=== design 1 ===
## config.mk

```make
export PLATFORM = sky130hd
export DESIGN_NAME = lfsr_prog_seq_flat
export DESIGN_NICKNAME = d
export VERILOG_FILES = /design/src/rtl/lfsr_pkg.sv /design/src/rtl/lfsr_prog_seq_if.sv /design/src/rtl/lfsr_rep_cnt.sv /design/src/rtl/lfsr_prog_seq.sv /design/src/flat_wrapper.sv
export SDC_FILE = /design/constraint.sdc
export NUM_CORES = 1
export LEC_CHECK = 0
export CORE_ASPECT_RATIO = 0.9
export CORE_UTILIZATION = 60
export CTS_BUF_LIST = sky130_fd_sc_hd__clkbuf_4 sky130_fd_sc_hd__clkbuf_8
export CTS_CLUSTER_SIZE = 24
export DETAILED_ROUTE_END_ITERATION = 8
export PLACE_DENSITY = 0.88
export SLEW_MARGIN = 20
export SYNTH_ARGS = -nofsm -noshare
export SYNTH_HDL_FRONTEND = slang
export SYNTH_SLANG_ARGS = --single-unit
export TNS_END_PERCENT = 5
```

## constraint.sdc

```tcl
create_clock -name clk -period 3.16 [get_ports clk]
set_clock_uncertainty 0.05 [all_clocks]
set_input_delay 0.474 -clock clk [delete_from_list [all_inputs] [get_ports clk]]
set_output_delay 0.474 -clock clk [all_outputs]
set_load 0.01 [all_outputs]
```

## src/rtl/lfsr_pkg.sv

```systemverilog
// Shared definitions for the LFSR program sequencer and datapath:
// opcode encoding, sequencer states, field widths and a decode helper.
package lfsr_pkg;

    localparam int OPC_W = 6;
    localparam int IMM_W = 8;

    typedef enum logic [OPC_W-1:0] {
        OP_CFG_TAP   = 6'h01,
        OP_INIT_L    = 6'h02,
        OP_RUN       = 6'h03,
        OP_STORE     = 6'h04,
        OP_LOAD      = 6'h05,
        OP_INIT_ADDR = 6'h06,
        OP_ADD_ADDR  = 6'h07,
        OP_SET_REP   = 6'h08,
        OP_HALT      = 6'h3F
    } opcode_e;

    typedef enum logic [1:0] {
        IDLE  = 2'd0,
        FETCH = 2'd1,
        EXEC  = 2'd2,
        HALT  = 2'd3
    } seq_state_e;

    // True for opcodes that are handed to the datapath as op strobes.
    function automatic logic is_fwd_op(input logic [OPC_W-1:0] opc);
        case (opc)
            OP_CFG_TAP, OP_INIT_L, OP_RUN, OP_STORE,
            OP_LOAD, OP_INIT_ADDR, OP_ADD_ADDR: return 1'b1;
            default:                            return 1'b0;
        endcase
    endfunction

endpackage

```

## src/rtl/lfsr_prog_seq_if.sv

```systemverilog
// Instruction-ROM fetch bus plus the op strobe bus towards the LFSR datapath.
interface lfsr_prog_seq_if #(
    parameter int AW = 8,
    parameter int IW = 14
);
    logic [AW-1:0] pc;
    logic [IW-1:0] instr;
    logic          op_valid;
    logic [5:0]    op_code;
    logic [7:0]    op_imm;

    // Sequencer side: drives the ROM address and the op strobes.
    modport master (
        output pc,
        output op_valid,
        output op_code,
        output op_imm,
        input  instr
    );

    // ROM / datapath side.
    modport slave (
        input  pc,
        input  op_valid,
        input  op_code,
        input  op_imm,
        output instr
    );
endinterface

```

## src/rtl/lfsr_rep_cnt.sv

```systemverilog
// Repeat down-counter for the run instruction: loaded with the repeat
// count before a run, decremented once per strobe, flags the final strobe.
module lfsr_rep_cnt (
    input  logic       clk,
    input  logic       rst_n,
    input  logic       load,
    input  logic [7:0] load_val,
    input  logic       dec,
    output logic       last
);
    logic [7:0] count_reg;

    // Load has priority; decrement saturates at zero.
    always_ff @(posedge clk or negedge rst_n) begin
        if (!rst_n) begin
            count_reg <= 8'd0;
        end else if (load) begin
            count_reg <= load_val;
        end else if (dec && (count_reg != 8'd0)) begin
            count_reg <= count_reg - 8'd1;
        end
    end

    assign last = (count_reg == 8'd1);
endmodule

```

## src/rtl/lfsr_prog_seq.sv

```systemverilog
// Program sequencer: fetches 14-bit words from the instruction ROM,
// forwards datapath ops as one-cycle strobes, expands run into rep
// strobes, and stops on halt or an illegal opcode.
module lfsr_prog_seq
    import lfsr_pkg::*;
#(
    parameter int            AW         = 8,
    parameter int            IW         = 14,
    parameter logic [AW-1:0] START_ADDR = '0
) (
    input  logic                   clk,
    input  logic                   rst_n,
    input  logic                   start,
    lfsr_prog_seq_if.master        bus,
    output logic                   busy,
    output logic                   done,
    output logic                   err
);
    localparam logic [1:0] S_IDLE  = IDLE;
    localparam logic [1:0] S_FETCH = FETCH;
    localparam logic [1:0] S_EXEC  = EXEC;
    localparam logic [1:0] S_HALT  = HALT;

    logic [1:0]       state_reg;
    logic [AW-1:0]    pc_reg;
    logic [IW-1:0]    ir_reg;
    logic [7:0]       rep_reg;
    logic             op_valid_reg;
    logic [OPC_W-1:0] op_code_reg;
    logic [IMM_W-1:0] op_imm_reg;
    logic             err_reg;

    logic [OPC_W-1:0] ir_opc;
    logic [IMM_W-1:0] ir_imm;
    logic [OPC_W-1:0] fetch_opc;
    logic             cnt_load;
    logic             cnt_dec;
    logic             cnt_last;

    assign ir_opc    = ir_reg[IW-1:IMM_W];
    assign ir_imm    = ir_reg[IMM_W-1:0];
    assign fetch_opc = bus.instr[IW-1:IMM_W];

    // The counter is reloaded on every fetch so a run always starts from rep.
    assign cnt_load = (state_reg == S_FETCH);
    assign cnt_dec  = (state_reg == S_EXEC) && (ir_opc == OP_RUN);

    lfsr_rep_cnt u_rep_cnt (
        .clk      (clk),
        .rst_n    (rst_n),
        .load     (cnt_load),
        .load_val (rep_reg),
        .dec      (cnt_dec),
        .last     (cnt_last)
    );

    // Fetch/execute FSM. The strobe register is set while fetching so that
    // it is high exactly during the EXEC cycles of a forwarded op.
    always_ff @(posedge clk or negedge rst_n) begin
        if (!rst_n) begin
            state_reg    <= S_IDLE;
            pc_reg       <= START_ADDR;
            ir_reg       <= '0;
            rep_reg      <= 8'd1;
            op_valid_reg <= 1'b0;
            op_code_reg  <= '0;
            op_imm_reg   <= '0;
            err_reg      <= 1'b0;
        end else begin
            case (state_reg)
                S_IDLE: begin
                    if (start) begin
                        pc_reg    <= START_ADDR;
                        err_reg   <= 1'b0;
                        state_reg <= S_FETCH;
                    end
                end
                S_FETCH: begin
                    ir_reg    <= bus.instr;
                    state_reg <= S_EXEC;
                    if (is_fwd_op(fetch_opc)) begin
                        op_valid_reg <= 1'b1;
                        op_code_reg  <= fetch_opc;
                        op_imm_reg   <= bus.instr[IMM_W-1:0];
                    end
                end
                S_EXEC: begin
                    if (ir_opc == OP_RUN) begin
                        if (cnt_last) begin
                            op_valid_reg <= 1'b0;
                            pc_reg       <= pc_reg + AW'(1);
                            rep_reg      <= 8'd1;
                            state_reg    <= S_FETCH;
                        end else begin
                            op_valid_reg <= 1'b1;
                        end
                    end else if (is_fwd_op(ir_opc)) begin
                        op_valid_reg <= 1'b0;
                        pc_reg       <= pc_reg + AW'(1);
                        state_reg    <= S_FETCH;
                    end else if (ir_opc == OP_SET_REP) begin
                        // A zero repeat count would mean "no strobes"; treat it as one.
                        rep_reg   <= (ir_imm == 8'd0) ? 8'd1 : ir_imm;
                        pc_reg    <= pc_reg + AW'(1);
                        state_reg <= S_FETCH;
                    end else if (ir_opc == OP_HALT) begin
                        state_reg <= S_HALT;
                    end else begin
                        err_reg   <= 1'b1;
                        state_reg <= S_HALT;
                    end
                end
                S_HALT: begin
                    if (start) begin
                        pc_reg    <= START_ADDR;
                        err_reg   <= 1'b0;
                        rep_reg   <= 8'd1;
                        state_reg <= S_FETCH;
                    end
                end
                default: begin
                    state_reg <= S_IDLE;
                end
            endcase
        end
    end

    assign bus.pc       = pc_reg;
    assign bus.op_valid = op_valid_reg;
    assign bus.op_code  = op_code_reg;
    assign bus.op_imm   = op_imm_reg;
    assign busy         = (state_reg == S_FETCH) || (state_reg == S_EXEC);
    assign done         = (state_reg == S_HALT);
    assign err          = err_reg;
endmodule

```

## src/flat_wrapper.sv

```systemverilog
// flat-port wrapper written by rule: the top's interface ports become plain ports
module lfsr_prog_seq_flat import lfsr_pkg::*;
#(
    parameter int            AW         = 8,
    parameter int            IW         = 14,
    parameter logic [AW-1:0] START_ADDR = '0
)
  (clk, rst_n, start, busy, done, err, bus_pc, bus_op_valid, bus_op_code, bus_op_imm, bus_instr);
  lfsr_prog_seq_if #(.AW(AW), .IW(IW)) bus_i ();
  input  logic clk;
  input  logic rst_n;
  input  logic start;
  output logic busy;
  output logic done;
  output logic err;
  output wire logic [$bits(bus_i.pc)-1:0] bus_pc;
  output wire logic [$bits(bus_i.op_valid)-1:0] bus_op_valid;
  output wire logic [$bits(bus_i.op_code)-1:0] bus_op_code;
  output wire logic [$bits(bus_i.op_imm)-1:0] bus_op_imm;
  input wire logic [$bits(bus_i.instr)-1:0] bus_instr;
  assign bus_pc = bus_i.pc;
  assign bus_op_valid = bus_i.op_valid;
  assign bus_op_code = bus_i.op_code;
  assign bus_op_imm = bus_i.op_imm;
  assign bus_i.instr = bus_instr;
  lfsr_prog_seq #(.AW(AW), .IW(IW), .START_ADDR(START_ADDR)) u_core (.clk(clk), .rst_n(rst_n), .start(start), .bus(bus_i), .busy(busy), .done(done), .err(err));
endmodule
```

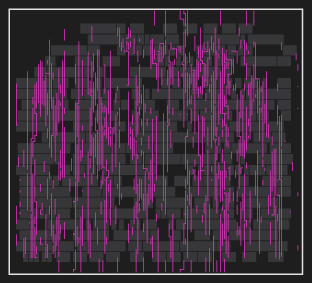
Figure 1: design 1, M2 wires.
(4 px per µm) Cells faint in the background.
nets with wire on the layer = 274
share of all routed wire = 49%
main direction = vertical
longest straight run = 30.3 µm

==> impl_metrics.yaml <==
# implementation run metrics
run_status:
  outcome: "finished clean"
global_route:
  antenna_found_initial: 0
  grt_max_degree: 42
finish:
  final_util: 0.783
  largest_register_ffs: 14
  drive_above_1_share: 0.146
  mi_logic_area_um2: 1250
final_timing:
  rsz0062_at_grt: "false"
  finalHoldViolCount: 0
  setup_viol: 0
die:
  taps: 60
  io_pins: 43
detailed_routing:
  wl_met3_um: 210
  ant_nets: 0
synth:
  aoi_share: 0.161
  ys_sh_mux: 0.0783
  top_area_cell: "dfrtp_1"
  synth_stat.cells: 250
  yosysMostFrequentCell: "dfrtp_1"
  avgSynthCellArea_um2: 10.9
clock_tree:
  clock-sinks: 56
setup_path:
  crit_start: "u_core.state_reg[0]$_DFFE_PN0P_"
  cp-endpoint: "u_core.u_rep_cnt.count_reg[3]$_DFFE_PN0P_"
place:
  place_congestion: 0.830
  place_inst: 347
pwr:
  p_clk_frac: 0.153
  max-vdd-ir-drop_mv: 0.455
  pwr-share-seq: 0.421

=== design 2 ===
### src/rtl/median_result_writer.sv
// Packs 1-bit median results into raster-ordered bytes and writes them through a small FIFO.
// Optional MEDIAN_POPCOUNT_EN adds a saturating count of accepted ones (onesCount).
module median_result_writer #(
   parameter int unsigned OUT_WIDTH      = 238,
   parameter int unsigned OUT_HEIGHT     = 178,
   parameter int unsigned FIFO_DEPTH     = 4,
   parameter int unsigned MEM_ADDR_WIDTH = 13
) (
   input  logic                      clk,
   input  logic                      reset,
   input  logic                      start,
   input  logic                      resultValid,
   input  logic                      resultBit,
   input  logic [7:0]                xResultAddr,
   input  logic [7:0]                yResultAddr,
   input  logic                      memReady,
   output logic                      memWe,
   output logic [MEM_ADDR_WIDTH-1:0] memAddr,
   output logic [7:0]                memData,
   output logic                      writerBusy,
   output logic                      writerDone,
`ifdef MEDIAN_POPCOUNT_EN
   output logic [15:0]               onesCount,
`endif
   output logic                      seqError,
   output logic                      overflow
);

   localparam int unsigned PTR_W   = (FIFO_DEPTH > 1) ? $clog2(FIFO_DEPTH) : 1;
   localparam int unsigned CNT_W   = PTR_W + 1;
   localparam int unsigned ENTRY_W = MEM_ADDR_WIDTH + 8;

   typedef enum logic [1:0] {S_IDLE, S_ACCEPT, S_FLUSH, S_DONE} state_t;

   state_t                    r_state;
   state_t                    w_next_state;
   logic [7:0]                r_exp_x;
   logic [7:0]                r_exp_y;
   logic [2:0]                r_bit_idx;
   logic [7:0]                r_shift;
   logic [MEM_ADDR_WIDTH-1:0] r_waddr;
   logic                      r_seq_err;
   logic                      r_overflow;
   logic                      r_busy;
   logic                      r_done;
   logic [ENTRY_W-1:0]        r_fifo [FIFO_DEPTH];
   logic [PTR_W-1:0]          r_wr_ptr;
   logic [PTR_W-1:0]          r_rd_ptr;
   logic [CNT_W-1:0]          r_count;

   logic                      w_start;
   logic                      w_accept;
   logic                      w_last_x;
   logic                      w_last_y;
   logic                      w_last_pix;
   logic [7:0]                w_word;
   logic                      w_push;
   logic                      w_push_ok;
   logic                      w_empty;
   logic                      w_full;
   logic                      w_pop;
   logic [ENTRY_W-1:0]        w_head;

   assign w_start    = (r_state == S_IDLE) && start;
   assign w_accept   = (r_state == S_ACCEPT) && resultValid;
   assign w_last_x   = (r_exp_x == 8'(OUT_WIDTH - 1));
   assign w_last_y   = (r_exp_y == 8'(OUT_HEIGHT - 1));
   assign w_last_pix = w_last_x && w_last_y;
   // Bits above r_bit_idx are always zero because the shifter is cleared on every push
   assign w_word     = r_shift | (8'(resultBit) << r_bit_idx);
   assign w_push     = w_accept && ((r_bit_idx == 3'd7) || w_last_pix);
   assign w_empty    = (r_count == '0);
   assign w_full     = (r_count == CNT_W'(FIFO_DEPTH));
   assign w_pop      = !w_empty && memReady;
   // A same-cycle pop frees the slot, so a push into a full FIFO still lands
   assign w_push_ok  = w_push && (!w_full || w_pop);
   assign w_head     = r_fifo[r_rd_ptr];

   assign memWe      = w_pop;
   assign memAddr    = w_empty ? '0 : w_head[ENTRY_W-1:8];
   assign memData    = w_empty ? '0 : w_head[7:0];
   assign writerBusy = r_busy;
   assign writerDone = r_done;
   assign seqError   = r_seq_err;
   assign overflow   = r_overflow;

   always_ff @(posedge clk) begin
      if (reset) r_state <= S_IDLE;
      else       r_state <= w_next_state;
   end

   always_comb begin
      w_next_state = r_state;
      case (r_state)
         S_IDLE:   if (start) w_next_state = S_ACCEPT;
         S_ACCEPT: if (w_accept && w_last_pix) w_next_state = S_FLUSH;
         S_FLUSH:  if (w_empty) w_next_state = S_DONE;
         S_DONE:   w_next_state = S_IDLE;
         default:  w_next_state = S_IDLE;
      endcase
   end

   // Status flags track the next state so they line up with the state register
   always_ff @(posedge clk) begin
      if (reset) begin
         r_busy <= 1'b0;
         r_done <= 1'b0;
      end else begin
         r_busy <= (w_next_state == S_ACCEPT) || (w_next_state == S_FLUSH);
         r_done <= (w_next_state == S_DONE);
      end
   end

   // Packing, raster tracking and sticky fault flags
   always_ff @(posedge clk) begin
      if (reset) begin
         r_exp_x    <= '0;
         r_exp_y    <= '0;
         r_bit_idx  <= '0;
         r_shift    <= '0;
         r_waddr    <= '0;
         r_seq_err  <= 1'b0;
         r_overflow <= 1'b0;
      end else if (w_start) begin
         r_exp_x    <= '0;
         r_exp_y    <= '0;
         r_bit_idx  <= '0;
         r_shift    <= '0;
         r_waddr    <= '0;
         r_seq_err  <= 1'b0;
         r_overflow <= 1'b0;
      end else if (w_accept) begin
         r_bit_idx <= r_bit_idx + 3'd1;
         if ((xResultAddr != r_exp_x) || (yResultAddr != r_exp_y)) r_seq_err <= 1'b1;
         if (w_last_x) begin
            r_exp_x <= '0;
            r_exp_y <= w_last_y ? 8'd0 : r_exp_y + 8'd1;
         end else begin
            r_exp_x <= r_exp_x + 8'd1;
         end
         if (w_push) begin
            r_shift <= '0;
            r_waddr <= r_waddr + MEM_ADDR_WIDTH'(1);
            if (!w_push_ok) r_overflow <= 1'b1;
         end else begin
            r_shift <= w_word;
         end
      end
   end

   always_ff @(posedge clk) begin
      if (reset) begin
         r_wr_ptr <= '0;
         r_rd_ptr <= '0;
         r_count  <= '0;
      end else begin
         if (w_push_ok) r_wr_ptr <= r_wr_ptr + PTR_W'(1);
         if (w_pop)     r_rd_ptr <= r_rd_ptr + PTR_W'(1);
         r_count <= r_count + CNT_W'(w_push_ok) - CNT_W'(w_pop);
      end
   end

   // Storage needs no reset; the empty flag masks stale entries
   always_ff @(posedge clk) begin
      if (w_push_ok) r_fifo[r_wr_ptr] <= {r_waddr, w_word};
   end

`ifdef MEDIAN_POPCOUNT_EN
   logic [15:0] r_ones;

   always_ff @(posedge clk) begin
      if (reset || w_start)                                  r_ones <= '0;
      else if (w_accept && resultBit && (r_ones != 16'hFFFF)) r_ones <= r_ones + 16'd1;
   end

   assign onesCount = r_ones;
`endif

endmodule

### config.mk
export PLATFORM = sky130hd
export DESIGN_NAME = median_result_writer
export DESIGN_NICKNAME = d
export VERILOG_FILES = /design/src/rtl/median_result_writer.sv
export SDC_FILE = /design/constraint.sdc
export NUM_CORES = 1
export LEC_CHECK = 0
export CAP_MARGIN = 30
export CELL_PAD_IN_SITES_DETAIL_PLACEMENT = 2
export CELL_PAD_IN_SITES_GLOBAL_PLACEMENT = 2
export CORE_ASPECT_RATIO = 1.2
export CORE_MARGIN = 2
export CORE_UTILIZATION = 41
export DETAILED_ROUTE_END_ITERATION = 6
export GPL_ROUTABILITY_DRIVEN = 0
export PLACE_DENSITY = 0.84
export SYNTH_ARGS = -nofsm -noshare
export SYNTH_HDL_FRONTEND = slang
export SYNTH_SLANG_ARGS = --single-unit
### constraint.sdc
create_clock -name clk -period 2.8 [get_ports clk]
set_input_delay 0.56 -clock clk [delete_from_list [all_inputs] [get_ports clk]]
set_output_delay 0.56 -clock clk [all_outputs]
set_load 0.01 [all_outputs]
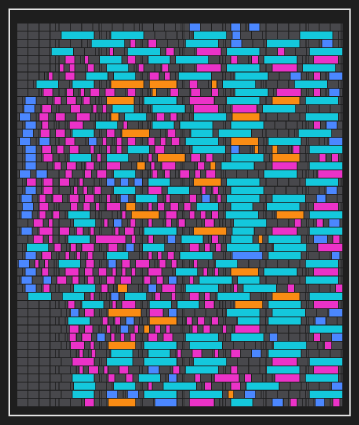
Figure 2: design 2, cell classes on the final placement.
(3 px per µm) Fill, decap, tap and diode cells in gray.
flops -> cyan  # cells 139
other buffers and delay cells -> blue  # cells 73
combinational and other logic -> magenta  # cells 272
clock drivers and dummy loads -> orange  # cells 32

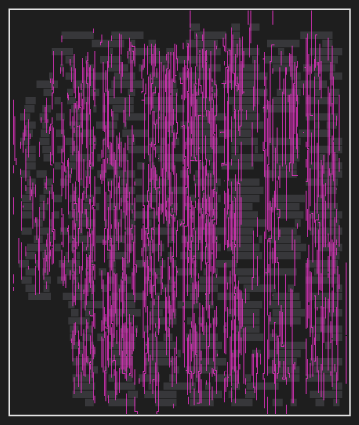
Figure 3: design 2, M2 wires.
(3 px per µm) Cells faint in the background.
nets with wire on the layer = 508
wire length on this layer = 9600 µm

==> impl_metrics.yaml <==
# implementation run metrics
run_status:
  outcome: "finished with violations"
  violations: "design-rule violations"
synth:
  top_area_frac: 0.431
  ys_area_um2: 5860
clock_tree:
  post_cts_resized: 7
  root_buffer: "clkbuf_16"
  cts_setup_buffers: 0
setup_path:
  required_ns: 2.24
  worst_setup_path_start_kind: "flop"
final_timing:
  slew-limit-headroom: 0.593
  setup_viol: 0
  fin_crit_sh: 0.971
  slew_violations: 0
finish:
  flops: 139
  biggestCellCategory: "flip-flops and latches"
  diodes: 0
detailed_routing:
  routed-via-count: 3855
  drc: 4
global_route:
  grt_max_degree: 24
  overflow: 0
die:
  fp_util: 0.422
  taps: 171
pwr:
  p_int_w: 0.00387
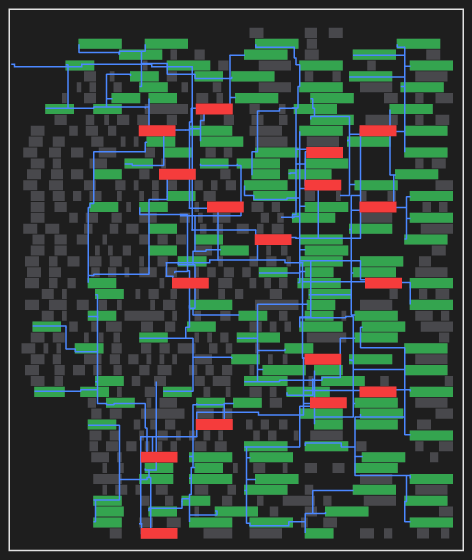
Figure 4: design 2, clock network drawn from the DEF.
(4 px per µm)
flip-flops -> green  # count 139
clock wires -> blue  # length 1990 µm
clock drivers -> red  # count 17
flops lie = all over the die


=== design 3 ===
Figure 5. Clock network drawn from the DEF (design 3).
(4 px per µm)
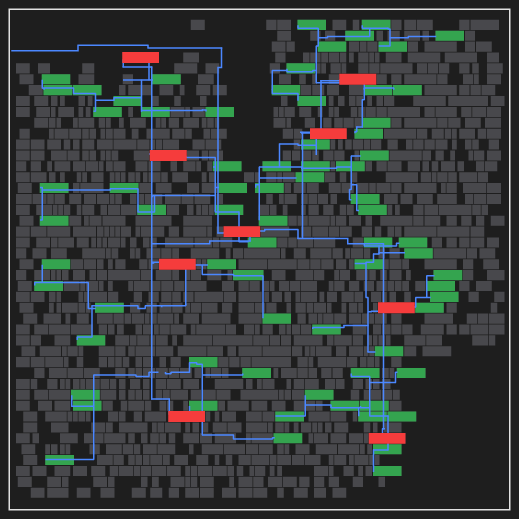
Figure 6. M2 wires (design 3).
(3 px per µm) Cells faint in the background.
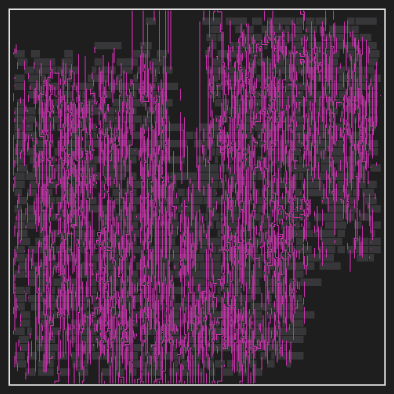
Figure 7. Clock wiring as the flow saved it (design 3).
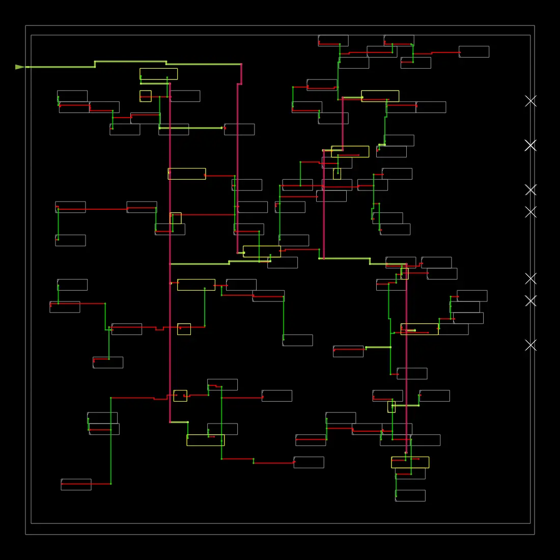
## src/rtl/writeback_arbiter_if.sv

```systemverilog
// Register-file write-port bus: pipeline result, MDU handshake, decode hazard query and
// the register-file write signals. The arbiter takes the slave view.
interface writeback_arbiter_if;
  logic        pipeValid;
  logic [4:0]  pipeRd;
  logic        pipeIsLoad;
  logic [2:0]  pipeLoadFunct3;
  logic [1:0]  pipeLoadAddrLow;
  logic [31:0] pipeResult;
  logic [31:0] loadWord;
  logic        stallPipe;
  logic        mduValid;
  logic [4:0]  mduRd;
  logic [31:0] mduResult;
  logic        mduReady;
  logic        mduIssue;
  logic [4:0]  mduIssueRd;
  logic [4:0]  hazardRs1;
  logic [4:0]  hazardRs2;
  logic [4:0]  hazardRd;
  logic        hazardStall;
  logic        regWrite;
  logic [4:0]  writeRegister;
  logic [31:0] writeData;

  modport master (
    output pipeValid, pipeRd, pipeIsLoad, pipeLoadFunct3, pipeLoadAddrLow, pipeResult, loadWord,
    output mduValid, mduRd, mduResult, mduIssue, mduIssueRd,
    output hazardRs1, hazardRs2, hazardRd,
    input  stallPipe, mduReady, hazardStall, regWrite, writeRegister, writeData
  );

  modport slave (
    input  pipeValid, pipeRd, pipeIsLoad, pipeLoadFunct3, pipeLoadAddrLow, pipeResult, loadWord,
    input  mduValid, mduRd, mduResult, mduIssue, mduIssueRd,
    input  hazardRs1, hazardRs2, hazardRd,
    output stallPipe, mduReady, hazardStall, regWrite, writeRegister, writeData
  );
endinterface

```

## src/rtl/writeback_arbiter.sv

```systemverilog
// Register-file write-port arbiter: in-order pipeline results merged with out-of-order MDU
// results through a one-entry buffer with starvation guard, plus an MDU destination scoreboard.
module writeback_arbiter #(
  parameter int unsigned NUM_REGS     = 32,
  parameter int unsigned STARVE_LIMIT = 4
) (
  input logic                 clk,
  input logic                 reset,
  writeback_arbiter_if.slave  io_wb
);

  logic              r_buf_valid;
  logic [4:0]        r_buf_rd;
  logic [31:0]       r_buf_data;
  logic [3:0]        r_starve_cnt;
  logic [NUM_REGS-1:0] r_pending;

  logic              w_buf_valid_nxt;
  logic [4:0]        w_buf_rd_nxt;
  logic [31:0]       w_buf_data_nxt;
  logic [3:0]        w_starve_cnt_nxt;
  logic [31:0]       w_pend_ext;
  logic [31:0]       w_pend_nxt;

  logic              w_pipe_claim;
  logic              w_mdu_keep;
  logic              w_mdu_take;
  logic              w_force;
  logic              w_clr_en;
  logic [4:0]        w_clr_rd;
  logic [7:0]        w_ld_byte;
  logic [15:0]       w_ld_half;
  logic [31:0]       w_ld_word;
  logic [31:0]       w_pipe_data;

  assign w_pipe_claim = io_wb.pipeValid && (io_wb.pipeRd != 5'd0) &&
                        (32'(io_wb.pipeRd) < NUM_REGS);
  assign w_mdu_keep   = (io_wb.mduRd != 5'd0) && (32'(io_wb.mduRd) < NUM_REGS);
  assign w_mdu_take   = io_wb.mduValid && !r_buf_valid;
  assign w_force      = r_buf_valid && (32'(r_starve_cnt) >= STARVE_LIMIT);

  // Pad the scoreboard to 32 bits so any 5-bit index is legal; bit 0 always reads clear.
  assign w_pend_ext   = 32'(r_pending) & ~32'd1;

  always_comb begin
    w_ld_byte = io_wb.loadWord[7:0];
    case (io_wb.pipeLoadAddrLow)
      2'd1:    w_ld_byte = io_wb.loadWord[15:8];
      2'd2:    w_ld_byte = io_wb.loadWord[23:16];
      2'd3:    w_ld_byte = io_wb.loadWord[31:24];
      default: w_ld_byte = io_wb.loadWord[7:0];
    endcase
    w_ld_half = io_wb.pipeLoadAddrLow[1] ? io_wb.loadWord[31:16] : io_wb.loadWord[15:0];
    case (io_wb.pipeLoadFunct3)
      3'b000:  w_ld_word = {{24{w_ld_byte[7]}}, w_ld_byte};
      3'b001:  w_ld_word = {{16{w_ld_half[15]}}, w_ld_half};
      3'b100:  w_ld_word = {24'd0, w_ld_byte};
      3'b101:  w_ld_word = {16'd0, w_ld_half};
      default: w_ld_word = io_wb.loadWord;
    endcase
    w_pipe_data = io_wb.pipeIsLoad ? w_ld_word : io_wb.pipeResult;
  end

  always_comb begin
    io_wb.regWrite      = 1'b0;
    io_wb.writeRegister = 5'd0;
    io_wb.writeData     = 32'd0;
    io_wb.stallPipe     = 1'b0;
    io_wb.mduReady      = 1'b0;
    io_wb.hazardStall   = 1'b0;
    w_buf_valid_nxt     = r_buf_valid;
    w_buf_rd_nxt        = r_buf_rd;
    w_buf_data_nxt      = r_buf_data;
    w_starve_cnt_nxt    = r_starve_cnt;
    w_clr_en            = 1'b0;
    w_clr_rd            = 5'd0;

    if (!reset) begin
      io_wb.mduReady    = !r_buf_valid;
      io_wb.stallPipe   = w_force && w_pipe_claim;
      io_wb.hazardStall = w_pend_ext[io_wb.hazardRs1] | w_pend_ext[io_wb.hazardRs2] |
                          w_pend_ext[io_wb.hazardRd];

      if (w_force) begin
        io_wb.regWrite      = 1'b1;
        io_wb.writeRegister = r_buf_rd;
        io_wb.writeData     = r_buf_data;
        w_buf_valid_nxt     = 1'b0;
        w_starve_cnt_nxt    = 4'd0;
        w_clr_en            = 1'b1;
        w_clr_rd            = r_buf_rd;
      end else if (w_pipe_claim) begin
        io_wb.regWrite      = 1'b1;
        io_wb.writeRegister = io_wb.pipeRd;
        io_wb.writeData     = w_pipe_data;
        if (w_mdu_take && w_mdu_keep) begin
          w_buf_valid_nxt = 1'b1;
          w_buf_rd_nxt    = io_wb.mduRd;
          w_buf_data_nxt  = io_wb.mduResult;
        end
        if (r_buf_valid && (r_starve_cnt != 4'hF)) begin
          w_starve_cnt_nxt = r_starve_cnt + 4'd1;
        end
      end else if (r_buf_valid) begin
        io_wb.regWrite      = 1'b1;
        io_wb.writeRegister = r_buf_rd;
        io_wb.writeData     = r_buf_data;
        w_buf_valid_nxt     = 1'b0;
        w_starve_cnt_nxt    = 4'd0;
        w_clr_en            = 1'b1;
        w_clr_rd            = r_buf_rd;
      end else if (w_mdu_take && w_mdu_keep) begin
        io_wb.regWrite      = 1'b1;
        io_wb.writeRegister = io_wb.mduRd;
        io_wb.writeData     = io_wb.mduResult;
        w_clr_en            = 1'b1;
        w_clr_rd            = io_wb.mduRd;
      end
    end
  end

  // Issue is applied after the writeback clear so a same-cycle set wins.
  always_comb begin
    w_pend_nxt = w_pend_ext;
    if (w_clr_en) begin
      w_pend_nxt[w_clr_rd] = 1'b0;
    end
    if (io_wb.mduIssue && (io_wb.mduIssueRd != 5'd0) && (32'(io_wb.mduIssueRd) < NUM_REGS)) begin
      w_pend_nxt[io_wb.mduIssueRd] = 1'b1;
    end
  end

  always_ff @(posedge clk) begin
    if (reset) begin
      r_buf_valid  <= 1'b0;
      r_buf_rd     <= 5'd0;
      r_buf_data   <= 32'd0;
      r_starve_cnt <= 4'd0;
      r_pending    <= '0;
    end else begin
      r_buf_valid  <= w_buf_valid_nxt;
      r_buf_rd     <= w_buf_rd_nxt;
      r_buf_data   <= w_buf_data_nxt;
      r_starve_cnt <= w_starve_cnt_nxt;
      r_pending    <= w_pend_nxt[NUM_REGS-1:0];
    end
  end

endmodule
```

## src/flat_wrapper.sv

```systemverilog
// flat-port wrapper written by rule: the top's interface ports become plain ports
module writeback_arbiter_flat 
#(
  parameter int unsigned NUM_REGS     = 32,
  parameter int unsigned STARVE_LIMIT = 4
)
  (clk, reset, io_wb_pipeValid, io_wb_pipeRd, io_wb_pipeIsLoad, io_wb_pipeLoadFunct3, io_wb_pipeLoadAddrLow, io_wb_pipeResult, io_wb_loadWord, io_wb_mduValid, io_wb_mduRd, io_wb_mduResult, io_wb_mduIssue, io_wb_mduIssueRd, io_wb_hazardRs1, io_wb_hazardRs2, io_wb_hazardRd, io_wb_stallPipe, io_wb_mduReady, io_wb_hazardStall, io_wb_regWrite, io_wb_writeRegister, io_wb_writeData);
  writeback_arbiter_if io_wb_i ();
  input logic clk;
  input logic reset;
  input wire logic [$bits(io_wb_i.pipeValid)-1:0] io_wb_pipeValid;
  input wire logic [$bits(io_wb_i.pipeRd)-1:0] io_wb_pipeRd;
  input wire logic [$bits(io_wb_i.pipeIsLoad)-1:0] io_wb_pipeIsLoad;
  input wire logic [$bits(io_wb_i.pipeLoadFunct3)-1:0] io_wb_pipeLoadFunct3;
  input wire logic [$bits(io_wb_i.pipeLoadAddrLow)-1:0] io_wb_pipeLoadAddrLow;
  input wire logic [$bits(io_wb_i.pipeResult)-1:0] io_wb_pipeResult;
  input wire logic [$bits(io_wb_i.loadWord)-1:0] io_wb_loadWord;
  input wire logic [$bits(io_wb_i.mduValid)-1:0] io_wb_mduValid;
  input wire logic [$bits(io_wb_i.mduRd)-1:0] io_wb_mduRd;
  input wire logic [$bits(io_wb_i.mduResult)-1:0] io_wb_mduResult;
  input wire logic [$bits(io_wb_i.mduIssue)-1:0] io_wb_mduIssue;
  input wire logic [$bits(io_wb_i.mduIssueRd)-1:0] io_wb_mduIssueRd;
  input wire logic [$bits(io_wb_i.hazardRs1)-1:0] io_wb_hazardRs1;
  input wire logic [$bits(io_wb_i.hazardRs2)-1:0] io_wb_hazardRs2;
  input wire logic [$bits(io_wb_i.hazardRd)-1:0] io_wb_hazardRd;
  output wire logic [$bits(io_wb_i.stallPipe)-1:0] io_wb_stallPipe;
  output wire logic [$bits(io_wb_i.mduReady)-1:0] io_wb_mduReady;
  output wire logic [$bits(io_wb_i.hazardStall)-1:0] io_wb_hazardStall;
  output wire logic [$bits(io_wb_i.regWrite)-1:0] io_wb_regWrite;
  output wire logic [$bits(io_wb_i.writeRegister)-1:0] io_wb_writeRegister;
  output wire logic [$bits(io_wb_i.writeData)-1:0] io_wb_writeData;
  assign io_wb_i.pipeValid = io_wb_pipeValid;
  assign io_wb_i.pipeRd = io_wb_pipeRd;
  assign io_wb_i.pipeIsLoad = io_wb_pipeIsLoad;
  assign io_wb_i.pipeLoadFunct3 = io_wb_pipeLoadFunct3;
  assign io_wb_i.pipeLoadAddrLow = io_wb_pipeLoadAddrLow;
  assign io_wb_i.pipeResult = io_wb_pipeResult;
  assign io_wb_i.loadWord = io_wb_loadWord;
  assign io_wb_i.mduValid = io_wb_mduValid;
  assign io_wb_i.mduRd = io_wb_mduRd;
  assign io_wb_i.mduResult = io_wb_mduResult;
  assign io_wb_i.mduIssue = io_wb_mduIssue;
  assign io_wb_i.mduIssueRd = io_wb_mduIssueRd;
  assign io_wb_i.hazardRs1 = io_wb_hazardRs1;
  assign io_wb_i.hazardRs2 = io_wb_hazardRs2;
  assign io_wb_i.hazardRd = io_wb_hazardRd;
  assign io_wb_stallPipe = io_wb_i.stallPipe;
  assign io_wb_mduReady = io_wb_i.mduReady;
  assign io_wb_hazardStall = io_wb_i.hazardStall;
  assign io_wb_regWrite = io_wb_i.regWrite;
  assign io_wb_writeRegister = io_wb_i.writeRegister;
  assign io_wb_writeData = io_wb_i.writeData;
  writeback_arbiter #(.NUM_REGS(NUM_REGS), .STARVE_LIMIT(STARVE_LIMIT)) u_core (.clk(clk), .reset(reset), .io_wb(io_wb_i));
endmodule
```

## config.mk

```make
export PLATFORM = sky130hd
export DESIGN_NAME = writeback_arbiter_flat
export DESIGN_NICKNAME = d
export VERILOG_FILES = /design/src/rtl/writeback_arbiter_if.sv /design/src/rtl/writeback_arbiter.sv /design/src/flat_wrapper.sv
export SDC_FILE = /design/constraint.sdc
export NUM_CORES = 1
export LEC_CHECK = 0
export CAP_MARGIN = 20
export CORE_MARGIN = 1
export CORE_UTILIZATION = 40
export CTS_CLUSTER_DIAMETER = 50
export DETAILED_ROUTE_END_ITERATION = 10
export PLACE_DENSITY = 0.74
export SLEW_MARGIN = 20
export SYNTH_ARGS = -nofsm -noshare
export SYNTH_HDL_FRONTEND = slang
export SYNTH_SLANG_ARGS = --single-unit
```

## constraint.sdc

```tcl
create_clock -name clk -period 2.8 [get_ports clk]
set_input_delay 0.56 -clock clk [delete_from_list [all_inputs] [get_ports clk]]
set_output_delay 0.56 -clock clk [all_outputs]
set_load 0.02 [all_outputs]
```

==> impl_metrics.yaml <==
# implementation run metrics
setup_path:
  cpLargestDelayFamily: "AND-OR/OR-AND gates"
  slowest_delay_ns: 0.49
  r2r_start: "u_core.r_buf_valid$_SDFFE_PP0N_"
  crit_cells: 8
detailed_routing:
  finalWirelength_um: 26200
  drc: 15
  top_layer: "met4"
clock_tree:
  clk_path_buf_depth: 2
  htree_levels: 3
global_route:
  grt_pass1_wl_um: 39900
run_status:
  violations: "design-rule violations, negative setup slack"
  outcome: "finished with violations"
synth:
  xor_share: 0.00145
  yosys_warnings: 0
  top_area_cell: "dfxtp_1"
  ys_area_um2: 6030
die:
  die_h_um: 125
  dieArea_um2: 15600
finish:
  biggestCellCategory: "logic gates"
  n_all_buffers: 356
  largest_register_ffs: 32
  final_util: 0.701
final_timing:
  setup_viol: 36
  fmax_mhz: 336
  setup_ws_ns: -0.179
pwr:
  p_sw_frac: 0.332
Notes on Figure 5 above:
flip-flops -> green  # count 73
clock drivers -> red  # count 9
clock wires -> blue  # length 1160 µm
routed clock nets = 10
Clock Power Share: 0.322
Clock Latency Late Sink: 0.36 ns

Notes on Figure 6 above:
wire length on this layer = 12300 µm
longest straight run = 56.8 µm
nets with wire on the layer = 1094
share of all routed wire = 47%

Notes on Figure 7 above:
Fin Clk Skew: 0.00671 ns
CTS buffer count: 9


=== design 4 ===
Figure 8. Clock wiring as the flow saved it (design 4).
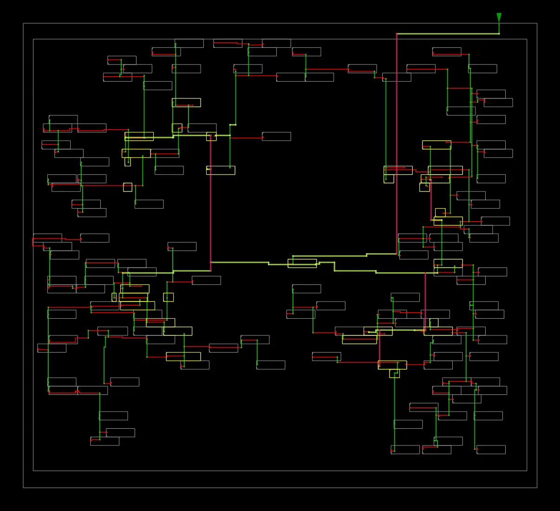
Figure 9. Cell classes on the final placement (design 4).
(2 px per µm) Fill, decap, tap and diode cells in gray.
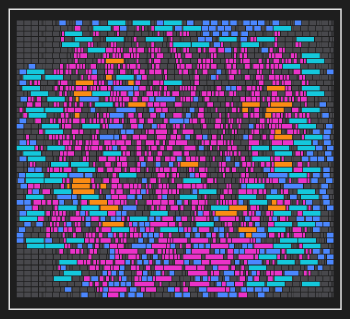
--- src/rtl/axi_stream_hdr_pkg.sv ---
// Shared types and byte-count helpers for the header insert/strip stream blocks.
package axi_stream_hdr_pkg;

  localparam int DATA_WD_DEF = 32;
  localparam int MAX_BYTES   = 64;

  typedef logic [MAX_BYTES-1:0] keep_max_t;

  typedef enum logic [1:0] {IDLE, FIRST, STREAM, FLUSH} state_t;

  function automatic int unsigned keep_to_cnt(input keep_max_t keep);
    int unsigned cnt;
    cnt = 0;
    for (int i = 0; i < MAX_BYTES; i++) begin
      if (keep[i]) cnt++;
    end
    return cnt;
  endfunction

  function automatic keep_max_t cnt_to_keep_lsb(input int unsigned cnt);
    keep_max_t k;
    k = '0;
    for (int unsigned i = 0; i < MAX_BYTES; i++) k[i] = (i < cnt);
    return k;
  endfunction

  // MSB-aligned within the low nbytes bits; callers cast down to their own width.
  function automatic keep_max_t cnt_to_keep_msb(input int unsigned cnt, input int unsigned nbytes);
    keep_max_t k;
    k = '0;
    for (int unsigned i = 0; i < MAX_BYTES; i++) k[i] = (i < nbytes) && (i + cnt >= nbytes);
    return k;
  endfunction

endpackage

--- src/rtl/axi_stream_byte_merge.sv ---
// Appends the top bytes of a beat behind an R-byte MSB-aligned residual and
// returns the merged word plus the bytes that did not fit.
module axi_stream_byte_merge
  import axi_stream_hdr_pkg::*;
#(
  parameter int DATA_WD      = DATA_WD_DEF,
  parameter int DATA_BYTE_WD = DATA_WD / 8,
  parameter int BYTE_CNT_WD  = $clog2(DATA_BYTE_WD) + 1
) (
  input  logic [DATA_WD-1:0]     resid,
  input  logic [BYTE_CNT_WD-1:0] resid_cnt,
  input  logic [DATA_WD-1:0]     beat,
  input  logic [BYTE_CNT_WD-1:0] beat_cnt,
  output logic [DATA_WD-1:0]     merged,
  output logic [DATA_WD-1:0]     leftover,
  output logic [BYTE_CNT_WD-1:0] leftover_cnt
);

  localparam logic [BYTE_CNT_WD:0] W_CNT = (BYTE_CNT_WD+1)'(DATA_BYTE_WD);

  logic [DATA_WD-1:0]   resid_m;
  logic [DATA_WD-1:0]   beat_m;
  logic [2*DATA_WD-1:0] cat;
  logic [BYTE_CNT_WD:0] total;

  always_comb begin
    resid_m = '0;
    beat_m  = '0;
    for (int i = 0; i < DATA_BYTE_WD; i++) begin
      if (i < int'(resid_cnt)) resid_m[DATA_WD-1-8*i -: 8] = resid[DATA_WD-1-8*i -: 8];
      if (i < int'(beat_cnt))  beat_m[DATA_WD-1-8*i -: 8]  = beat[DATA_WD-1-8*i -: 8];
    end
    cat = {resid_m, {DATA_WD{1'b0}}} |
          ({{DATA_WD{1'b0}}, beat_m} << (8 * (DATA_BYTE_WD - int'(resid_cnt))));
    merged   = cat[2*DATA_WD-1 -: DATA_WD];
    leftover = cat[DATA_WD-1:0];
    total    = {1'b0, resid_cnt} + {1'b0, beat_cnt};
    leftover_cnt = (total > W_CNT) ? BYTE_CNT_WD'(total - W_CNT) : '0;
  end

endmodule

--- src/rtl/axi_stream_strip_header.sv ---
// Removes an N-byte header from each AXI-Stream packet, emits it on a side
// channel and re-packs the payload into full MSB-aligned beats.
//   state  | meaning
//   IDLE   | waiting for a strip command
//   FIRST  | waiting for the first beat; header taken from it
//   STREAM | merging residual with each following beat
//   FLUSH  | emitting the final residual after the last input beat
module axi_stream_strip_header
  import axi_stream_hdr_pkg::*;
#(
  parameter int DATA_WD      = DATA_WD_DEF,
  parameter int DATA_BYTE_WD = DATA_WD / 8,
  parameter int BYTE_CNT_WD  = $clog2(DATA_BYTE_WD) + 1
) (
  input  logic                    clk,
  input  logic                    rst_n,
  input  logic                    valid_in,
  input  logic [DATA_WD-1:0]      data_in,
  input  logic [DATA_BYTE_WD-1:0] keep_in,
  input  logic                    last_in,
  output logic                    ready_in,
  output logic                    valid_out,
  output logic [DATA_WD-1:0]      data_out,
  output logic [DATA_BYTE_WD-1:0] keep_out,
  output logic                    last_out,
  input  logic                    ready_out,
  input  logic                    valid_strip,
  input  logic [BYTE_CNT_WD-1:0]  byte_strip_cnt,
  output logic                    ready_strip,
  output logic                    valid_hdr,
  output logic [DATA_WD-1:0]      data_hdr,
  output logic [DATA_BYTE_WD-1:0] keep_hdr,
  input  logic                    ready_hdr,
  output logic                    err_short
);

  localparam logic [BYTE_CNT_WD-1:0] W_CNT_S = BYTE_CNT_WD'(DATA_BYTE_WD);
  localparam logic [BYTE_CNT_WD:0]   W_CNT   = (BYTE_CNT_WD+1)'(DATA_BYTE_WD);

  state_t state, state_nxt;
  logic [BYTE_CNT_WD-1:0]  n_reg, n_nxt;
  logic [DATA_WD-1:0]      resid, resid_nxt;
  logic [BYTE_CNT_WD-1:0]  resid_cnt, resid_cnt_nxt;
  logic                    valid_out_nxt, last_out_nxt;
  logic [DATA_WD-1:0]      data_out_nxt;
  logic [DATA_BYTE_WD-1:0] keep_out_nxt;
  logic                    valid_hdr_nxt;
  logic [DATA_WD-1:0]      data_hdr_nxt;
  logic [DATA_BYTE_WD-1:0] keep_hdr_nxt;
  logic                    err_nxt;

  logic                    out_free, hdr_free, accept;
  logic [BYTE_CNT_WD-1:0]  beat_cnt, hdr_bytes, first_rem;
  logic [DATA_WD-1:0]      beat_m, first_resid, hdr_word;
  logic [BYTE_CNT_WD:0]    total;
  logic [DATA_WD-1:0]      merged, leftover;
  logic [BYTE_CNT_WD-1:0]  leftover_cnt;

  axi_stream_byte_merge #(
    .DATA_WD      (DATA_WD),
    .DATA_BYTE_WD (DATA_BYTE_WD),
    .BYTE_CNT_WD  (BYTE_CNT_WD)
  ) u_merge (
    .resid        (resid),
    .resid_cnt    (resid_cnt),
    .beat         (data_in),
    .beat_cnt     (beat_cnt),
    .merged       (merged),
    .leftover     (leftover),
    .leftover_cnt (leftover_cnt)
  );

  assign out_free    = !valid_out || ready_out;
  assign hdr_free    = !valid_hdr || ready_hdr;
  assign ready_in    = ((state == FIRST) && out_free && hdr_free) || ((state == STREAM) && out_free);
  assign ready_strip = (state == IDLE);
  assign accept      = valid_in && ready_in;

  always_comb begin
    beat_cnt = BYTE_CNT_WD'(keep_to_cnt(keep_max_t'(keep_in)));
    for (int i = 0; i < DATA_BYTE_WD; i++) beat_m[8*i +: 8] = keep_in[i] ? data_in[8*i +: 8] : 8'h00;
    hdr_bytes   = (beat_cnt < n_reg) ? beat_cnt : n_reg;
    hdr_word    = beat_m >> (8 * (DATA_BYTE_WD - int'(hdr_bytes)));
    first_resid = beat_m << (8 * int'(n_reg));
    first_rem   = (beat_cnt > n_reg) ? beat_cnt - n_reg : '0;
    total       = {1'b0, resid_cnt} + {1'b0, beat_cnt};
  end

  always_comb begin
    state_nxt     = state;
    n_nxt         = n_reg;
    resid_nxt     = resid;
    resid_cnt_nxt = resid_cnt;
    valid_out_nxt = valid_out && !ready_out;
    data_out_nxt  = data_out;
    keep_out_nxt  = keep_out;
    last_out_nxt  = last_out;
    valid_hdr_nxt = valid_hdr && !ready_hdr;
    data_hdr_nxt  = data_hdr;
    keep_hdr_nxt  = keep_hdr;
    err_nxt       = 1'b0;
    case (state)
      IDLE: begin
        if (valid_strip) begin
          n_nxt     = (byte_strip_cnt > W_CNT_S) ? W_CNT_S : byte_strip_cnt;
          state_nxt = FIRST;
        end
      end
      FIRST: begin
        if (accept) begin
          if (n_reg != '0) begin
            valid_hdr_nxt = 1'b1;
            data_hdr_nxt  = hdr_word;
            keep_hdr_nxt  = DATA_BYTE_WD'(cnt_to_keep_lsb(32'(hdr_bytes)));
          end
          resid_nxt     = first_resid;
          resid_cnt_nxt = first_rem;
          if (!last_in) begin
            state_nxt = STREAM;
          end else begin
            state_nxt     = IDLE;
            resid_cnt_nxt = '0;
            if (first_rem != '0) begin
              valid_out_nxt = 1'b1;
              data_out_nxt  = first_resid;
              keep_out_nxt  = DATA_BYTE_WD'(cnt_to_keep_msb(32'(first_rem), DATA_BYTE_WD));
              last_out_nxt  = 1'b1;
            end
            if (beat_cnt < n_reg) err_nxt = 1'b1;
          end
        end
      end
      STREAM: begin
        if (accept) begin
          if (last_in && (total <= W_CNT)) begin
            valid_out_nxt = 1'b1;
            data_out_nxt  = merged;
            keep_out_nxt  = DATA_BYTE_WD'(cnt_to_keep_msb(32'(total), DATA_BYTE_WD));
            last_out_nxt  = 1'b1;
            resid_cnt_nxt = '0;
            state_nxt     = IDLE;
          end else if (total >= W_CNT) begin
            valid_out_nxt = 1'b1;
            data_out_nxt  = merged;
            keep_out_nxt  = '1;
            last_out_nxt  = 1'b0;
            resid_nxt     = leftover;
            resid_cnt_nxt = leftover_cnt;
            if (last_in) state_nxt = FLUSH;
          end else begin
            // short non-last beat: keep accumulating until a full word exists
            resid_nxt     = merged;
            resid_cnt_nxt = BYTE_CNT_WD'(total);
          end
        end
      end
      FLUSH: begin
        if (out_free) begin
          valid_out_nxt = 1'b1;
          data_out_nxt  = resid;
          keep_out_nxt  = DATA_BYTE_WD'(cnt_to_keep_msb(32'(resid_cnt), DATA_BYTE_WD));
          last_out_nxt  = 1'b1;
          resid_cnt_nxt = '0;
          state_nxt     = IDLE;
        end
      end
      default: state_nxt = IDLE;
    endcase
  end

  always_ff @(posedge clk or negedge rst_n) begin
    if (!rst_n) begin
      state     <= IDLE;
      n_reg     <= '0;
      resid     <= '0;
      resid_cnt <= '0;
      valid_out <= 1'b0;
      data_out  <= '0;
      keep_out  <= '0;
      last_out  <= 1'b0;
      valid_hdr <= 1'b0;
      data_hdr  <= '0;
      keep_hdr  <= '0;
      err_short <= 1'b0;
    end else begin
      state     <= state_nxt;
      n_reg     <= n_nxt;
      resid     <= resid_nxt;
      resid_cnt <= resid_cnt_nxt;
      valid_out <= valid_out_nxt;
      data_out  <= data_out_nxt;
      keep_out  <= keep_out_nxt;
      last_out  <= last_out_nxt;
      valid_hdr <= valid_hdr_nxt;
      data_hdr  <= data_hdr_nxt;
      keep_hdr  <= keep_hdr_nxt;
      err_short <= err_nxt;
    end
  end

endmodule

--- config.mk ---
export PLATFORM = sky130hd
export DESIGN_NAME = axi_stream_strip_header
export DESIGN_NICKNAME = d
export VERILOG_FILES = /design/src/rtl/axi_stream_hdr_pkg.sv /design/src/rtl/axi_stream_byte_merge.sv /design/src/rtl/axi_stream_strip_header.sv
export SDC_FILE = /design/constraint.sdc
export NUM_CORES = 1
export LEC_CHECK = 0
export CAP_MARGIN = 20
export CORE_ASPECT_RATIO = 0.9
export CORE_MARGIN = 3
export CORE_UTILIZATION = 40
export DETAILED_ROUTE_END_ITERATION = 7
export SKIP_LAST_GASP = 1
export SLEW_MARGIN = 20
export SYNTH_ARGS = -nofsm -noshare
export SYNTH_HDL_FRONTEND = slang
export SYNTH_HIERARCHICAL = 1
export SYNTH_SLANG_ARGS = --single-unit
export TNS_END_PERCENT = 5
--- constraint.sdc ---
create_clock -name clk -period 3.45 [get_ports clk]
set_clock_uncertainty 0.2 [all_clocks]
set_input_delay 0.69 -clock clk [delete_from_list [all_inputs] [get_ports clk]]
set_output_delay 0.69 -clock clk [all_outputs]
set_load 0.01 [all_outputs]
==> impl_metrics.yaml <==
# implementation run metrics
synth:
  avgSynthCellArea_um2: 7.69
  ys_sh_mux: 0.0487
  synth_stat.cells: 1186
  top_area_cell: "dfrtp_1"
  synth_area_um2: 9120
finish:
  final_common_cell: "nand2_1"
final_timing:
  fmax_mhz: 275
  fin_crit_sh: 1.05
  setup_viol: 102
  setup_ws_ns: -0.181
  rsz0062_at_grt: "true"
global_route:
  met1_usage: 0.445
  antenna_found_initial: 0
  grt_pass1_vias: 9975
worst_hold_path:
  hold_path_end: "data_hdr[26]$_DFFE_PN0P_"
run_status:
  outcome: "finished with violations"
  violations: "negative setup slack"
place:
  place_inst: 1640
pwr:
  pwr-share-comb: 0.712
  p_leak_nw: 5.36
  p_sw_frac: 0.476
detailed_routing:
  met2_length_um: 16500
About Figure 8:
seq_cells: 116
clkbuf count: 18
CTS buffer count: 17
Clk power: 0.00193 W

About Figure 9:
combinational and other logic -> magenta  # cells 977
flops -> cyan  # cells 116
other buffers and delay cells -> blue  # cells 292
clock drivers and dummy loads -> orange  # cells 32


=== design 5 ===
Figure 10. Pin map (design 5).
(2 px per µm) Pins as bars across the die edge, other pins in gray.
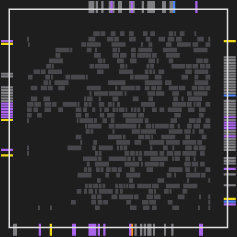
<file path="config.mk">
export PLATFORM = sky130hd
export DESIGN_NAME = ddr_cmd_arbiter
export DESIGN_NICKNAME = d
export VERILOG_FILES = /design/src/rtl/ddr_cmd_arbiter.sv
export SDC_FILE = /design/constraint.sdc
export NUM_CORES = 1
export LEC_CHECK = 0
export CORE_MARGIN = 8
export CORE_UTILIZATION = 30
export CTS_BUF_LIST = sky130_fd_sc_hd__clkbuf_16
export CTS_CLUSTER_SIZE = 8
export DETAILED_ROUTE_END_ITERATION = 16
export PLACE_DENSITY = 0.59
export SLEW_MARGIN = 20
export SYNTH_ARGS = -nofsm -noshare
export SYNTH_HDL_FRONTEND = slang
export SYNTH_SLANG_ARGS = --single-unit
</file>
<file path="constraint.sdc">
create_clock -name ddr_usrclk -period 2.94 [get_ports ddr_usrclk]
set_clock_uncertainty 0.15 [all_clocks]
set_input_delay 0.588 -clock ddr_usrclk [delete_from_list [all_inputs] [get_ports ddr_usrclk]]
set_output_delay 0.588 -clock ddr_usrclk [all_outputs]
set_load 0.1 [all_outputs]
</file>
<file path="src/rtl/ddr_cmd_arbiter.sv">
// ddr_cmd_arbiter: arbitrates write/read burst requests onto a single MCB command port
// Ports:
//   ddr_usrclk, ddr_usrreset   clock, synchronous active-high reset
//   ddr_cal_done               calibration complete; gates all commands
//   wr_req, wr_restart, wr_ack write burst request, pointer restart, issue ack
//   rd_req, rd_addr, rd_ack    read burst request, byte address, issue ack
//   cmd_en, cmd_instr, cmd_bl, cmd_byte_addr, cmd_full   MCB command port
//   wr_ptr, wrapped, busy      ring write pointer, sticky wrap flag, not-idle
// Optional: DDR_ARB_STARVE_GUARD_EN forces a read after STARVE_MAX writes granted over it
module ddr_cmd_arbiter #(
    parameter int BURST_BYTES = 256,
    parameter int RING_BYTES  = 33554432,
    parameter int STARVE_MAX  = 4
) (
    input  logic        ddr_usrclk,
    input  logic        ddr_usrreset,
    input  logic        ddr_cal_done,
    input  logic        wr_req,
    input  logic        wr_restart,
    output logic        wr_ack,
    input  logic        rd_req,
    input  logic [29:0] rd_addr,
    output logic        rd_ack,
    output logic        cmd_en,
    output logic [2:0]  cmd_instr,
    output logic [5:0]  cmd_bl,
    output logic [29:0] cmd_byte_addr,
    input  logic        cmd_full,
    output logic [29:0] wr_ptr,
    output logic        wrapped,
    output logic        busy
);
    typedef enum logic [1:0] {S_IDLE, S_ARB, S_ISSUE} state_t;
    localparam logic [29:0] LAST  = 30'(RING_BYTES - BURST_BYTES);
    localparam logic [29:0] BURST = 30'(BURST_BYTES);
    state_t      r_state, w_next;
    logic        r_is_rd;
    logic [29:0] r_addr, r_wr_ptr;
    logic        r_wrapped;
    logic        w_grant, w_pick_rd, w_force_rd, w_issue;
    assign w_issue   = r_state == S_ISSUE;
    assign w_grant   = r_state == S_ARB && ddr_cal_done && (wr_req || rd_req) && !cmd_full;
    assign w_pick_rd = rd_req && (!wr_req || w_force_rd);
    assign cmd_en        = w_issue;
    assign wr_ack        = w_issue && !r_is_rd;
    assign rd_ack        = w_issue && r_is_rd;
    assign cmd_instr     = {2'b00, r_is_rd};
    assign cmd_bl        = 6'd63;
    assign cmd_byte_addr = r_addr;
    assign wr_ptr        = r_wr_ptr;
    assign wrapped       = r_wrapped;
    assign busy          = r_state != S_IDLE;
    always_ff @(posedge ddr_usrclk) begin
        if (ddr_usrreset) r_state <= S_IDLE;
        else              r_state <= w_next;
    end
    always_comb begin
        w_next = r_state;
        case (r_state)
            S_IDLE:  w_next = ddr_cal_done ? S_ARB : S_IDLE;
            S_ARB:   w_next = !ddr_cal_done ? S_IDLE : (w_grant ? S_ISSUE : S_ARB);
            S_ISSUE: w_next = S_ARB;
            default: w_next = S_IDLE;
        endcase
    end
    always_ff @(posedge ddr_usrclk) begin
        if (ddr_usrreset) begin
            r_is_rd   <= 1'b0;
            r_addr    <= '0;
            r_wr_ptr  <= '0;
            r_wrapped <= 1'b0;
        end else begin
            if (w_grant) begin
                r_is_rd <= w_pick_rd;
                r_addr  <= w_pick_rd ? (rd_addr & ~30'd3) : r_wr_ptr;
            end
            // restart wins over the post-issue increment; the issuing command already holds its address
            if (wr_restart) begin
                r_wr_ptr  <= '0;
                r_wrapped <= 1'b0;
            end else if (w_issue && !r_is_rd) begin
                r_wr_ptr <= (r_wr_ptr == LAST) ? '0 : r_wr_ptr + BURST;
                if (r_wr_ptr == LAST) r_wrapped <= 1'b1;
            end
        end
    end
`ifdef DDR_ARB_STARVE_GUARD_EN
    localparam int CW = $clog2(STARVE_MAX + 1);
    logic [CW-1:0] r_starve;
    // counter saturates naturally: at STARVE_MAX with rd_req pending the read wins and clears it
    assign w_force_rd = r_starve == CW'(STARVE_MAX);
    always_ff @(posedge ddr_usrclk) begin
        if (ddr_usrreset)             r_starve <= '0;
        else if (w_grant && w_pick_rd) r_starve <= '0;
        else if (w_grant && rd_req)    r_starve <= r_starve + CW'(1);
    end
`else
    assign w_force_rd = STARVE_MAX < 0;
`endif
endmodule

</file>
==> impl_metrics.yaml <==
# implementation run metrics
synth:
  synth_cells: 280
  edf_count: 0
  ys_sh_adder: 0.00489
  yosys_warnings: 0
  top_area_frac: 0.430
  ys_area_um2: 2560
  common_cells: "dfxtp_1, nor2_1, mux2i_1"
  netlist_logic_family_top: "simple AND/OR/NAND/NOR gates"
setup_path:
  rr_endpoint: "wr_ptr[19]$_SDFFE_PP0P_"
  cp.arrival_ns: 2.34
  crit_cells: 6
  crit_buf_inv: 1
  reg2reg_slack_ns: 0.63
  critical_path_class: "reg -> reg"
  end_kind: "flop"
  r2r_start: "wr_ptr[8]$_SDFFE_PP0P_"
  cpLargestDelayFamily: "simple AND/OR/NAND/NOR gates"
detailed_routing:
  ant_nets: 0
  first_pass_iters: 4
  m1WireLength_um: 3380
final_timing:
  setup_viol: 0
  fmax_mhz: 433
  slew_violations: 0
run_status:
  outcome: "finished clean"
global_route:
  grt_max_degree: 25
  overflow: 0
  antenna_found_initial: 0
  track_usage: 0.118
finish:
  comb_share: 0.364
  drive_above_1_share: 0.224
  final_util: 0.432
  clock_buffers: 5
  biggestCellCategory: "logic gates"
  mi_logic_area_um2: 1300
  nNetsFinal: 404
pwr:
  max-vdd-ir-drop_mv: 0.259
  total_power_w: 0.00172
  p_clk_frac: 0.380
worst_hold_path:
  hp-start: "cmd_byte_addr[7]$_SDFFE_PP0P_"
  hold_path_end: "cmd_byte_addr[7]$_SDFFE_PP0P_"
clock_tree:
  post_cts_resized: 0
die:
  rows: 33
place:
  post-dp-hpwl_um: 5500
Notes on Figure 10 above:
cmd_instr -> blue  # pins 3, direction output, edge 2 right, 1 top
cmd_bl -> yellow  # pins 6, direction output, edge 3 left, 2 right, 1 bottom
wr_restart -> orange  # pins 1, direction input, edge bottom
wr_ptr -> purple  # pins 30, direction output, edge 12 bottom, 8 left, 7 right, 3 top
Die W: 108 µm
Port-buffer cells: 92
DIE HEIGHT: 108 µm


=== design 6 ===
[config.mk]
export PLATFORM = sky130hd
export DESIGN_NAME = pipe_hazard_ctrl
export DESIGN_NICKNAME = d
export VERILOG_FILES = /design/src/rtl/cpu_types_pkg.sv /design/src/rtl/pipe_hazard_ctrl_hazard_detect.sv /design/src/rtl/pipe_hazard_ctrl.sv
export SDC_FILE = /design/constraint.sdc
export NUM_CORES = 1
export LEC_CHECK = 0
export ABC_AREA = 1
export CORE_ASPECT_RATIO = 0.9
export CORE_MARGIN = 3
export CORE_UTILIZATION = 40
export CTS_CLUSTER_DIAMETER = 60
export DETAILED_ROUTE_END_ITERATION = 12
export PLACE_DENSITY = 0.76
export SETUP_SLACK_MARGIN = 0.2
export SLEW_MARGIN = 20
export SYNTH_ARGS = -nofsm -noshare
export SYNTH_HDL_FRONTEND = slang
export SYNTH_SLANG_ARGS = --single-unit
[constraint.sdc]
create_clock -name CLK -period 1.88 [get_ports CLK]
set_clock_uncertainty 0.15 [all_clocks]
set_input_delay 0.376 -clock CLK [delete_from_list [all_inputs] [get_ports CLK]]
set_output_delay 0.376 -clock CLK [all_outputs]
set_load 0.01 [all_outputs]
[src/rtl/cpu_types_pkg.sv]
// Shared pipeline-control types: sequencer states and the per-latch control bundle.
package cpu_types_pkg;

  typedef enum logic [1:0] {
    RUN    = 2'd0,
    DWAIT  = 2'd1,
    HALTED = 2'd2
  } hazctrl_state_t;

  typedef struct packed {
    logic en;
    logic flush;
    logic freeze;
  } latch_ctrl_t;

endpackage

[src/rtl/pipe_hazard_ctrl_hazard_detect.sv]
// Load-use detector: a load in ID/EX whose destination feeds an IF/ID source.
// Purely combinational; r0 is never a hazard because it is hardwired to zero.
module hazard_detect #(
  parameter int REG_W = 5
) (
  input  logic             ex_dREN,
  input  logic [REG_W-1:0] ex_rd,
  input  logic [REG_W-1:0] id_rs1,
  input  logic [REG_W-1:0] id_rs2,
  input  logic             id_use_rs1,
  input  logic             id_use_rs2,
  output logic             lu_hazard
);

  logic rs1_match;
  logic rs2_match;

  assign rs1_match = id_use_rs1 && (ex_rd == id_rs1);
  assign rs2_match = id_use_rs2 && (ex_rd == id_rs2);
  assign lu_hazard = ex_dREN && (ex_rd != '0) && (rs1_match || rs2_match);

endmodule

[src/rtl/pipe_hazard_ctrl.sv]
// Pipeline latch sequencer: enables/flushes/freezes from cache hits, hazards, redirects, halt.
// Controls are combinational (0-cycle); only state, ihit_seen and the saturating counters are flopped.
module pipe_hazard_ctrl
  import cpu_types_pkg::*;
#(
  parameter int CNT_W = 16,
  parameter int REG_W = 5
) (
  input  logic             CLK,
  input  logic             RST,
  input  logic             ihit,
  input  logic             dhit,
  input  logic             mem_dREN,
  input  logic             mem_dWEN,
  input  logic             ex_dREN,
  input  logic [REG_W-1:0] ex_rd,
  input  logic [REG_W-1:0] id_rs1,
  input  logic [REG_W-1:0] id_rs2,
  input  logic             id_use_rs1,
  input  logic             id_use_rs2,
  input  logic             ex_redirect,
  input  logic             wb_halt,
  output logic             pc_en,
  output logic             ifid_en,
  output logic             ifid_flush,
  output logic             idex_en,
  output logic             idex_flush,
  output logic             idex_freeze,
  output logic             exmem_en,
  output logic             exmem_flush,
  output logic             memwb_en,
  output logic             halted,
  output logic [CNT_W-1:0] stall_cnt,
  output logic [CNT_W-1:0] flush_cnt
);

  hazctrl_state_t state, state_nxt;
  logic           ihit_seen, ihit_seen_nxt;
  logic [CNT_W-1:0] stall_q, flush_q;
  logic           stall_inc, flush_inc;
  logic           dreq, ihit_ok, dmem_ok, adv;
  logic           lu_hazard;
  latch_ctrl_t    idex_c;

  hazard_detect #(.REG_W(REG_W)) u_hazard_detect (
    .ex_dREN    (ex_dREN),
    .ex_rd      (ex_rd),
    .id_rs1     (id_rs1),
    .id_rs2     (id_rs2),
    .id_use_rs1 (id_use_rs1),
    .id_use_rs2 (id_use_rs2),
    .lu_hazard  (lu_hazard)
  );

  assign dreq    = mem_dREN || mem_dWEN;
  assign ihit_ok = ihit || ihit_seen;
  assign dmem_ok = !dreq || dhit;
  assign adv     = ihit_ok && dmem_ok;

  always_comb begin
    state_nxt     = state;
    ihit_seen_nxt = ihit_seen;
    stall_inc     = 1'b0;
    flush_inc     = 1'b0;
    pc_en         = 1'b0;
    ifid_en       = 1'b0;
    ifid_flush    = 1'b0;
    idex_c        = '0;
    exmem_en      = 1'b0;
    exmem_flush   = 1'b0;
    memwb_en      = 1'b0;
    halted        = 1'b0;

    // Reset forces every control low in the same cycle.
    if (!RST) begin
      if (state == HALTED) begin
        halted = 1'b1;
      end else if (wb_halt) begin
        // Squash EX/MEM so anything younger than the halt never commits.
        exmem_en      = 1'b1;
        exmem_flush   = 1'b1;
        state_nxt     = HALTED;
        ihit_seen_nxt = 1'b0;
      end else begin
        if (state == RUN && dreq && !dhit)
          state_nxt = DWAIT;
        else if (state == DWAIT && dhit)
          state_nxt = RUN;

        if (!adv) begin
          stall_inc = 1'b1;
          if (ihit)
            ihit_seen_nxt = 1'b1;
        end else begin
          ihit_seen_nxt = 1'b0;
          pc_en         = 1'b1;
          ifid_en       = 1'b1;
          idex_c.en     = 1'b1;
          exmem_en      = 1'b1;
          memwb_en      = 1'b1;
          if (ex_redirect) begin
            ifid_flush   = 1'b1;
            idex_c.flush = 1'b1;
            flush_inc    = 1'b1;
          end else if (lu_hazard) begin
            // Hold fetch/decode and push a bubble into EX.
            pc_en         = 1'b0;
            ifid_en       = 1'b0;
            idex_c.freeze = 1'b1;
            stall_inc     = 1'b1;
          end
        end
      end
    end
  end

  assign idex_en     = idex_c.en;
  assign idex_flush  = idex_c.flush;
  assign idex_freeze = idex_c.freeze;
  assign stall_cnt   = RST ? '0 : stall_q;
  assign flush_cnt   = RST ? '0 : flush_q;

  always_ff @(posedge CLK) begin
    if (RST) begin
      state     <= RUN;
      ihit_seen <= 1'b0;
      stall_q   <= '0;
      flush_q   <= '0;
    end else begin
      state     <= state_nxt;
      ihit_seen <= ihit_seen_nxt;
      if (stall_inc && (stall_q != '1))
        stall_q <= stall_q + 1'b1;
      if (flush_inc && (flush_q != '1))
        flush_q <= flush_q + 1'b1;
    end
  end

endmodule

==> impl_metrics.yaml <==
# implementation run metrics
synth:
  yosysSeqAreaShare: 0.271
  ys_sh_adder: 0.00968
  yosysMostFrequentCell: "nand2_1"
  synth_stat.cells: 453
finish:
  inv_count: 86
  drive_above_1_share: 0.386
  comb_share: 0.444
  flop_area_um2: 733
  nNetsFinal: 590
worst_hold_path:
  hold_path_class: "reg -> reg"
die:
  coreArea_um2: 6180
final_timing:
  slew_violations: 0
  fin_crit_sh: 0.972
run_status:
  outcome: "finished clean"
clock_tree:
  root_buffer: "clkbuf_8"
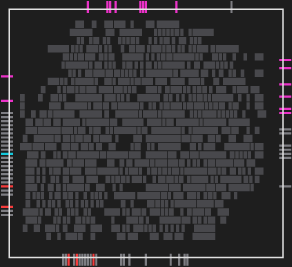
Figure 11: design 6, pin map.
(3 px per µm) Pins as bars across the die edge, other pins in gray.
ex_rd -> red  # pins 5, direction input, edge 3 bottom, 2 left
stall_cnt -> magenta  # pins 16, direction output, edge 8 top, 6 right, 2 left
halted -> cyan  # pins 1, direction output, edge left
DIE HEIGHT: 82.3 µm
Port-buffer cells: 67
Die W: 90.8 µm

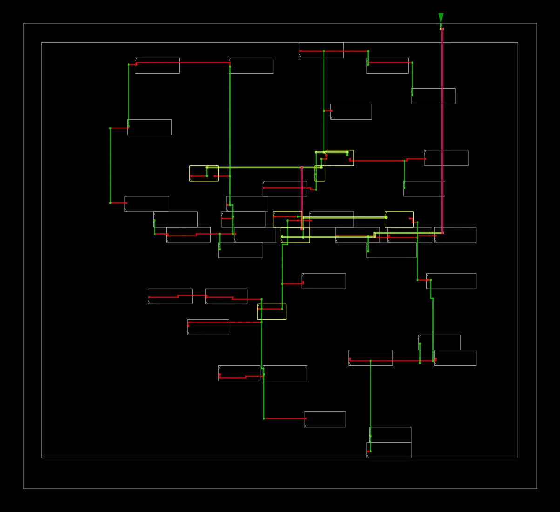
Figure 12: design 6, clock wiring as the flow saved it.
CTS buffer count: 5
# clock sinks: 35
Clk power: 0.000564 W
seq_cells: 35
clkbuf count: 6


=== design 7 ===
<file path="src/rtl/regfile_arb_pkg.sv">
// rtl/regfile_arb_pkg.sv - shared widths and FSM encodings for the register-file write arbiter
package regfile_arb_pkg;

  localparam int REGFILE_ADDR_W = 5;
  localparam int REGFILE_DATA_W = 32;
  localparam int REGFILE_DEPTH  = 32;

  typedef enum logic [1:0] {
    ARB_IDLE   = 2'd0,
    ARB_GRANT  = 2'd1,
    ARB_LOCKED = 2'd2
  } arbState_t;

  function automatic int ptrWidth(input int n);
    return (n > 1) ? $clog2(n) : 1;
  endfunction

endpackage

</file>
<file path="src/rtl/regfile_wr_arbiter_rr_pick.sv">
// rtl/regfile_wr_arbiter_rr_pick.sv - combinational round-robin picker, search starts at rrPtr
module rr_pick
  import regfile_arb_pkg::*;
#(
  parameter int NREQ  = 4,
  parameter int PTR_W = ptrWidth(NREQ)
) (
  input  logic [NREQ-1:0]  req,
  input  logic [PTR_W-1:0] rrPtr,
  output logic [NREQ-1:0]  gnt,
  output logic [PTR_W-1:0] winner
);

  localparam int IW = PTR_W + 1;

  logic [IW-1:0] idx;
  logic          found;

  always_comb begin
    gnt    = '0;
    winner = '0;
    found  = 1'b0;
    idx    = '0;
    for (int k = 0; k < NREQ; k++) begin
      // one extra bit lets the rotated index wrap without a modulo operator
      idx = {1'b0, rrPtr} + IW'(k);
      if (idx >= IW'(NREQ)) idx = idx - IW'(NREQ);
      if (!found && req[idx[PTR_W-1:0]]) begin
        found                 = 1'b1;
        gnt[idx[PTR_W-1:0]]   = 1'b1;
        winner                = idx[PTR_W-1:0];
      end
    end
  end

endmodule

</file>
<file path="src/rtl/regfile_wr_arbiter.sv">
// rtl/regfile_wr_arbiter.sv - round-robin arbiter for the register-file write port
// Optional ownership locking is built when REGFILE_ARB_LOCK_EN is defined.
module regfile_wr_arbiter
  import regfile_arb_pkg::*;
#(
  parameter int NREQ   = 4,
  parameter int ADDR_W = REGFILE_ADDR_W,
  parameter int DATA_W = REGFILE_DATA_W
) (
  input  logic                   clk,
  input  logic                   reset,
  input  logic [NREQ-1:0]        req,
  input  logic [NREQ*ADDR_W-1:0] reqAddr,
  input  logic [NREQ*DATA_W-1:0] reqData,
`ifdef REGFILE_ARB_LOCK_EN
  input  logic [NREQ-1:0]        reqLock,
`endif
  output logic [NREQ-1:0]        gnt,
  output logic [ADDR_W-1:0]      wrAddr,
  output logic [DATA_W-1:0]      wrData,
  output logic                   write
);

  localparam int PTR_W = ptrWidth(NREQ);

  logic [PTR_W-1:0]  rrPtr;
  logic [PTR_W-1:0]  pickIdx;
  logic [PTR_W-1:0]  winIdx;
  logic [PTR_W-1:0]  nextPtr;
  logic [NREQ-1:0]   pickGnt;
  logic              transfer;
  logic [ADDR_W-1:0] selAddr;
  logic [DATA_W-1:0] selData;
  arbState_t         state;
  arbState_t         nextState;

  rr_pick #(
    .NREQ  (NREQ),
    .PTR_W (PTR_W)
  ) uPick (
    .req    (req),
    .rrPtr  (rrPtr),
    .gnt    (pickGnt),
    .winner (pickIdx)
  );

`ifdef REGFILE_ARB_LOCK_EN
  logic [PTR_W-1:0] lockOwner;
  logic             ownerReq;
  logic             ownerLock;

  assign ownerReq  = req[lockOwner];
  assign ownerLock = reqLock[lockOwner];

  // while locked only the owner may be granted; the rotating search is bypassed
  always_comb begin
    gnt    = '0;
    winIdx = pickIdx;
    if (reset) begin
      gnt = '0;
    end else if (state == ARB_LOCKED) begin
      gnt[lockOwner] = ownerReq;
      winIdx         = lockOwner;
    end else begin
      gnt = pickGnt;
    end
  end
`else
  assign gnt    = reset ? '0 : pickGnt;
  assign winIdx = pickIdx;
`endif

  assign transfer = |(req & gnt);
  assign nextPtr  = (winIdx == PTR_W'(NREQ - 1)) ? '0 : winIdx + 1'b1;

  always_comb begin
    selAddr = '0;
    selData = '0;
    for (int i = 0; i < NREQ; i++) begin
      if (gnt[i]) begin
        selAddr = reqAddr[i*ADDR_W +: ADDR_W];
        selData = reqData[i*DATA_W +: DATA_W];
      end
    end
  end

  always_comb begin
    nextState = state;
    case (state)
      ARB_IDLE:  if (|req) nextState = ARB_GRANT;
      ARB_GRANT: if (!(|req)) nextState = ARB_IDLE;
      default:   nextState = ARB_IDLE;
    endcase
`ifdef REGFILE_ARB_LOCK_EN
    if (state != ARB_LOCKED) begin
      if (transfer && reqLock[winIdx]) nextState = ARB_LOCKED;
    end else if ((transfer || !ownerReq) && !ownerLock) begin
      nextState = (|req) ? ARB_GRANT : ARB_IDLE;
    end else begin
      nextState = ARB_LOCKED;
    end
`endif
  end

  always_ff @(posedge clk) begin
    if (reset) begin
      write  <= 1'b0;
      wrAddr <= '0;
      wrData <= '0;
      rrPtr  <= '0;
      state  <= ARB_IDLE;
`ifdef REGFILE_ARB_LOCK_EN
      lockOwner <= '0;
`endif
    end else begin
      state <= nextState;
      write <= transfer;
      if (transfer) begin
        wrAddr <= selAddr;
        wrData <= selData;
      end
`ifdef REGFILE_ARB_LOCK_EN
      // pointer stays frozen for locked beats and moves past the owner on release
      if (transfer && (state != ARB_LOCKED || !ownerLock)) rrPtr <= nextPtr;
      if (transfer && state != ARB_LOCKED && reqLock[winIdx]) lockOwner <= winIdx;
`else
      if (transfer) rrPtr <= nextPtr;
`endif
    end
  end

endmodule

</file>
<file path="config.mk">
export PLATFORM = sky130hd
export DESIGN_NAME = regfile_wr_arbiter
export DESIGN_NICKNAME = d
export VERILOG_FILES = /design/src/rtl/regfile_arb_pkg.sv /design/src/rtl/regfile_wr_arbiter_rr_pick.sv /design/src/rtl/regfile_wr_arbiter.sv
export SDC_FILE = /design/constraint.sdc
export NUM_CORES = 1
export LEC_CHECK = 0
export ABC_AREA = 1
export CORE_ASPECT_RATIO = 1.25
export CORE_MARGIN = 3
export CORE_UTILIZATION = 40
export DETAILED_ROUTE_END_ITERATION = 10
export HOLD_SLACK_MARGIN = 0.05
export PLACE_DENSITY = 0.82
export SLEW_MARGIN = 20
export SYNTH_ARGS = -nofsm -noshare
export SYNTH_HDL_FRONTEND = slang
export SYNTH_SLANG_ARGS = --single-unit
</file>
<file path="constraint.sdc">
create_clock -name clk -period 2.9 [get_ports clk]
set_clock_uncertainty 0.05 [all_clocks]
set_input_delay 0.29 -clock clk [delete_from_list [all_inputs] [get_ports clk]]
set_output_delay 0.29 -clock clk [all_outputs]
set_load 0.01 [all_outputs]
</file>
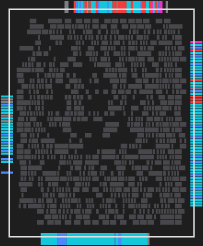
Figure 13: design 7, pin map.
(2 px per µm) Pins as bars across the die edge, other pins in gray.
reqAddr -> red  # pins 20, direction input, edge 15 top, 5 right
gnt -> magenta  # pins 4, direction output, edge 3 top, 1 right
reqData -> cyan  # pins 128, direction input, edge 50 bottom, 42 right, 21 top, 15 left
wrData -> blue  # pins 32, direction output, edge 12 right, 8 bottom, 6 top, 6 left
all pins by edge = 61 right, 59 bottom, 51 top, 25 left

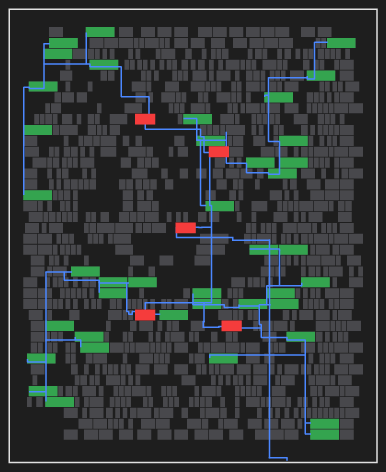
Figure 14: design 7, clock network drawn from the DEF.
(4 px per µm)
clock wires -> blue  # length 621 µm
clock drivers -> red  # count 5
flip-flops -> green  # count 40
routed clock nets = 6
flops lie = all over the die

==> impl_metrics.yaml <==
# implementation run metrics
run_status:
  outcome: "finished clean"
finish:
  final_common_cell: "nand2_1"
  area_growth_pct: 56.0
  biggestCellCategory: "logic gates"
  drive_above_1_share: 0.0659
  largest_register_ffs: 32
  clock_buffers: 7
  top_register: "wrData"
  nNetsFinal: 1011
final_timing:
  fin_crit_sh: 0.929
  finalHoldViolCount: 0
  setup_viol: 0
  fmax_mhz: 371
flow_run:
  tool_warnings: 33
global_route:
  track_usage: 0.257
die:
  fp_util: 0.416
  die_h_um: 113
clock_tree:
  ctsHoldBuffers: 0
  post_cts_resized: 5
  root_buffer: "clkbuf_8"
synth:
  async_reset_ff_frac: 0
  ys_area_um2: 3660
  synthSimpleGateAreaFrac: 0.591
  yosysSeqAreaShare: 0.219
  ys_ff: 40
setup_path:
  reg2reg_depth: 16
  path_max_fanout: 7
  crit_buf_inv: 4
  crit_cells: 11
  required_ns: 2.56
  reg2reg_slack_ns: 0.26
worst_hold_path:
  hold_path_class: "reg -> reg"
detailed_routing:
  routed-via-count: 4689
  wl_met3_um: 613
  met2_length_um: 6910
  finalWirelength_um: 13400
place:
  place_inst: 960
  post-dp-hpwl_um: 10100
pwr:
  switching_power_w: 0.00218
  powerSeq_w: 0.000791
  pwr-share-comb: 0.725
  p_sw_frac: 0.505
  p_per_area_nw_per_um2: 756
  pwr-share-seq: 0.183

=== design 8 ===
--- src/rtl/rs_dec_31_29_ser_pkg.sv ---
// Shared definitions for the serial RS(31,29) decoder.
//   - code geometry (N, K, symbol width)
//   - GF(2^5) field: primitive polynomial x^5+x^2+1, alpha = 5'h02
//   - alpha constants used by the syndrome and solver datapaths
//   - FSM state encoding
//   - helper functions for constant-coefficient multiplier generation
package rs_dec_31_29_ser_pkg;

   localparam int N     = 31;
   localparam int K     = 29;
   localparam int SYM_W = 5;

   localparam logic [SYM_W:0]   PRIM_POLY = 6'b100101;
   localparam logic [SYM_W-1:0] ALPHA     = 5'h02;
   localparam logic [SYM_W-1:0] ALPHA2    = 5'h04;
   // alpha^30 == alpha^-1, steps the magnitude register backwards
   localparam logic [SYM_W-1:0] ALPHA30   = 5'h12;

   typedef enum logic [1:0] {
      ST_IDLE,
      ST_COLLECT,
      ST_SOLVE,
      ST_OUTPUT
   } state_t;

   function automatic logic [SYM_W-1:0] gf_mul(input logic [SYM_W-1:0] a,
                                               input logic [SYM_W-1:0] b);
      logic [SYM_W-1:0] acc;
      logic [SYM_W-1:0] x;
      acc = '0;
      x   = a;
      for (int i = 0; i < SYM_W; i++) begin
         if (b[i]) acc = acc ^ x;
         x = x[SYM_W-1] ? ({x[SYM_W-2:0], 1'b0} ^ PRIM_POLY[SYM_W-1:0])
                        : {x[SYM_W-2:0], 1'b0};
      end
      return acc;
   endfunction

   function automatic logic [SYM_W-1:0] gf_alpha_pow(input int e);
      logic [SYM_W-1:0] r;
      r = 5'h01;
      for (int i = 0; i < e; i++) r = gf_mul(r, ALPHA);
      return r;
   endfunction

endpackage

--- src/rtl/rs_dec_31_29_ser_gf_mul_const_5.sv ---
// Constant multiplier in GF(2^5): y = a * alpha^EXP.
// Reduces to a small XOR network since the coefficient is a constant.
//   a : input symbol
//   y : product
module gf_mul_const_5
   import rs_dec_31_29_ser_pkg::*;
#(
   parameter int EXP = 1
) (
   input  logic [SYM_W-1:0] a,
   output logic [SYM_W-1:0] y
);

   localparam logic [SYM_W-1:0] COEF = (EXP == 1)  ? ALPHA  :
                                       (EXP == 2)  ? ALPHA2 :
                                       (EXP == 30) ? ALPHA30 :
                                                     gf_alpha_pow(EXP);

   assign y = gf_mul(a, COEF);

endmodule

--- src/rtl/rs_dec_31_29_ser.sv ---
// Serial RS(31,29) decoder, t=1, over GF(2^5).
// Collects 31 symbols (first = highest degree), computes S1=r(alpha) and
// S2=r(alpha^2) by Horner, searches for the error location in a fixed
// 31-cycle solve phase, then streams the 29 data symbols with any single
// symbol error corrected.
//
// state   | meaning
// IDLE    | waiting for a symbol with sof_i
// COLLECT | buffering symbols, updating syndromes
// SOLVE   | 31-step search: t=S1*alpha^j vs S2, u=S1*alpha^-j
// OUTPUT  | streaming 29 data symbols
//
// Ports:
//   clk_i, rst_i        clock, async active-high reset
//   sym_i/sym_valid_i   received symbol stream, sof_i marks symbol 0
//   in_ready_o          high in IDLE/COLLECT (low while rst_i is high)
//   sym_o/sym_valid_o   corrected data symbols, sof_o on the first
//   corrected_o         single error fixed (valid with sof_o)
//   uncorrectable_o     error detected but not correctable (valid with sof_o)
module rs_dec_31_29_ser
   import rs_dec_31_29_ser_pkg::*;
(
   input  logic             clk_i,
   input  logic             rst_i,
   input  logic [SYM_W-1:0] sym_i,
   input  logic             sym_valid_i,
   input  logic             sof_i,
   output logic             in_ready_o,
   output logic [SYM_W-1:0] sym_o,
   output logic             sym_valid_o,
   output logic             sof_o,
   output logic             corrected_o,
   output logic             uncorrectable_o
);

   localparam logic [4:0] LAST_IN  = 5'(N - 1);
   localparam logic [4:0] LAST_OUT = 5'(K - 1);

   state_t           state;
   logic [4:0]       cnt;
   logic [SYM_W-1:0] s1, s2, t, u, p, e;
   logic             found;
   logic [SYM_W-1:0] buf_q [N];

   logic [SYM_W-1:0] s1_a, s2_a2, t_a, u_a30;
   logic [SYM_W-1:0] s1_nxt, s2_nxt;
   logic             accept;
   logic             both_nz, one_zero, do_fix;
   logic [4:0]       fix_idx;

   gf_mul_const_5 #(.EXP(1))  u_mul_s1 (.a(s1), .y(s1_a));
   gf_mul_const_5 #(.EXP(2))  u_mul_s2 (.a(s2), .y(s2_a2));
   gf_mul_const_5 #(.EXP(1))  u_mul_t  (.a(t),  .y(t_a));
   gf_mul_const_5 #(.EXP(30)) u_mul_u  (.a(u),  .y(u_a30));

   assign in_ready_o = ~rst_i & ((state == ST_IDLE) | (state == ST_COLLECT));
   assign accept     = sym_valid_i & in_ready_o;
   assign s1_nxt     = s1_a ^ sym_i;
   assign s2_nxt     = s2_a2 ^ sym_i;

   assign both_nz  = (s1 != '0) & (s2 != '0);
   assign one_zero = (s1 == '0) ^ (s2 == '0);
   // degree p maps to buffer index 30-p; p<=1 lands in parity, not output
   assign fix_idx  = LAST_IN - p;
   assign do_fix   = both_nz & found & (p > 5'd1);

   // Buffer is not reset; a new word always overwrites it from index 0.
   always_ff @(posedge clk_i) begin
      if (accept) begin
         if (sof_i)
            buf_q[0] <= sym_i;
         else if (state == ST_COLLECT)
            buf_q[cnt] <= sym_i;
      end
   end

   always_ff @(posedge clk_i or posedge rst_i) begin
      if (rst_i) begin
         state           <= ST_IDLE;
         cnt             <= '0;
         s1              <= '0;
         s2              <= '0;
         t               <= '0;
         u               <= '0;
         p               <= '0;
         e               <= '0;
         found           <= 1'b0;
         sym_o           <= '0;
         sym_valid_o     <= 1'b0;
         sof_o           <= 1'b0;
         corrected_o     <= 1'b0;
         uncorrectable_o <= 1'b0;
      end else begin
         sym_valid_o     <= 1'b0;
         sof_o           <= 1'b0;
         corrected_o     <= 1'b0;
         uncorrectable_o <= 1'b0;
         case (state)
            ST_IDLE: begin
               if (accept && sof_i) begin
                  s1    <= sym_i;
                  s2    <= sym_i;
                  cnt   <= 5'd1;
                  state <= ST_COLLECT;
               end
            end
            ST_COLLECT: begin
               if (accept) begin
                  if (sof_i) begin
                     s1  <= sym_i;
                     s2  <= sym_i;
                     cnt <= 5'd1;
                  end else begin
                     s1  <= s1_nxt;
                     s2  <= s2_nxt;
                     cnt <= cnt + 5'd1;
                     if (cnt == LAST_IN) begin
                        t     <= s1_nxt;
                        u     <= s1_nxt;
                        cnt   <= '0;
                        found <= 1'b0;
                        state <= ST_SOLVE;
                     end
                  end
               end
            end
            ST_SOLVE: begin
               t <= t_a;
               u <= u_a30;
               // t = S1*alpha^j equals S2 exactly when alpha^j = S2/S1
               if (!found && (t == s2)) begin
                  found <= 1'b1;
                  p     <= cnt;
                  e     <= u;
               end
               cnt <= cnt + 5'd1;
               if (cnt == LAST_IN) begin
                  cnt   <= '0;
                  state <= ST_OUTPUT;
               end
            end
            ST_OUTPUT: begin
               sym_valid_o <= 1'b1;
               sym_o       <= (do_fix && (fix_idx == cnt)) ? (buf_q[cnt] ^ e)
                                                            : buf_q[cnt];
               if (cnt == '0) begin
                  sof_o           <= 1'b1;
                  corrected_o     <= both_nz;
                  uncorrectable_o <= one_zero;
               end
               cnt <= cnt + 5'd1;
               if (cnt == LAST_OUT) begin
                  cnt   <= '0;
                  state <= ST_IDLE;
               end
            end
            default: state <= ST_IDLE;
         endcase
      end
   end

endmodule

--- config.mk ---
export PLATFORM = sky130hd
export DESIGN_NAME = rs_dec_31_29_ser
export DESIGN_NICKNAME = d
export VERILOG_FILES = /design/src/rtl/rs_dec_31_29_ser_pkg.sv /design/src/rtl/rs_dec_31_29_ser_gf_mul_const_5.sv /design/src/rtl/rs_dec_31_29_ser.sv
export SDC_FILE = /design/constraint.sdc
export NUM_CORES = 1
export LEC_CHECK = 0
export CAP_MARGIN = 10
export CORE_UTILIZATION = 46
export CTS_BUF_LIST = sky130_fd_sc_hd__clkbuf_8 sky130_fd_sc_hd__clkbuf_16
export DETAILED_ROUTE_END_ITERATION = 16
export SYNTH_ARGS = -nofsm -noshare
export SYNTH_HDL_FRONTEND = slang
export SYNTH_HIERARCHICAL = 1
export SYNTH_SLANG_ARGS = --single-unit
--- constraint.sdc ---
create_clock -name clk_i -period 5.1 [get_ports clk_i]
set_input_delay 1.02 -clock clk_i [delete_from_list [all_inputs] [get_ports clk_i]]
set_output_delay 1.02 -clock clk_i [all_outputs]
set_load 0.1 [all_outputs]
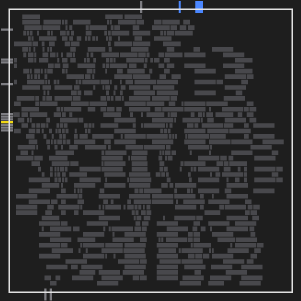
Figure 15: design 8, pin map.
(2 px per µm) Pins as bars across the die edge, other pins in gray.
in_ready_o -> yellow  # pins 1, direction output, edge left
sym_o -> blue  # pins 5, direction output, edge top
DIE HEIGHT: 141 µm
Port-buffer cells: 18

==> impl_metrics.yaml <==
# implementation run metrics
run_status:
  outcome: "finished clean"
die:
  rows: 50
  io_pins: 19
global_route:
  grt_use_met3: 0.0279
setup_path:
  reg2reg_slack_ns: 2.11
  rr_endpoint: "sym_o[2]$_DFFE_PP0P_"
  slowest_delay_ns: 1.14
finish:
  drive_above_1_share: 0.101
  post-route-cell-area_um2: 9840
  top_register: "buf_q"
final_timing:
  slew_violations: 0
  tightestPinTransition_ns: 1.04
clock_tree:
  htree_levels: 1
pwr:
  max-vdd-ir-drop_mv: 0.571
  maxPowerGroup: "registers"
  pwr-share-comb: 0.292
detailed_routing:
  first_pass_iters: 5
synth:
  yosysUniqueCellTypes: 38
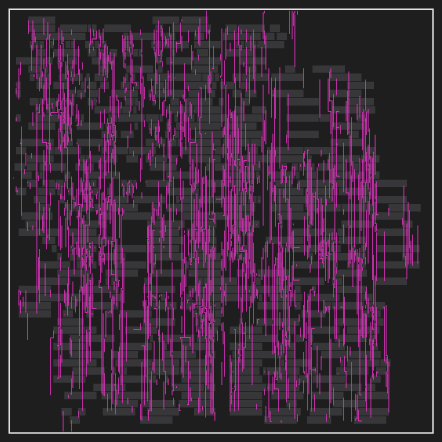
Figure 16: design 8, M2 wires.
(3 px per µm) Cells faint in the background.
main direction = vertical
wire length on this layer = 9360 µm


=== design 9 ===
Figure 17. Pin map (design 9).
(3 px per µm) Pins as bars across the die edge, other pins in gray.
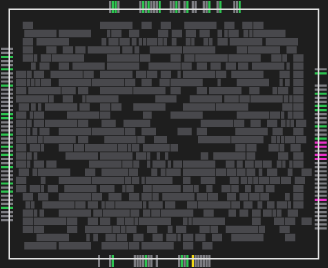
Figure 18. M2 wires (design 9).
(4 px per µm) Cells faint in the background.
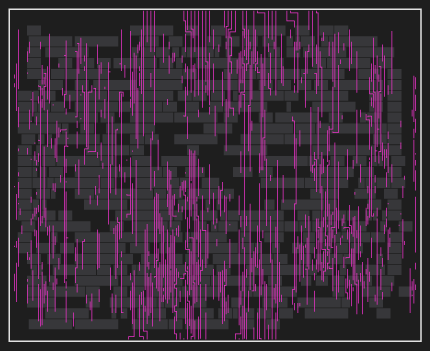
===== src/rtl/wb_pkg.sv =====
// Shared defaults for the writeback arbiter slice: register address/data
// widths and the record describing one register-file write request.
package wb_pkg;

    localparam int WB_ADDR_SIZE = 5;
    localparam int WB_WORD_SIZE = 32;

    typedef struct packed {
        logic                    we;
        logic [WB_ADDR_SIZE-1:0] addr;
        logic [WB_WORD_SIZE-1:0] data;
    } wr_req_t;

endpackage


===== src/rtl/wb_pend_fifo.sv =====
// Pending-write FIFO for long-latency results, with two address-match
// ports so decode can see which destinations are still in flight.
module wb_pend_fifo #(
    parameter int ADDR_SIZE = 5,
    parameter int WORD_SIZE = 32,
    parameter int DEPTH     = 2
) (
    input  logic                 clk,
    input  logic                 rst_n,
    input  logic                 push,
    input  logic [ADDR_SIZE-1:0] push_addr,
    input  logic [WORD_SIZE-1:0] push_data,
    input  logic                 pop,
    output logic                 full,
    output logic                 empty,
    output logic [ADDR_SIZE-1:0] head_addr,
    output logic [WORD_SIZE-1:0] head_data,
    input  logic [ADDR_SIZE-1:0] match_addr_a,
    input  logic [ADDR_SIZE-1:0] match_addr_b,
    output logic                 match_a,
    output logic                 match_b
);

    localparam int PW = $clog2(DEPTH);

    logic [ADDR_SIZE-1:0] addr_mem [DEPTH];
    logic [WORD_SIZE-1:0] data_mem [DEPTH];
    logic [PW-1:0]        wr_ptr;
    logic [PW-1:0]        rd_ptr;
    logic [PW:0]          count;
    logic                 do_push;
    logic                 do_pop;

    assign full      = (count == (PW+1)'(DEPTH));
    assign empty     = (count == '0);
    assign do_push   = push & ~full;
    assign do_pop    = pop & ~empty;
    assign head_addr = addr_mem[rd_ptr];
    assign head_data = data_mem[rd_ptr];

    always_ff @(posedge clk or negedge rst_n) begin
        if (!rst_n) begin
            wr_ptr <= '0;
            rd_ptr <= '0;
            count  <= '0;
        end else begin
            if (do_push) wr_ptr <= wr_ptr + PW'(1);
            if (do_pop)  rd_ptr <= rd_ptr + PW'(1);
            case ({do_push, do_pop})
                2'b10:   count <= count + (PW+1)'(1);
                2'b01:   count <= count - (PW+1)'(1);
                default: count <= count;
            endcase
        end
    end

    // Storage carries no reset; occupancy alone decides which slots are live.
    always_ff @(posedge clk) begin
        if (do_push) begin
            addr_mem[wr_ptr] <= push_addr;
            data_mem[wr_ptr] <= push_data;
        end
    end

    always_comb begin
        logic [PW-1:0] offset;
        match_a = 1'b0;
        match_b = 1'b0;
        offset  = '0;
        for (int i = 0; i < DEPTH; i++) begin
            offset = PW'(i) - rd_ptr;
            if ((PW+1)'(offset) < count) begin
                if (match_addr_a != '0 && addr_mem[i] == match_addr_a) match_a = 1'b1;
                if (match_addr_b != '0 && addr_mem[i] == match_addr_b) match_b = 1'b1;
            end
        end
    end

endmodule


===== src/rtl/wb_arbiter.sv =====
// Register-file write-port arbiter: pipeline writeback has priority, long-latency
// results queue in wb_pend_fifo. Optional same-cycle bypass: WB_ARB_BYPASS_EN.
module wb_arbiter
    import wb_pkg::*;
#(
    parameter int ADDR_SIZE    = WB_ADDR_SIZE,
    parameter int WORD_SIZE    = WB_WORD_SIZE,
    parameter int DEPTH        = 2,
    parameter int STARVE_LIMIT = 4
) (
    input  logic                 clk,
    input  logic                 rst_n,
    input  logic                 pipe_we,
    input  logic [ADDR_SIZE-1:0] pipe_addr,
    input  logic [WORD_SIZE-1:0] pipe_data,
    input  logic                 ll_valid,
    output logic                 ll_ready,
    input  logic [ADDR_SIZE-1:0] ll_addr,
    input  logic [WORD_SIZE-1:0] ll_data,
    input  logic [ADDR_SIZE-1:0] query_addr_a,
    input  logic [ADDR_SIZE-1:0] query_addr_b,
    output logic                 pend_a,
    output logic                 pend_b,
    output logic                 stall_req,
    output logic                 proto_err,
    output logic                 reg_d_we,
    output logic [ADDR_SIZE-1:0] reg_d_addr,
    output logic [WORD_SIZE-1:0] reg_d_data
);

    localparam int CW = $clog2(STARVE_LIMIT + 1);

    logic                 full;
    logic                 empty;
    logic [ADDR_SIZE-1:0] head_addr;
    logic [WORD_SIZE-1:0] head_data;
    logic                 ll_fire;
    logic                 bypass;
    logic                 push;
    logic                 pop;
    logic [CW-1:0]        starve_cnt;
    logic [CW-1:0]        starve_cnt_nxt;
    wr_req_t              sel;

    assign ll_ready = rst_n & ~full;
    assign ll_fire  = ll_valid & ll_ready & (ll_addr != '0);
`ifdef WB_ARB_BYPASS_EN
    assign bypass   = ll_fire & ~pipe_we & empty;
`else
    assign bypass   = 1'b0;
`endif
    assign push     = ll_fire & ~bypass;
    assign pop      = rst_n & ~pipe_we & ~empty;

    wb_pend_fifo #(
        .ADDR_SIZE(ADDR_SIZE),
        .WORD_SIZE(WORD_SIZE),
        .DEPTH    (DEPTH)
    ) u_fifo (
        .clk         (clk),
        .rst_n       (rst_n),
        .push        (push),
        .push_addr   (ll_addr),
        .push_data   (ll_data),
        .pop         (pop),
        .full        (full),
        .empty       (empty),
        .head_addr   (head_addr),
        .head_data   (head_data),
        .match_addr_a(query_addr_a),
        .match_addr_b(query_addr_b),
        .match_a     (pend_a),
        .match_b     (pend_b)
    );

    always_comb begin
        sel = '0;
        if (!rst_n) begin
            sel = '0;
        end else if (pipe_we) begin
            sel.we   = 1'b1;
            sel.addr = WB_ADDR_SIZE'(pipe_addr);
            sel.data = WB_WORD_SIZE'(pipe_data);
        end else if (!empty) begin
            sel.we   = 1'b1;
            sel.addr = WB_ADDR_SIZE'(head_addr);
            sel.data = WB_WORD_SIZE'(head_data);
        end else if (bypass) begin
            sel.we   = 1'b1;
            sel.addr = WB_ADDR_SIZE'(ll_addr);
            sel.data = WB_WORD_SIZE'(ll_data);
        end
    end

    assign reg_d_we   = sel.we;
    assign reg_d_addr = ADDR_SIZE'(sel.addr);
    assign reg_d_data = WORD_SIZE'(sel.data);

    // A pop always relieves pressure; otherwise count full cycles up to the limit.
    always_comb begin
        starve_cnt_nxt = starve_cnt;
        if (pop)
            starve_cnt_nxt = '0;
        else if (full && starve_cnt != CW'(STARVE_LIMIT))
            starve_cnt_nxt = starve_cnt + CW'(1);
    end

    always_ff @(posedge clk or negedge rst_n) begin
        if (!rst_n) begin
            starve_cnt <= '0;
            stall_req  <= 1'b0;
            proto_err  <= 1'b0;
        end else begin
            starve_cnt <= starve_cnt_nxt;
            stall_req  <= (starve_cnt_nxt == CW'(STARVE_LIMIT));
            proto_err  <= proto_err | (pipe_we & stall_req);
        end
    end

endmodule


===== config.mk =====
export PLATFORM = sky130hd
export DESIGN_NAME = wb_arbiter
export DESIGN_NICKNAME = d
export VERILOG_FILES = /design/src/rtl/wb_pkg.sv /design/src/rtl/wb_pend_fifo.sv /design/src/rtl/wb_arbiter.sv
export SDC_FILE = /design/constraint.sdc
export NUM_CORES = 1
export LEC_CHECK = 0
export ABC_CLOCK_PERIOD_IN_PS = 3600
export CORE_ASPECT_RATIO = 0.8
export CORE_MARGIN = 1.5
export CORE_UTILIZATION = 47
export CTS_BUF_LIST = sky130_fd_sc_hd__clkbuf_8
export DETAILED_ROUTE_END_ITERATION = 7
export HOLD_SLACK_MARGIN = 0.12
export PLACE_DENSITY = 0.83
export SLEW_MARGIN = 0
export SYNTH_ARGS = -nofsm -noshare
export SYNTH_HDL_FRONTEND = slang
export SYNTH_SLANG_ARGS = --single-unit

===== constraint.sdc =====
create_clock -name clk -period 3.6 [get_ports clk]
set_clock_uncertainty 0.2 [all_clocks]
set_input_delay 0.36 -clock clk [delete_from_list [all_inputs] [get_ports clk]]
set_output_delay 0.36 -clock clk [all_outputs]
set_load 0.01 [all_outputs]

==> impl_metrics.yaml <==
# implementation run metrics
run_status:
  outcome: "finished clean"
detailed_routing:
  top_layer: "met4"
  routed-via-count: 2662
  finalWirelength_um: 8630
global_route:
  met1_usage: 0.255
  grt_use_met3: 0.0564
setup_path:
  r2r_start: "u_fifo.count[0]$_DFFE_PN0P_"
  crit_buf_inv: 3
  path_cells: "dlygate4sd3_1 > or3b_1 > buf_4 > o21ai_0 > clkdlybuf4s50_1"
  cp-endpoint: "reg_d_data[25]"
  critical_path_class: "in -> out"
  worst_setup_path_start_kind: "input port"
worst_hold_path:
  hold_path_end: "proto_err$_DFF_PN0_"
  hold_path_depth: 1
die:
  rows: 28
clock_tree:
  cts_tree: "yes"
  clock-sinks: 83
  cts_setup_buffers: 0
pwr:
  powerSeq_w: 0.00131
finish:
  biggestCellCategory: "flip-flops and latches"
  logic_gates: 178
  final_common_cell: "clkdlybuf4s50_1"
  clock_buffers: 9
  comb_share: 0.222
  post-route-cell-area_um2: 5430
  clk_share: 0.0486
synth:
  ff_type: "edfxtp_1"
  yosys_warnings: 0
  synth_stat.cells: 279
  top_area_frac: 0.596
  avgSynthCellArea_um2: 13.4
  yosysSeqAreaShare: 0.657
final_timing:
  fmax_mhz: 327
  tightestPinTransition_ns: 0.929
place:
  place_congestion: 0.850
About Figure 17:
pipe_data -> green  # pins 32, direction input, edge 12 left, 10 top, 6 right, 4 bottom
ll_ready -> yellow  # pins 1, direction output, edge bottom
pipe_addr -> magenta  # pins 5, direction input, edge right

About Figure 18:
nets with wire on the layer = 417
wire length on this layer = 4300 µm
longest straight run = 40.5 µm
main direction = vertical


=== design 10 ===
Figure 19. M2 wires (design 10).
(3 px per µm) Cells faint in the background.
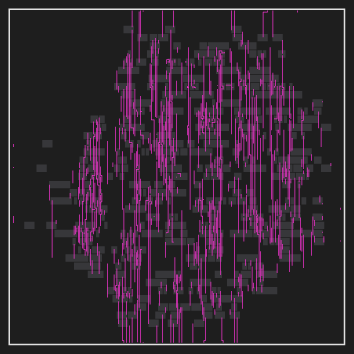
<file path="src/rtl/uart_reg_responder.sv">
// Command-frame responder on the UART byte link: decodes read/write register frames, drives the register bus, and answers with a status frame.
// Optional inter-byte timeout is enabled by defining UART_RESP_TIMEOUT_EN.
module uart_reg_responder #(
  parameter int ADDR_W      = 4,
  parameter int TIMEOUT_CYC = 50000
) (
  input  logic              clk,
  input  logic              rst,
  input  logic [7:0]        rx_data,
  input  logic              rx_ready,
  output logic              tx_en,
  output logic [7:0]        tx_data,
  input  logic              tx_done,
  output logic [ADDR_W-1:0] bus_addr,
  output logic              bus_we,
  output logic [7:0]        bus_wdata,
  input  logic [7:0]        bus_rdata
);

  localparam logic [7:0] SYNC_REQ  = 8'hA5;
  localparam logic [7:0] SYNC_RESP = 8'h5A;
  localparam logic [7:0] CMD_READ  = 8'h01;
  localparam logic [7:0] CMD_WRITE = 8'h02;

  typedef enum logic [2:0] {
    S_IDLE, S_CMD, S_ADDR, S_DATA, S_CSUM, S_EXEC, S_SEND, S_WAIT
  } state_t;

  state_t      state, state_nxt;
  logic [7:0]  cmd_q, addr_q, wdata_q, csum_q;
  logic [7:0]  status_q, resp_data_q;
  logic [1:0]  idx_q;
  logic        is_read, is_write;
  logic [7:0]  exp_csum, addr_hi, status_c, resp_byte;
  logic        timeout_hit;

  assign is_read  = (cmd_q == CMD_READ);
  assign is_write = (cmd_q == CMD_WRITE);
  assign exp_csum = cmd_q ^ addr_q ^ (is_write ? wdata_q : 8'h00);
  assign addr_hi  = addr_q >> ADDR_W;

  // Checksum errors outrank command errors, which outrank address errors.
  always_comb begin
    status_c = 8'h00;
    if (csum_q != exp_csum)
      status_c = 8'h01;
    else if (!is_read && !is_write)
      status_c = 8'h02;
    else if (addr_hi != 8'h00)
      status_c = 8'h03;
  end

  always_comb begin
    resp_byte = SYNC_RESP;
    case (idx_q)
      2'd0:    resp_byte = SYNC_RESP;
      2'd1:    resp_byte = status_q;
      2'd2:    resp_byte = resp_data_q;
      default: resp_byte = SYNC_RESP ^ status_q ^ resp_data_q;
    endcase
  end

  assign bus_addr  = addr_q[ADDR_W-1:0];
  assign bus_wdata = wdata_q;
  assign tx_data   = (state == S_SEND || state == S_WAIT) ? resp_byte : 8'h00;

`ifdef UART_RESP_TIMEOUT_EN
  localparam int TW = (TIMEOUT_CYC > 2) ? $clog2(TIMEOUT_CYC) : 1;
  localparam logic [TW-1:0] TMO_LAST = TW'(TIMEOUT_CYC - 1);
  logic [TW-1:0] tmo_q;
  logic          collecting;

  assign collecting  = (state == S_CMD) || (state == S_ADDR) ||
                       (state == S_DATA) || (state == S_CSUM);
  assign timeout_hit = collecting && (tmo_q == TMO_LAST);

  always_ff @(posedge clk) begin
    if (rst || !collecting || rx_ready)
      tmo_q <= '0;
    else
      tmo_q <= tmo_q + 1'b1;
  end
`else
  logic unused_timeout_cfg;
  assign unused_timeout_cfg = ^TIMEOUT_CYC;
  assign timeout_hit        = 1'b0;
`endif

  always_ff @(posedge clk) begin
    if (rst)
      state <= S_IDLE;
    else
      state <= state_nxt;
  end

  always_comb begin
    state_nxt = state;
    tx_en     = 1'b0;
    bus_we    = 1'b0;
    case (state)
      S_IDLE: if (rx_ready && rx_data == SYNC_REQ) state_nxt = S_CMD;
      S_CMD: begin
        if (rx_ready)         state_nxt = S_ADDR;
        else if (timeout_hit) state_nxt = S_IDLE;
      end
      S_ADDR: begin
        if (rx_ready)         state_nxt = is_write ? S_DATA : S_CSUM;
        else if (timeout_hit) state_nxt = S_IDLE;
      end
      S_DATA: begin
        if (rx_ready)         state_nxt = S_CSUM;
        else if (timeout_hit) state_nxt = S_IDLE;
      end
      S_CSUM: begin
        if (rx_ready)         state_nxt = S_EXEC;
        else if (timeout_hit) state_nxt = S_IDLE;
      end
      S_EXEC: begin
        bus_we    = is_write && (status_c == 8'h00);
        state_nxt = S_SEND;
      end
      S_SEND: begin
        tx_en     = 1'b1;
        state_nxt = S_WAIT;
      end
      S_WAIT: if (tx_done) state_nxt = (idx_q == 2'd3) ? S_IDLE : S_SEND;
      default: state_nxt = S_IDLE;
    endcase
  end

  // Frame fields are captured in the state that owns them; the response is frozen in EXEC.
  always_ff @(posedge clk) begin
    if (rst) begin
      cmd_q       <= 8'h00;
      addr_q      <= 8'h00;
      wdata_q     <= 8'h00;
      csum_q      <= 8'h00;
      status_q    <= 8'h00;
      resp_data_q <= 8'h00;
      idx_q       <= 2'd0;
    end else begin
      case (state)
        S_CMD:  if (rx_ready) cmd_q   <= rx_data;
        S_ADDR: if (rx_ready) addr_q  <= rx_data;
        S_DATA: if (rx_ready) wdata_q <= rx_data;
        S_CSUM: if (rx_ready) csum_q  <= rx_data;
        S_EXEC: begin
          status_q    <= status_c;
          resp_data_q <= (status_c != 8'h00) ? 8'h00 : (is_read ? bus_rdata : wdata_q);
          idx_q       <= 2'd0;
        end
        S_WAIT: if (tx_done) idx_q <= idx_q + 2'd1;
        default: ;
      endcase
    end
  end

endmodule

</file>
<file path="config.mk">
export PLATFORM = sky130hd
export DESIGN_NAME = uart_reg_responder
export DESIGN_NICKNAME = d
export VERILOG_FILES = /design/src/rtl/uart_reg_responder.sv
export SDC_FILE = /design/constraint.sdc
export NUM_CORES = 1
export LEC_CHECK = 0
export CAP_MARGIN = 20
export CORE_MARGIN = 4
export CORE_UTILIZATION = 25
export CTS_BUF_LIST = sky130_fd_sc_hd__clkbuf_8
export DETAILED_ROUTE_END_ITERATION = 8
export PLACE_DENSITY = 0.45
export SKIP_CTS_REPAIR_TIMING = 1
export SYNTH_ARGS = -nofsm -noshare
export SYNTH_HDL_FRONTEND = slang
export SYNTH_SLANG_ARGS = --single-unit
</file>
<file path="constraint.sdc">
create_clock -name clk -period 3 [get_ports clk]
set_input_delay 0.9 -clock clk [delete_from_list [all_inputs] [get_ports clk]]
set_output_delay 0.9 -clock clk [all_outputs]
set_load 0.01 [all_outputs]
</file>
==> impl_metrics.yaml <==
# implementation run metrics
detailed_routing:
  routed-via-count: 2448
  wl_per_cell_um: 14.1
  wl_met3_um: 218
  top_layer: "met4"
  initialDrtViolationCount: 96
place:
  postPlaceCellArea_um2: 3470
  place_congestion: 0.760
synth:
  async_reset_ff_frac: 0
  yosysUniqueCellTypes: 60
  edf_count: 0
  ys_sh_adder: 0.0188
  top_area_cell: "dfxtp_1"
  floorplan.nets: 347
  ys_area_um2: 2660
setup_path:
  reg2reg_slack_ns: 0.95
  cp-endpoint: "bus_we"
pwr:
  max-vdd-ir-drop_mv: 0.148
  maxPowerGroup: "registers"
final_timing:
  period_needed_ns: 3.02
  setup_ws_ns: -0.0153
  setup_viol: 1
  fmax_mhz: 332
  tns_ns: -0.0153
  fin_crit_sh: 1.01
finish:
  area_growth_pct: 35.1
  drive_above_1_share: 0.201
  nonClkBufAreaFrac: 0.207
  mi_logic_area_um2: 1640
clock_tree:
  cts_made_buffers: 5
die:
  die_w_um: 111
  rows: 37
  die_h_um: 111
run_status:
  outcome: "finished with violations"
  violations: "negative setup slack"
global_route:
  grt_pass1_vias: 2282
  grt_use_met3: 0.0202
Notes on Figure 19 above:
wire length on this layer = 3700 µm
main direction = vertical
nets with wire on the layer = 338
Routed Wire Length: 7530 µm
GR Util met2: 0.208


=== design 11 ===
Figure 20. Clock network drawn from the DEF (design 11).
(12 px per µm)
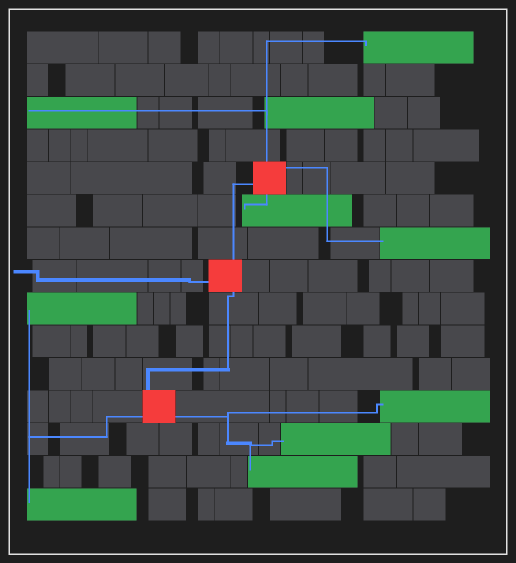
`config.mk`:
```
export PLATFORM = sky130hd
export DESIGN_NAME = seq_encoder8_3
export DESIGN_NICKNAME = d
export VERILOG_FILES = /design/src/rtl/seq_encoder8_3.sv
export SDC_FILE = /design/constraint.sdc
export NUM_CORES = 1
export LEC_CHECK = 0
export CAP_MARGIN = 25
export CORE_ASPECT_RATIO = 1.1
export CORE_UTILIZATION = 41
export CTS_CLUSTER_DIAMETER = 120
export DETAILED_ROUTE_END_ITERATION = 10
export PLACE_DENSITY = 0.7
export SETUP_SLACK_MARGIN = 0.4
export SYNTH_ARGS = -nofsm -noshare
export SYNTH_HDL_FRONTEND = slang
export SYNTH_SLANG_ARGS = --single-unit
```
`constraint.sdc`:
```
create_clock -name clk -period 2 [get_ports clk]
set_clock_uncertainty 0.2 [all_clocks]
set_input_delay 0.3 -clock clk [delete_from_list [all_inputs] [get_ports clk]]
set_output_delay 0.3 -clock clk [all_outputs]
set_load 0.01 [all_outputs]
```
`src/rtl/seq_encoder8_3.sv`:
```
`default_nettype none
// ============================================================================
// Module   : seq_encoder8_3
// Purpose  : Sequential 8-to-3 priority encoder. It captures a request vector
//            and emits one set-bit index per valid/ready beat.
//            The popcount output o_count exists only when ENC8_POPCOUNT_EN
//            is defined.
// Revision : 1.0 - initial release
// ============================================================================
module seq_encoder8_3 #(
   parameter bit PRIO_LSB = 1'b1
) (
   input  logic       clk,
   input  logic       rst_n,
   input  logic       i_start,
   input  logic [7:0] i_vec,
   input  logic       i_ready,
`ifdef ENC8_POPCOUNT_EN
   output logic [3:0] o_count,
`endif
   output logic       o_busy,
   output logic       o_valid,
   output logic [2:0] o_code,
   output logic       o_last,
   output logic       o_done
);

   typedef enum logic [1:0] {
      S_IDLE = 2'd0,
      S_EMIT = 2'd1,
      S_FIN  = 2'd2
   } state_t;

   state_t     r_state, w_state_nxt;
   logic [7:0] r_pend, w_pend_nxt, w_served;
   logic [2:0] w_code;
   logic       w_single, w_hs, w_capture;

   // The loop's last hit wins: a descending scan yields the lowest set index.
   always_comb begin
      w_code = 3'd0;
      if (PRIO_LSB) begin
         for (int i = 7; i >= 0; i--) if (r_pend[i]) w_code = 3'(i);
      end else begin
         for (int i = 0; i < 8; i++) if (r_pend[i]) w_code = 3'(i);
      end
   end

   always_comb begin
      w_served         = 8'd0;
      w_served[w_code] = 1'b1;
   end

   assign w_single  = (r_pend != 8'd0) && ((r_pend & (r_pend - 8'd1)) == 8'd0);
   assign w_hs      = o_valid && i_ready;
   assign w_capture = (r_state == S_IDLE) && i_start;

   always_comb begin
      w_state_nxt = r_state;
      w_pend_nxt  = r_pend;
      case (r_state)
         S_IDLE: begin
            if (i_start) begin
               if (i_vec != 8'd0) begin
                  w_pend_nxt  = i_vec;
                  w_state_nxt = S_EMIT;
               end else begin
                  w_state_nxt = S_FIN;
               end
            end
         end
         S_EMIT: begin
            if (w_hs) begin
               w_pend_nxt = r_pend & ~w_served;
               if (w_single) w_state_nxt = S_FIN;
            end
         end
         S_FIN:   w_state_nxt = S_IDLE;
         default: w_state_nxt = S_IDLE;
      endcase
   end

   always_ff @(posedge clk or negedge rst_n) begin
      if (!rst_n) begin
         r_state <= S_IDLE;
         r_pend  <= 8'd0;
      end else begin
         r_state <= w_state_nxt;
         r_pend  <= w_pend_nxt;
      end
   end

   // Outputs decode straight from state so reset clears them without a clock.
   assign o_busy  = (r_state != S_IDLE);
   assign o_valid = (r_state == S_EMIT);
   assign o_code  = o_valid ? w_code : 3'd0;
   assign o_last  = o_valid && w_single;
   assign o_done  = (r_state == S_FIN);

`ifdef ENC8_POPCOUNT_EN
   always_ff @(posedge clk or negedge rst_n) begin
      if (!rst_n)         o_count <= 4'd0;
      else if (w_capture) o_count <= 4'($countones(i_vec));
   end
`endif

endmodule
`default_nettype wire

```
==> impl_metrics.yaml <==
# implementation run metrics
detailed_routing:
  via_per_inst: 6.37
final_timing:
  setup_viol: 8
  setup_ws_ns: -0.442
run_status:
  outcome: "finished with violations"
  violations: "negative setup slack"
global_route:
  met2_usage: 0.503
  track_usage: 0.316
finish:
  post-route-cell-area_um2: 1400
  largest_register_ffs: 8
  final_util: 0.890
place:
  postPlaceCellArea_um2: 1090
  place_inst: 138
clock_tree:
  cts_made_buffers: 3
  post_cts_resized: 56
  ctsHoldBuffers: 0
pwr:
  pg_comb_w: 0.00238
flow_run:
  tool_warnings: 29
## Picture notes: Figure 20
clock wires -> blue  # length 169 µm
clock drivers -> red  # count 3
flip-flops -> green  # count 10
flops lie = all over the die
routed clock nets = 4


=== design 12 ===
[src/rtl/axi4s_frame_gen.sv]
// Purpose : AXI4-Stream test-frame generator; emits num_frames frames of len bytes with an incrementing byte pattern.
// Latency : first beat valid on the cycle after start is accepted; back-to-back beats while tready is high.
// Backpr. : stalls on s_tready_i low, holding tdata/tkeep/tlast/tvalid stable until the beat transfers.
// Config  : define AXI4S_FRAME_GEN_GAP_EN to insert IFG_CYCLES idle cycles between frames.
module axi4s_frame_gen #(
   parameter int AXI_WIDTH  = 64,
   parameter int IFG_CYCLES = 4
) (
   input  logic                   clk_i,
   input  logic                   rst_ni,
   input  logic                   start_i,
   input  logic [15:0]            len_bytes_i,
   input  logic [15:0]            num_frames_i,
   output logic                   busy_o,
   output logic                   done_o,
   output logic [15:0]            frames_sent_o,
   output logic [AXI_WIDTH-1:0]   s_tdata_o,
   output logic                   s_tvalid_o,
   input  logic                   s_tready_i,
   output logic                   s_tlast_o,
   output logic [AXI_WIDTH/8-1:0] s_tkeep_o
);

   localparam int          KW       = AXI_WIDTH / 8;
   localparam logic [15:0] KW16     = 16'(KW);
   localparam logic [7:0]  KW8      = 8'(KW);
   localparam logic [7:0]  IFG_LAST = 8'(IFG_CYCLES - 1);

   typedef enum logic [1:0] {
      IDLE = 2'd0,
      SEND = 2'd1,
      GAP  = 2'd2,
      DONE = 2'd3
   } state_t;

   state_t      state_q, state_d;
   logic [15:0] len_q, len_d;     // frame length captured at start
   logic [15:0] nfr_q, nfr_d;     // frame count captured at start
   logic [15:0] rem_q, rem_d;     // bytes still to send in the current frame, including this beat
   logic [7:0]  off_q, off_d;     // low byte of the in-frame byte offset of lane 0
   logic [15:0] sent_q, sent_d;   // completed frames; also the index of the frame being sent
   logic [7:0]  gap_q, gap_d;     // idle cycles already spent in GAP

   logic beat_acc;
   logic last_beat;
   logic final_frame;

   // The current beat is the last of its frame once no more than one beat of bytes remains.
   assign last_beat   = (rem_q <= KW16);
   assign beat_acc    = (state_q == SEND) && s_tready_i;
   assign final_frame = ((sent_q + 16'd1) == nfr_q);

   // State and run registers; async reset returns to IDLE with everything cleared.
   always_ff @(posedge clk_i or negedge rst_ni) begin
      if (!rst_ni) begin
         state_q <= IDLE;
         len_q   <= '0;
         nfr_q   <= '0;
         rem_q   <= '0;
         off_q   <= '0;
         sent_q  <= '0;
         gap_q   <= '0;
      end else begin
         state_q <= state_d;
         len_q   <= len_d;
         nfr_q   <= nfr_d;
         rem_q   <= rem_d;
         off_q   <= off_d;
         sent_q  <= sent_d;
         gap_q   <= gap_d;
      end
   end

   // Next-state logic: run capture, beat/frame bookkeeping and inter-frame gap timing.
   always_comb begin
      state_d = state_q;
      len_d   = len_q;
      nfr_d   = nfr_q;
      rem_d   = rem_q;
      off_d   = off_q;
      sent_d  = sent_q;
      gap_d   = gap_q;
      case (state_q)
         IDLE: begin
            if (start_i) begin
               len_d  = len_bytes_i;
               nfr_d  = num_frames_i;
               rem_d  = len_bytes_i;
               off_d  = '0;
               sent_d = '0;
               gap_d  = '0;
               if ((len_bytes_i != 16'd0) && (num_frames_i != 16'd0)) begin
                  state_d = SEND;
               end else begin
                  state_d = DONE;
               end
            end
         end
         SEND: begin
            if (beat_acc) begin
               if (last_beat) begin
                  sent_d = sent_q + 16'd1;
                  rem_d  = len_q;
                  off_d  = '0;
                  if (final_frame) begin
                     state_d = DONE;
                  end else begin
`ifdef AXI4S_FRAME_GEN_GAP_EN
                     state_d = GAP;
                     gap_d   = '0;
`else
                     state_d = SEND;
`endif
                  end
               end else begin
                  rem_d = rem_q - KW16;
                  off_d = off_q + KW8;
               end
            end
         end
         GAP: begin
            if (gap_q == IFG_LAST) begin
               state_d = SEND;
            end else begin
               gap_d = gap_q + 8'd1;
            end
         end
         DONE: begin
            state_d = IDLE;
         end
         default: begin
            state_d = IDLE;
         end
      endcase
   end

   // Stream outputs derived from registered state only, so they stay stable during a stall.
   always_comb begin
      logic [7:0]           byte_v;
      logic [AXI_WIDTH-1:0] dat_v;
      logic [KW-1:0]        keep_v;
      dat_v  = '0;
      keep_v = '0;
      byte_v = '0;
      for (int i = 0; i < KW; i++) begin
         keep_v[i] = !last_beat || (16'(i) < rem_q);
         byte_v    = sent_q[7:0] + off_q + 8'(i);
         dat_v[i*8 +: 8] = keep_v[i] ? byte_v : 8'h00;
      end
      s_tvalid_o = (state_q == SEND);
      s_tlast_o  = (state_q == SEND) && last_beat;
      s_tkeep_o  = (state_q == SEND) ? keep_v : '0;
      s_tdata_o  = (state_q == SEND) ? dat_v : '0;
   end

   // Status outputs.
   always_comb begin
      busy_o        = (state_q != IDLE);
      done_o        = (state_q == DONE);
      frames_sent_o = sent_q;
   end

endmodule

[config.mk]
export PLATFORM = sky130hd
export DESIGN_NAME = axi4s_frame_gen
export DESIGN_NICKNAME = d
export VERILOG_FILES = /design/src/rtl/axi4s_frame_gen.sv
export SDC_FILE = /design/constraint.sdc
export NUM_CORES = 1
export LEC_CHECK = 0
export CAP_MARGIN = 20
export CORE_MARGIN = 10
export CORE_UTILIZATION = 30
export DETAILED_ROUTE_END_ITERATION = 10
export PLACE_DENSITY = 0.49
export RECOVER_POWER = 25
export SETUP_SLACK_MARGIN = 0.02
export SYNTH_ARGS = -nofsm -noshare
export SYNTH_HDL_FRONTEND = slang
export SYNTH_SLANG_ARGS = --single-unit
[constraint.sdc]
create_clock -name clk_i -period 4.3 [get_ports clk_i]
set_input_delay 0.86 -clock clk_i [delete_from_list [all_inputs] [get_ports clk_i]]
set_output_delay 0.86 -clock clk_i [all_outputs]
set_load 0.01 [all_outputs]
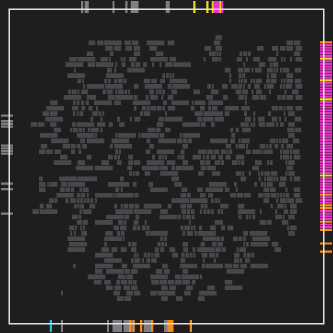
Figure 21: design 12, pin map.
(2 px per µm) Pins as bars across the die edge, other pins in gray.
s_tdata_o -> magenta  # pins 64, direction output, edge 60 right, 4 top
frames_sent_o -> orange  # pins 16, direction output, edge 8 right, 8 bottom
clk_i -> cyan  # pins 1, direction input, edge bottom
s_tkeep_o -> yellow  # pins 8, direction output, edge 4 right, 4 top
all pins by edge = 72 right, 26 bottom, 19 top, 11 left
Port-buffer cells: 127
Die W: 157 µm

==> impl_metrics.yaml <==
# implementation run metrics
run_status:
  outcome: "finished with violations"
  violations: "max-capacitance violations, max-slew violations"
final_timing:
  fin_crit_sh: 0.991
  slew_violations: 59
  slew-limit-headroom: -0.00689
  timing.hold.ws_ns: 0.506
setup_path:
  rr_endpoint: "frames_sent_o[13]$_DFFE_PN0P_"
  path_max_fanout: 8
  r2r_start: "rem_q[9]$_DFFE_PN0P_"
  cpLargestDelayFamily: "simple AND/OR/NAND/NOR gates"
die:
  taps: 229
detailed_routing:
  met2_length_um: 8620
  wl_met3_um: 1080
  drc: 0
global_route:
  met1_usage: 0.196
  grt_pass1_wl_um: 29700
pwr:
  pg_clk_w: 0.000775
  pwr-share-seq: 0.315
  switching_power_w: 0.00102
  p_leak_nw: 3.05
synth:
  ys_area_um2: 5590
  netlist_logic_family_top: "simple AND/OR/NAND/NOR gates"
  synthSimpleGateAreaFrac: 0.221
flow_run:
  cap_violations: 1
clock_tree:
  clock_latency_ns: 0.34
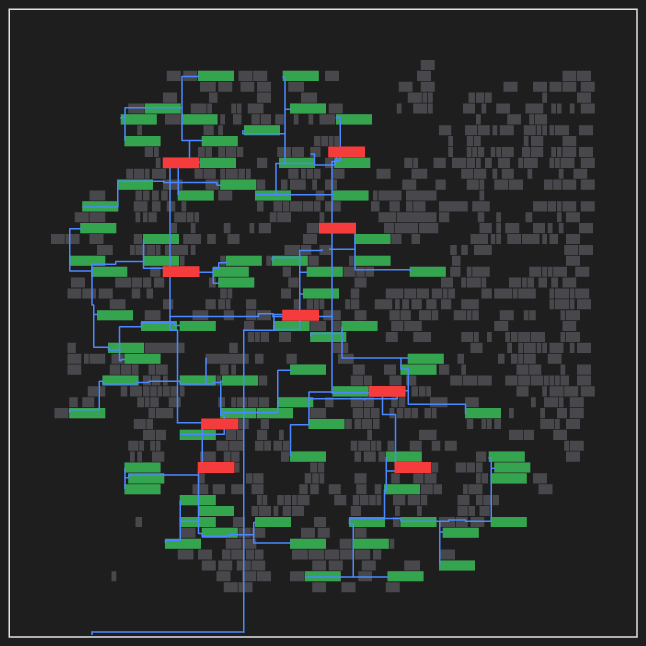
Figure 22: design 12, clock network drawn from the DEF.
(4 px per µm)
flip-flops -> green  # count 79
clock wires -> blue  # length 1200 µm
clock drivers -> red  # count 9
routed clock nets = 10



==> notes/layouts.md <==
Pictures saved along the way, in no particular order.

Clock wiring as the flow saved it.
image #1
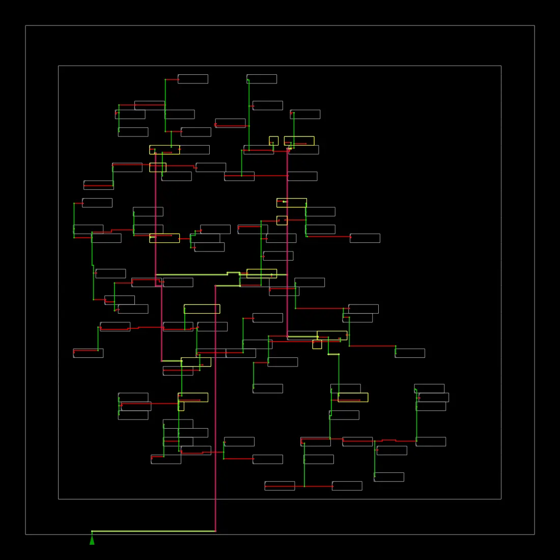
image #2
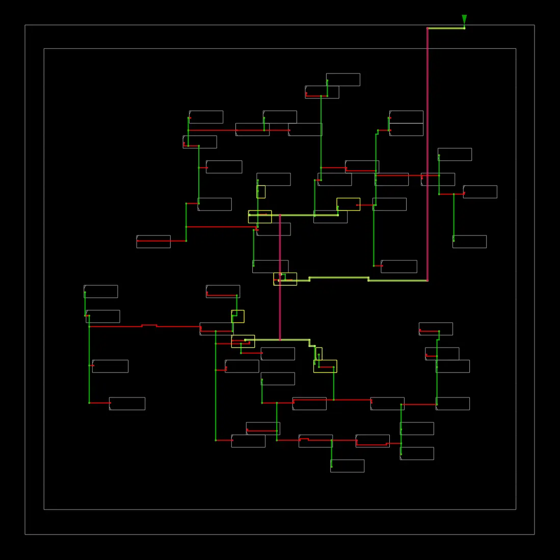
image #3
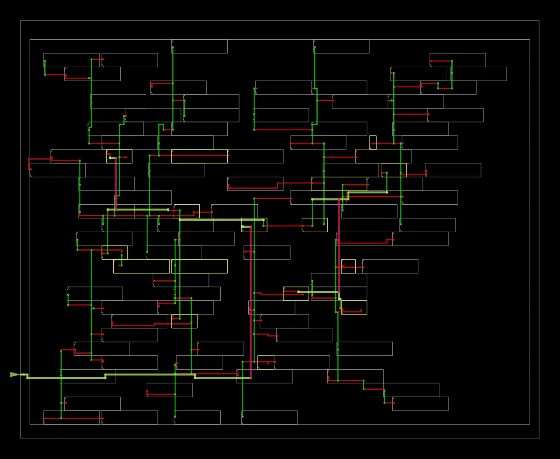
image #4
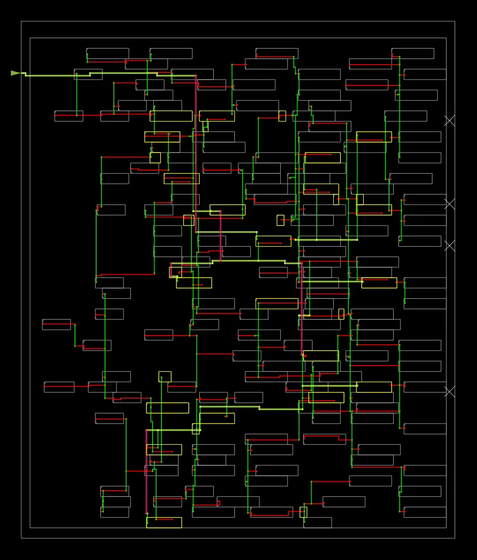
image #5
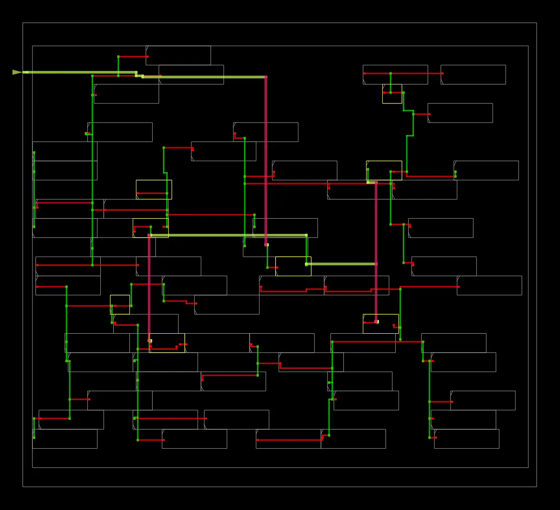
image #6
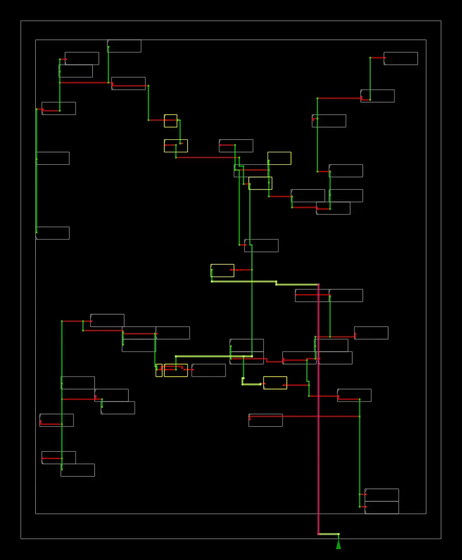
Image #6 is design 7.
Image #2 is design 10.
Image #1 is design 12.
Image #5 is design 1.
Image #3 is design 9.
Image #4 is design 2.
Of these, most clock buffers: image #4


==> layout pictures side by side <==
Clock wiring as the flow saved it.
Plate I
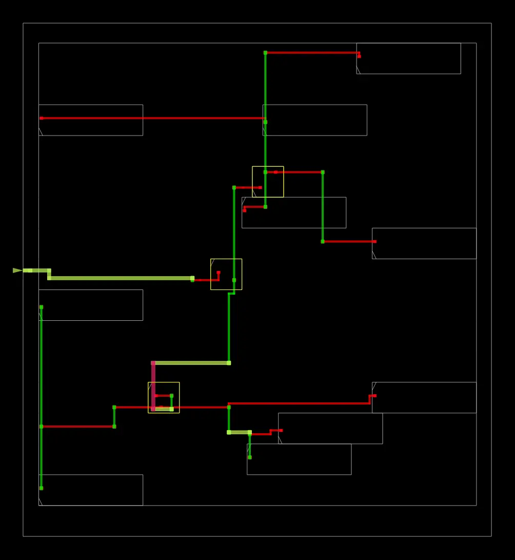
Plate II
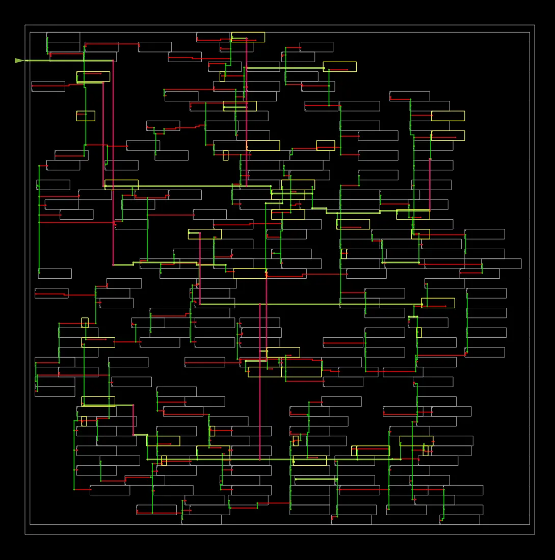
Plate III
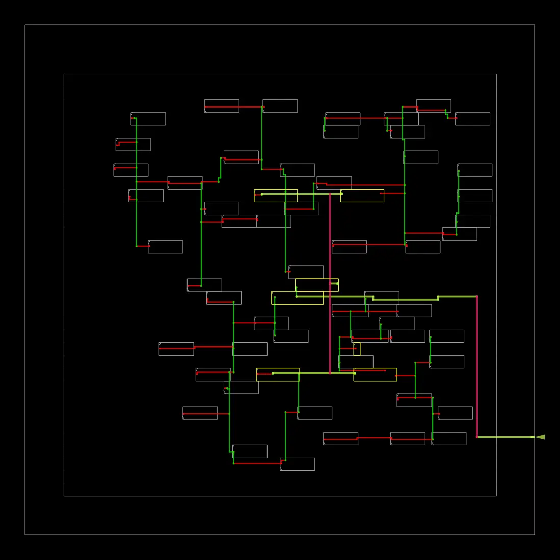
Design 8 is Plate II.
Design 11 is Plate I.
Design 5 is Plate III.
- fewest sequential cells: Plate I
- most clock buffers: Plate II

Power is estimated from default activity; no workload was simulated.
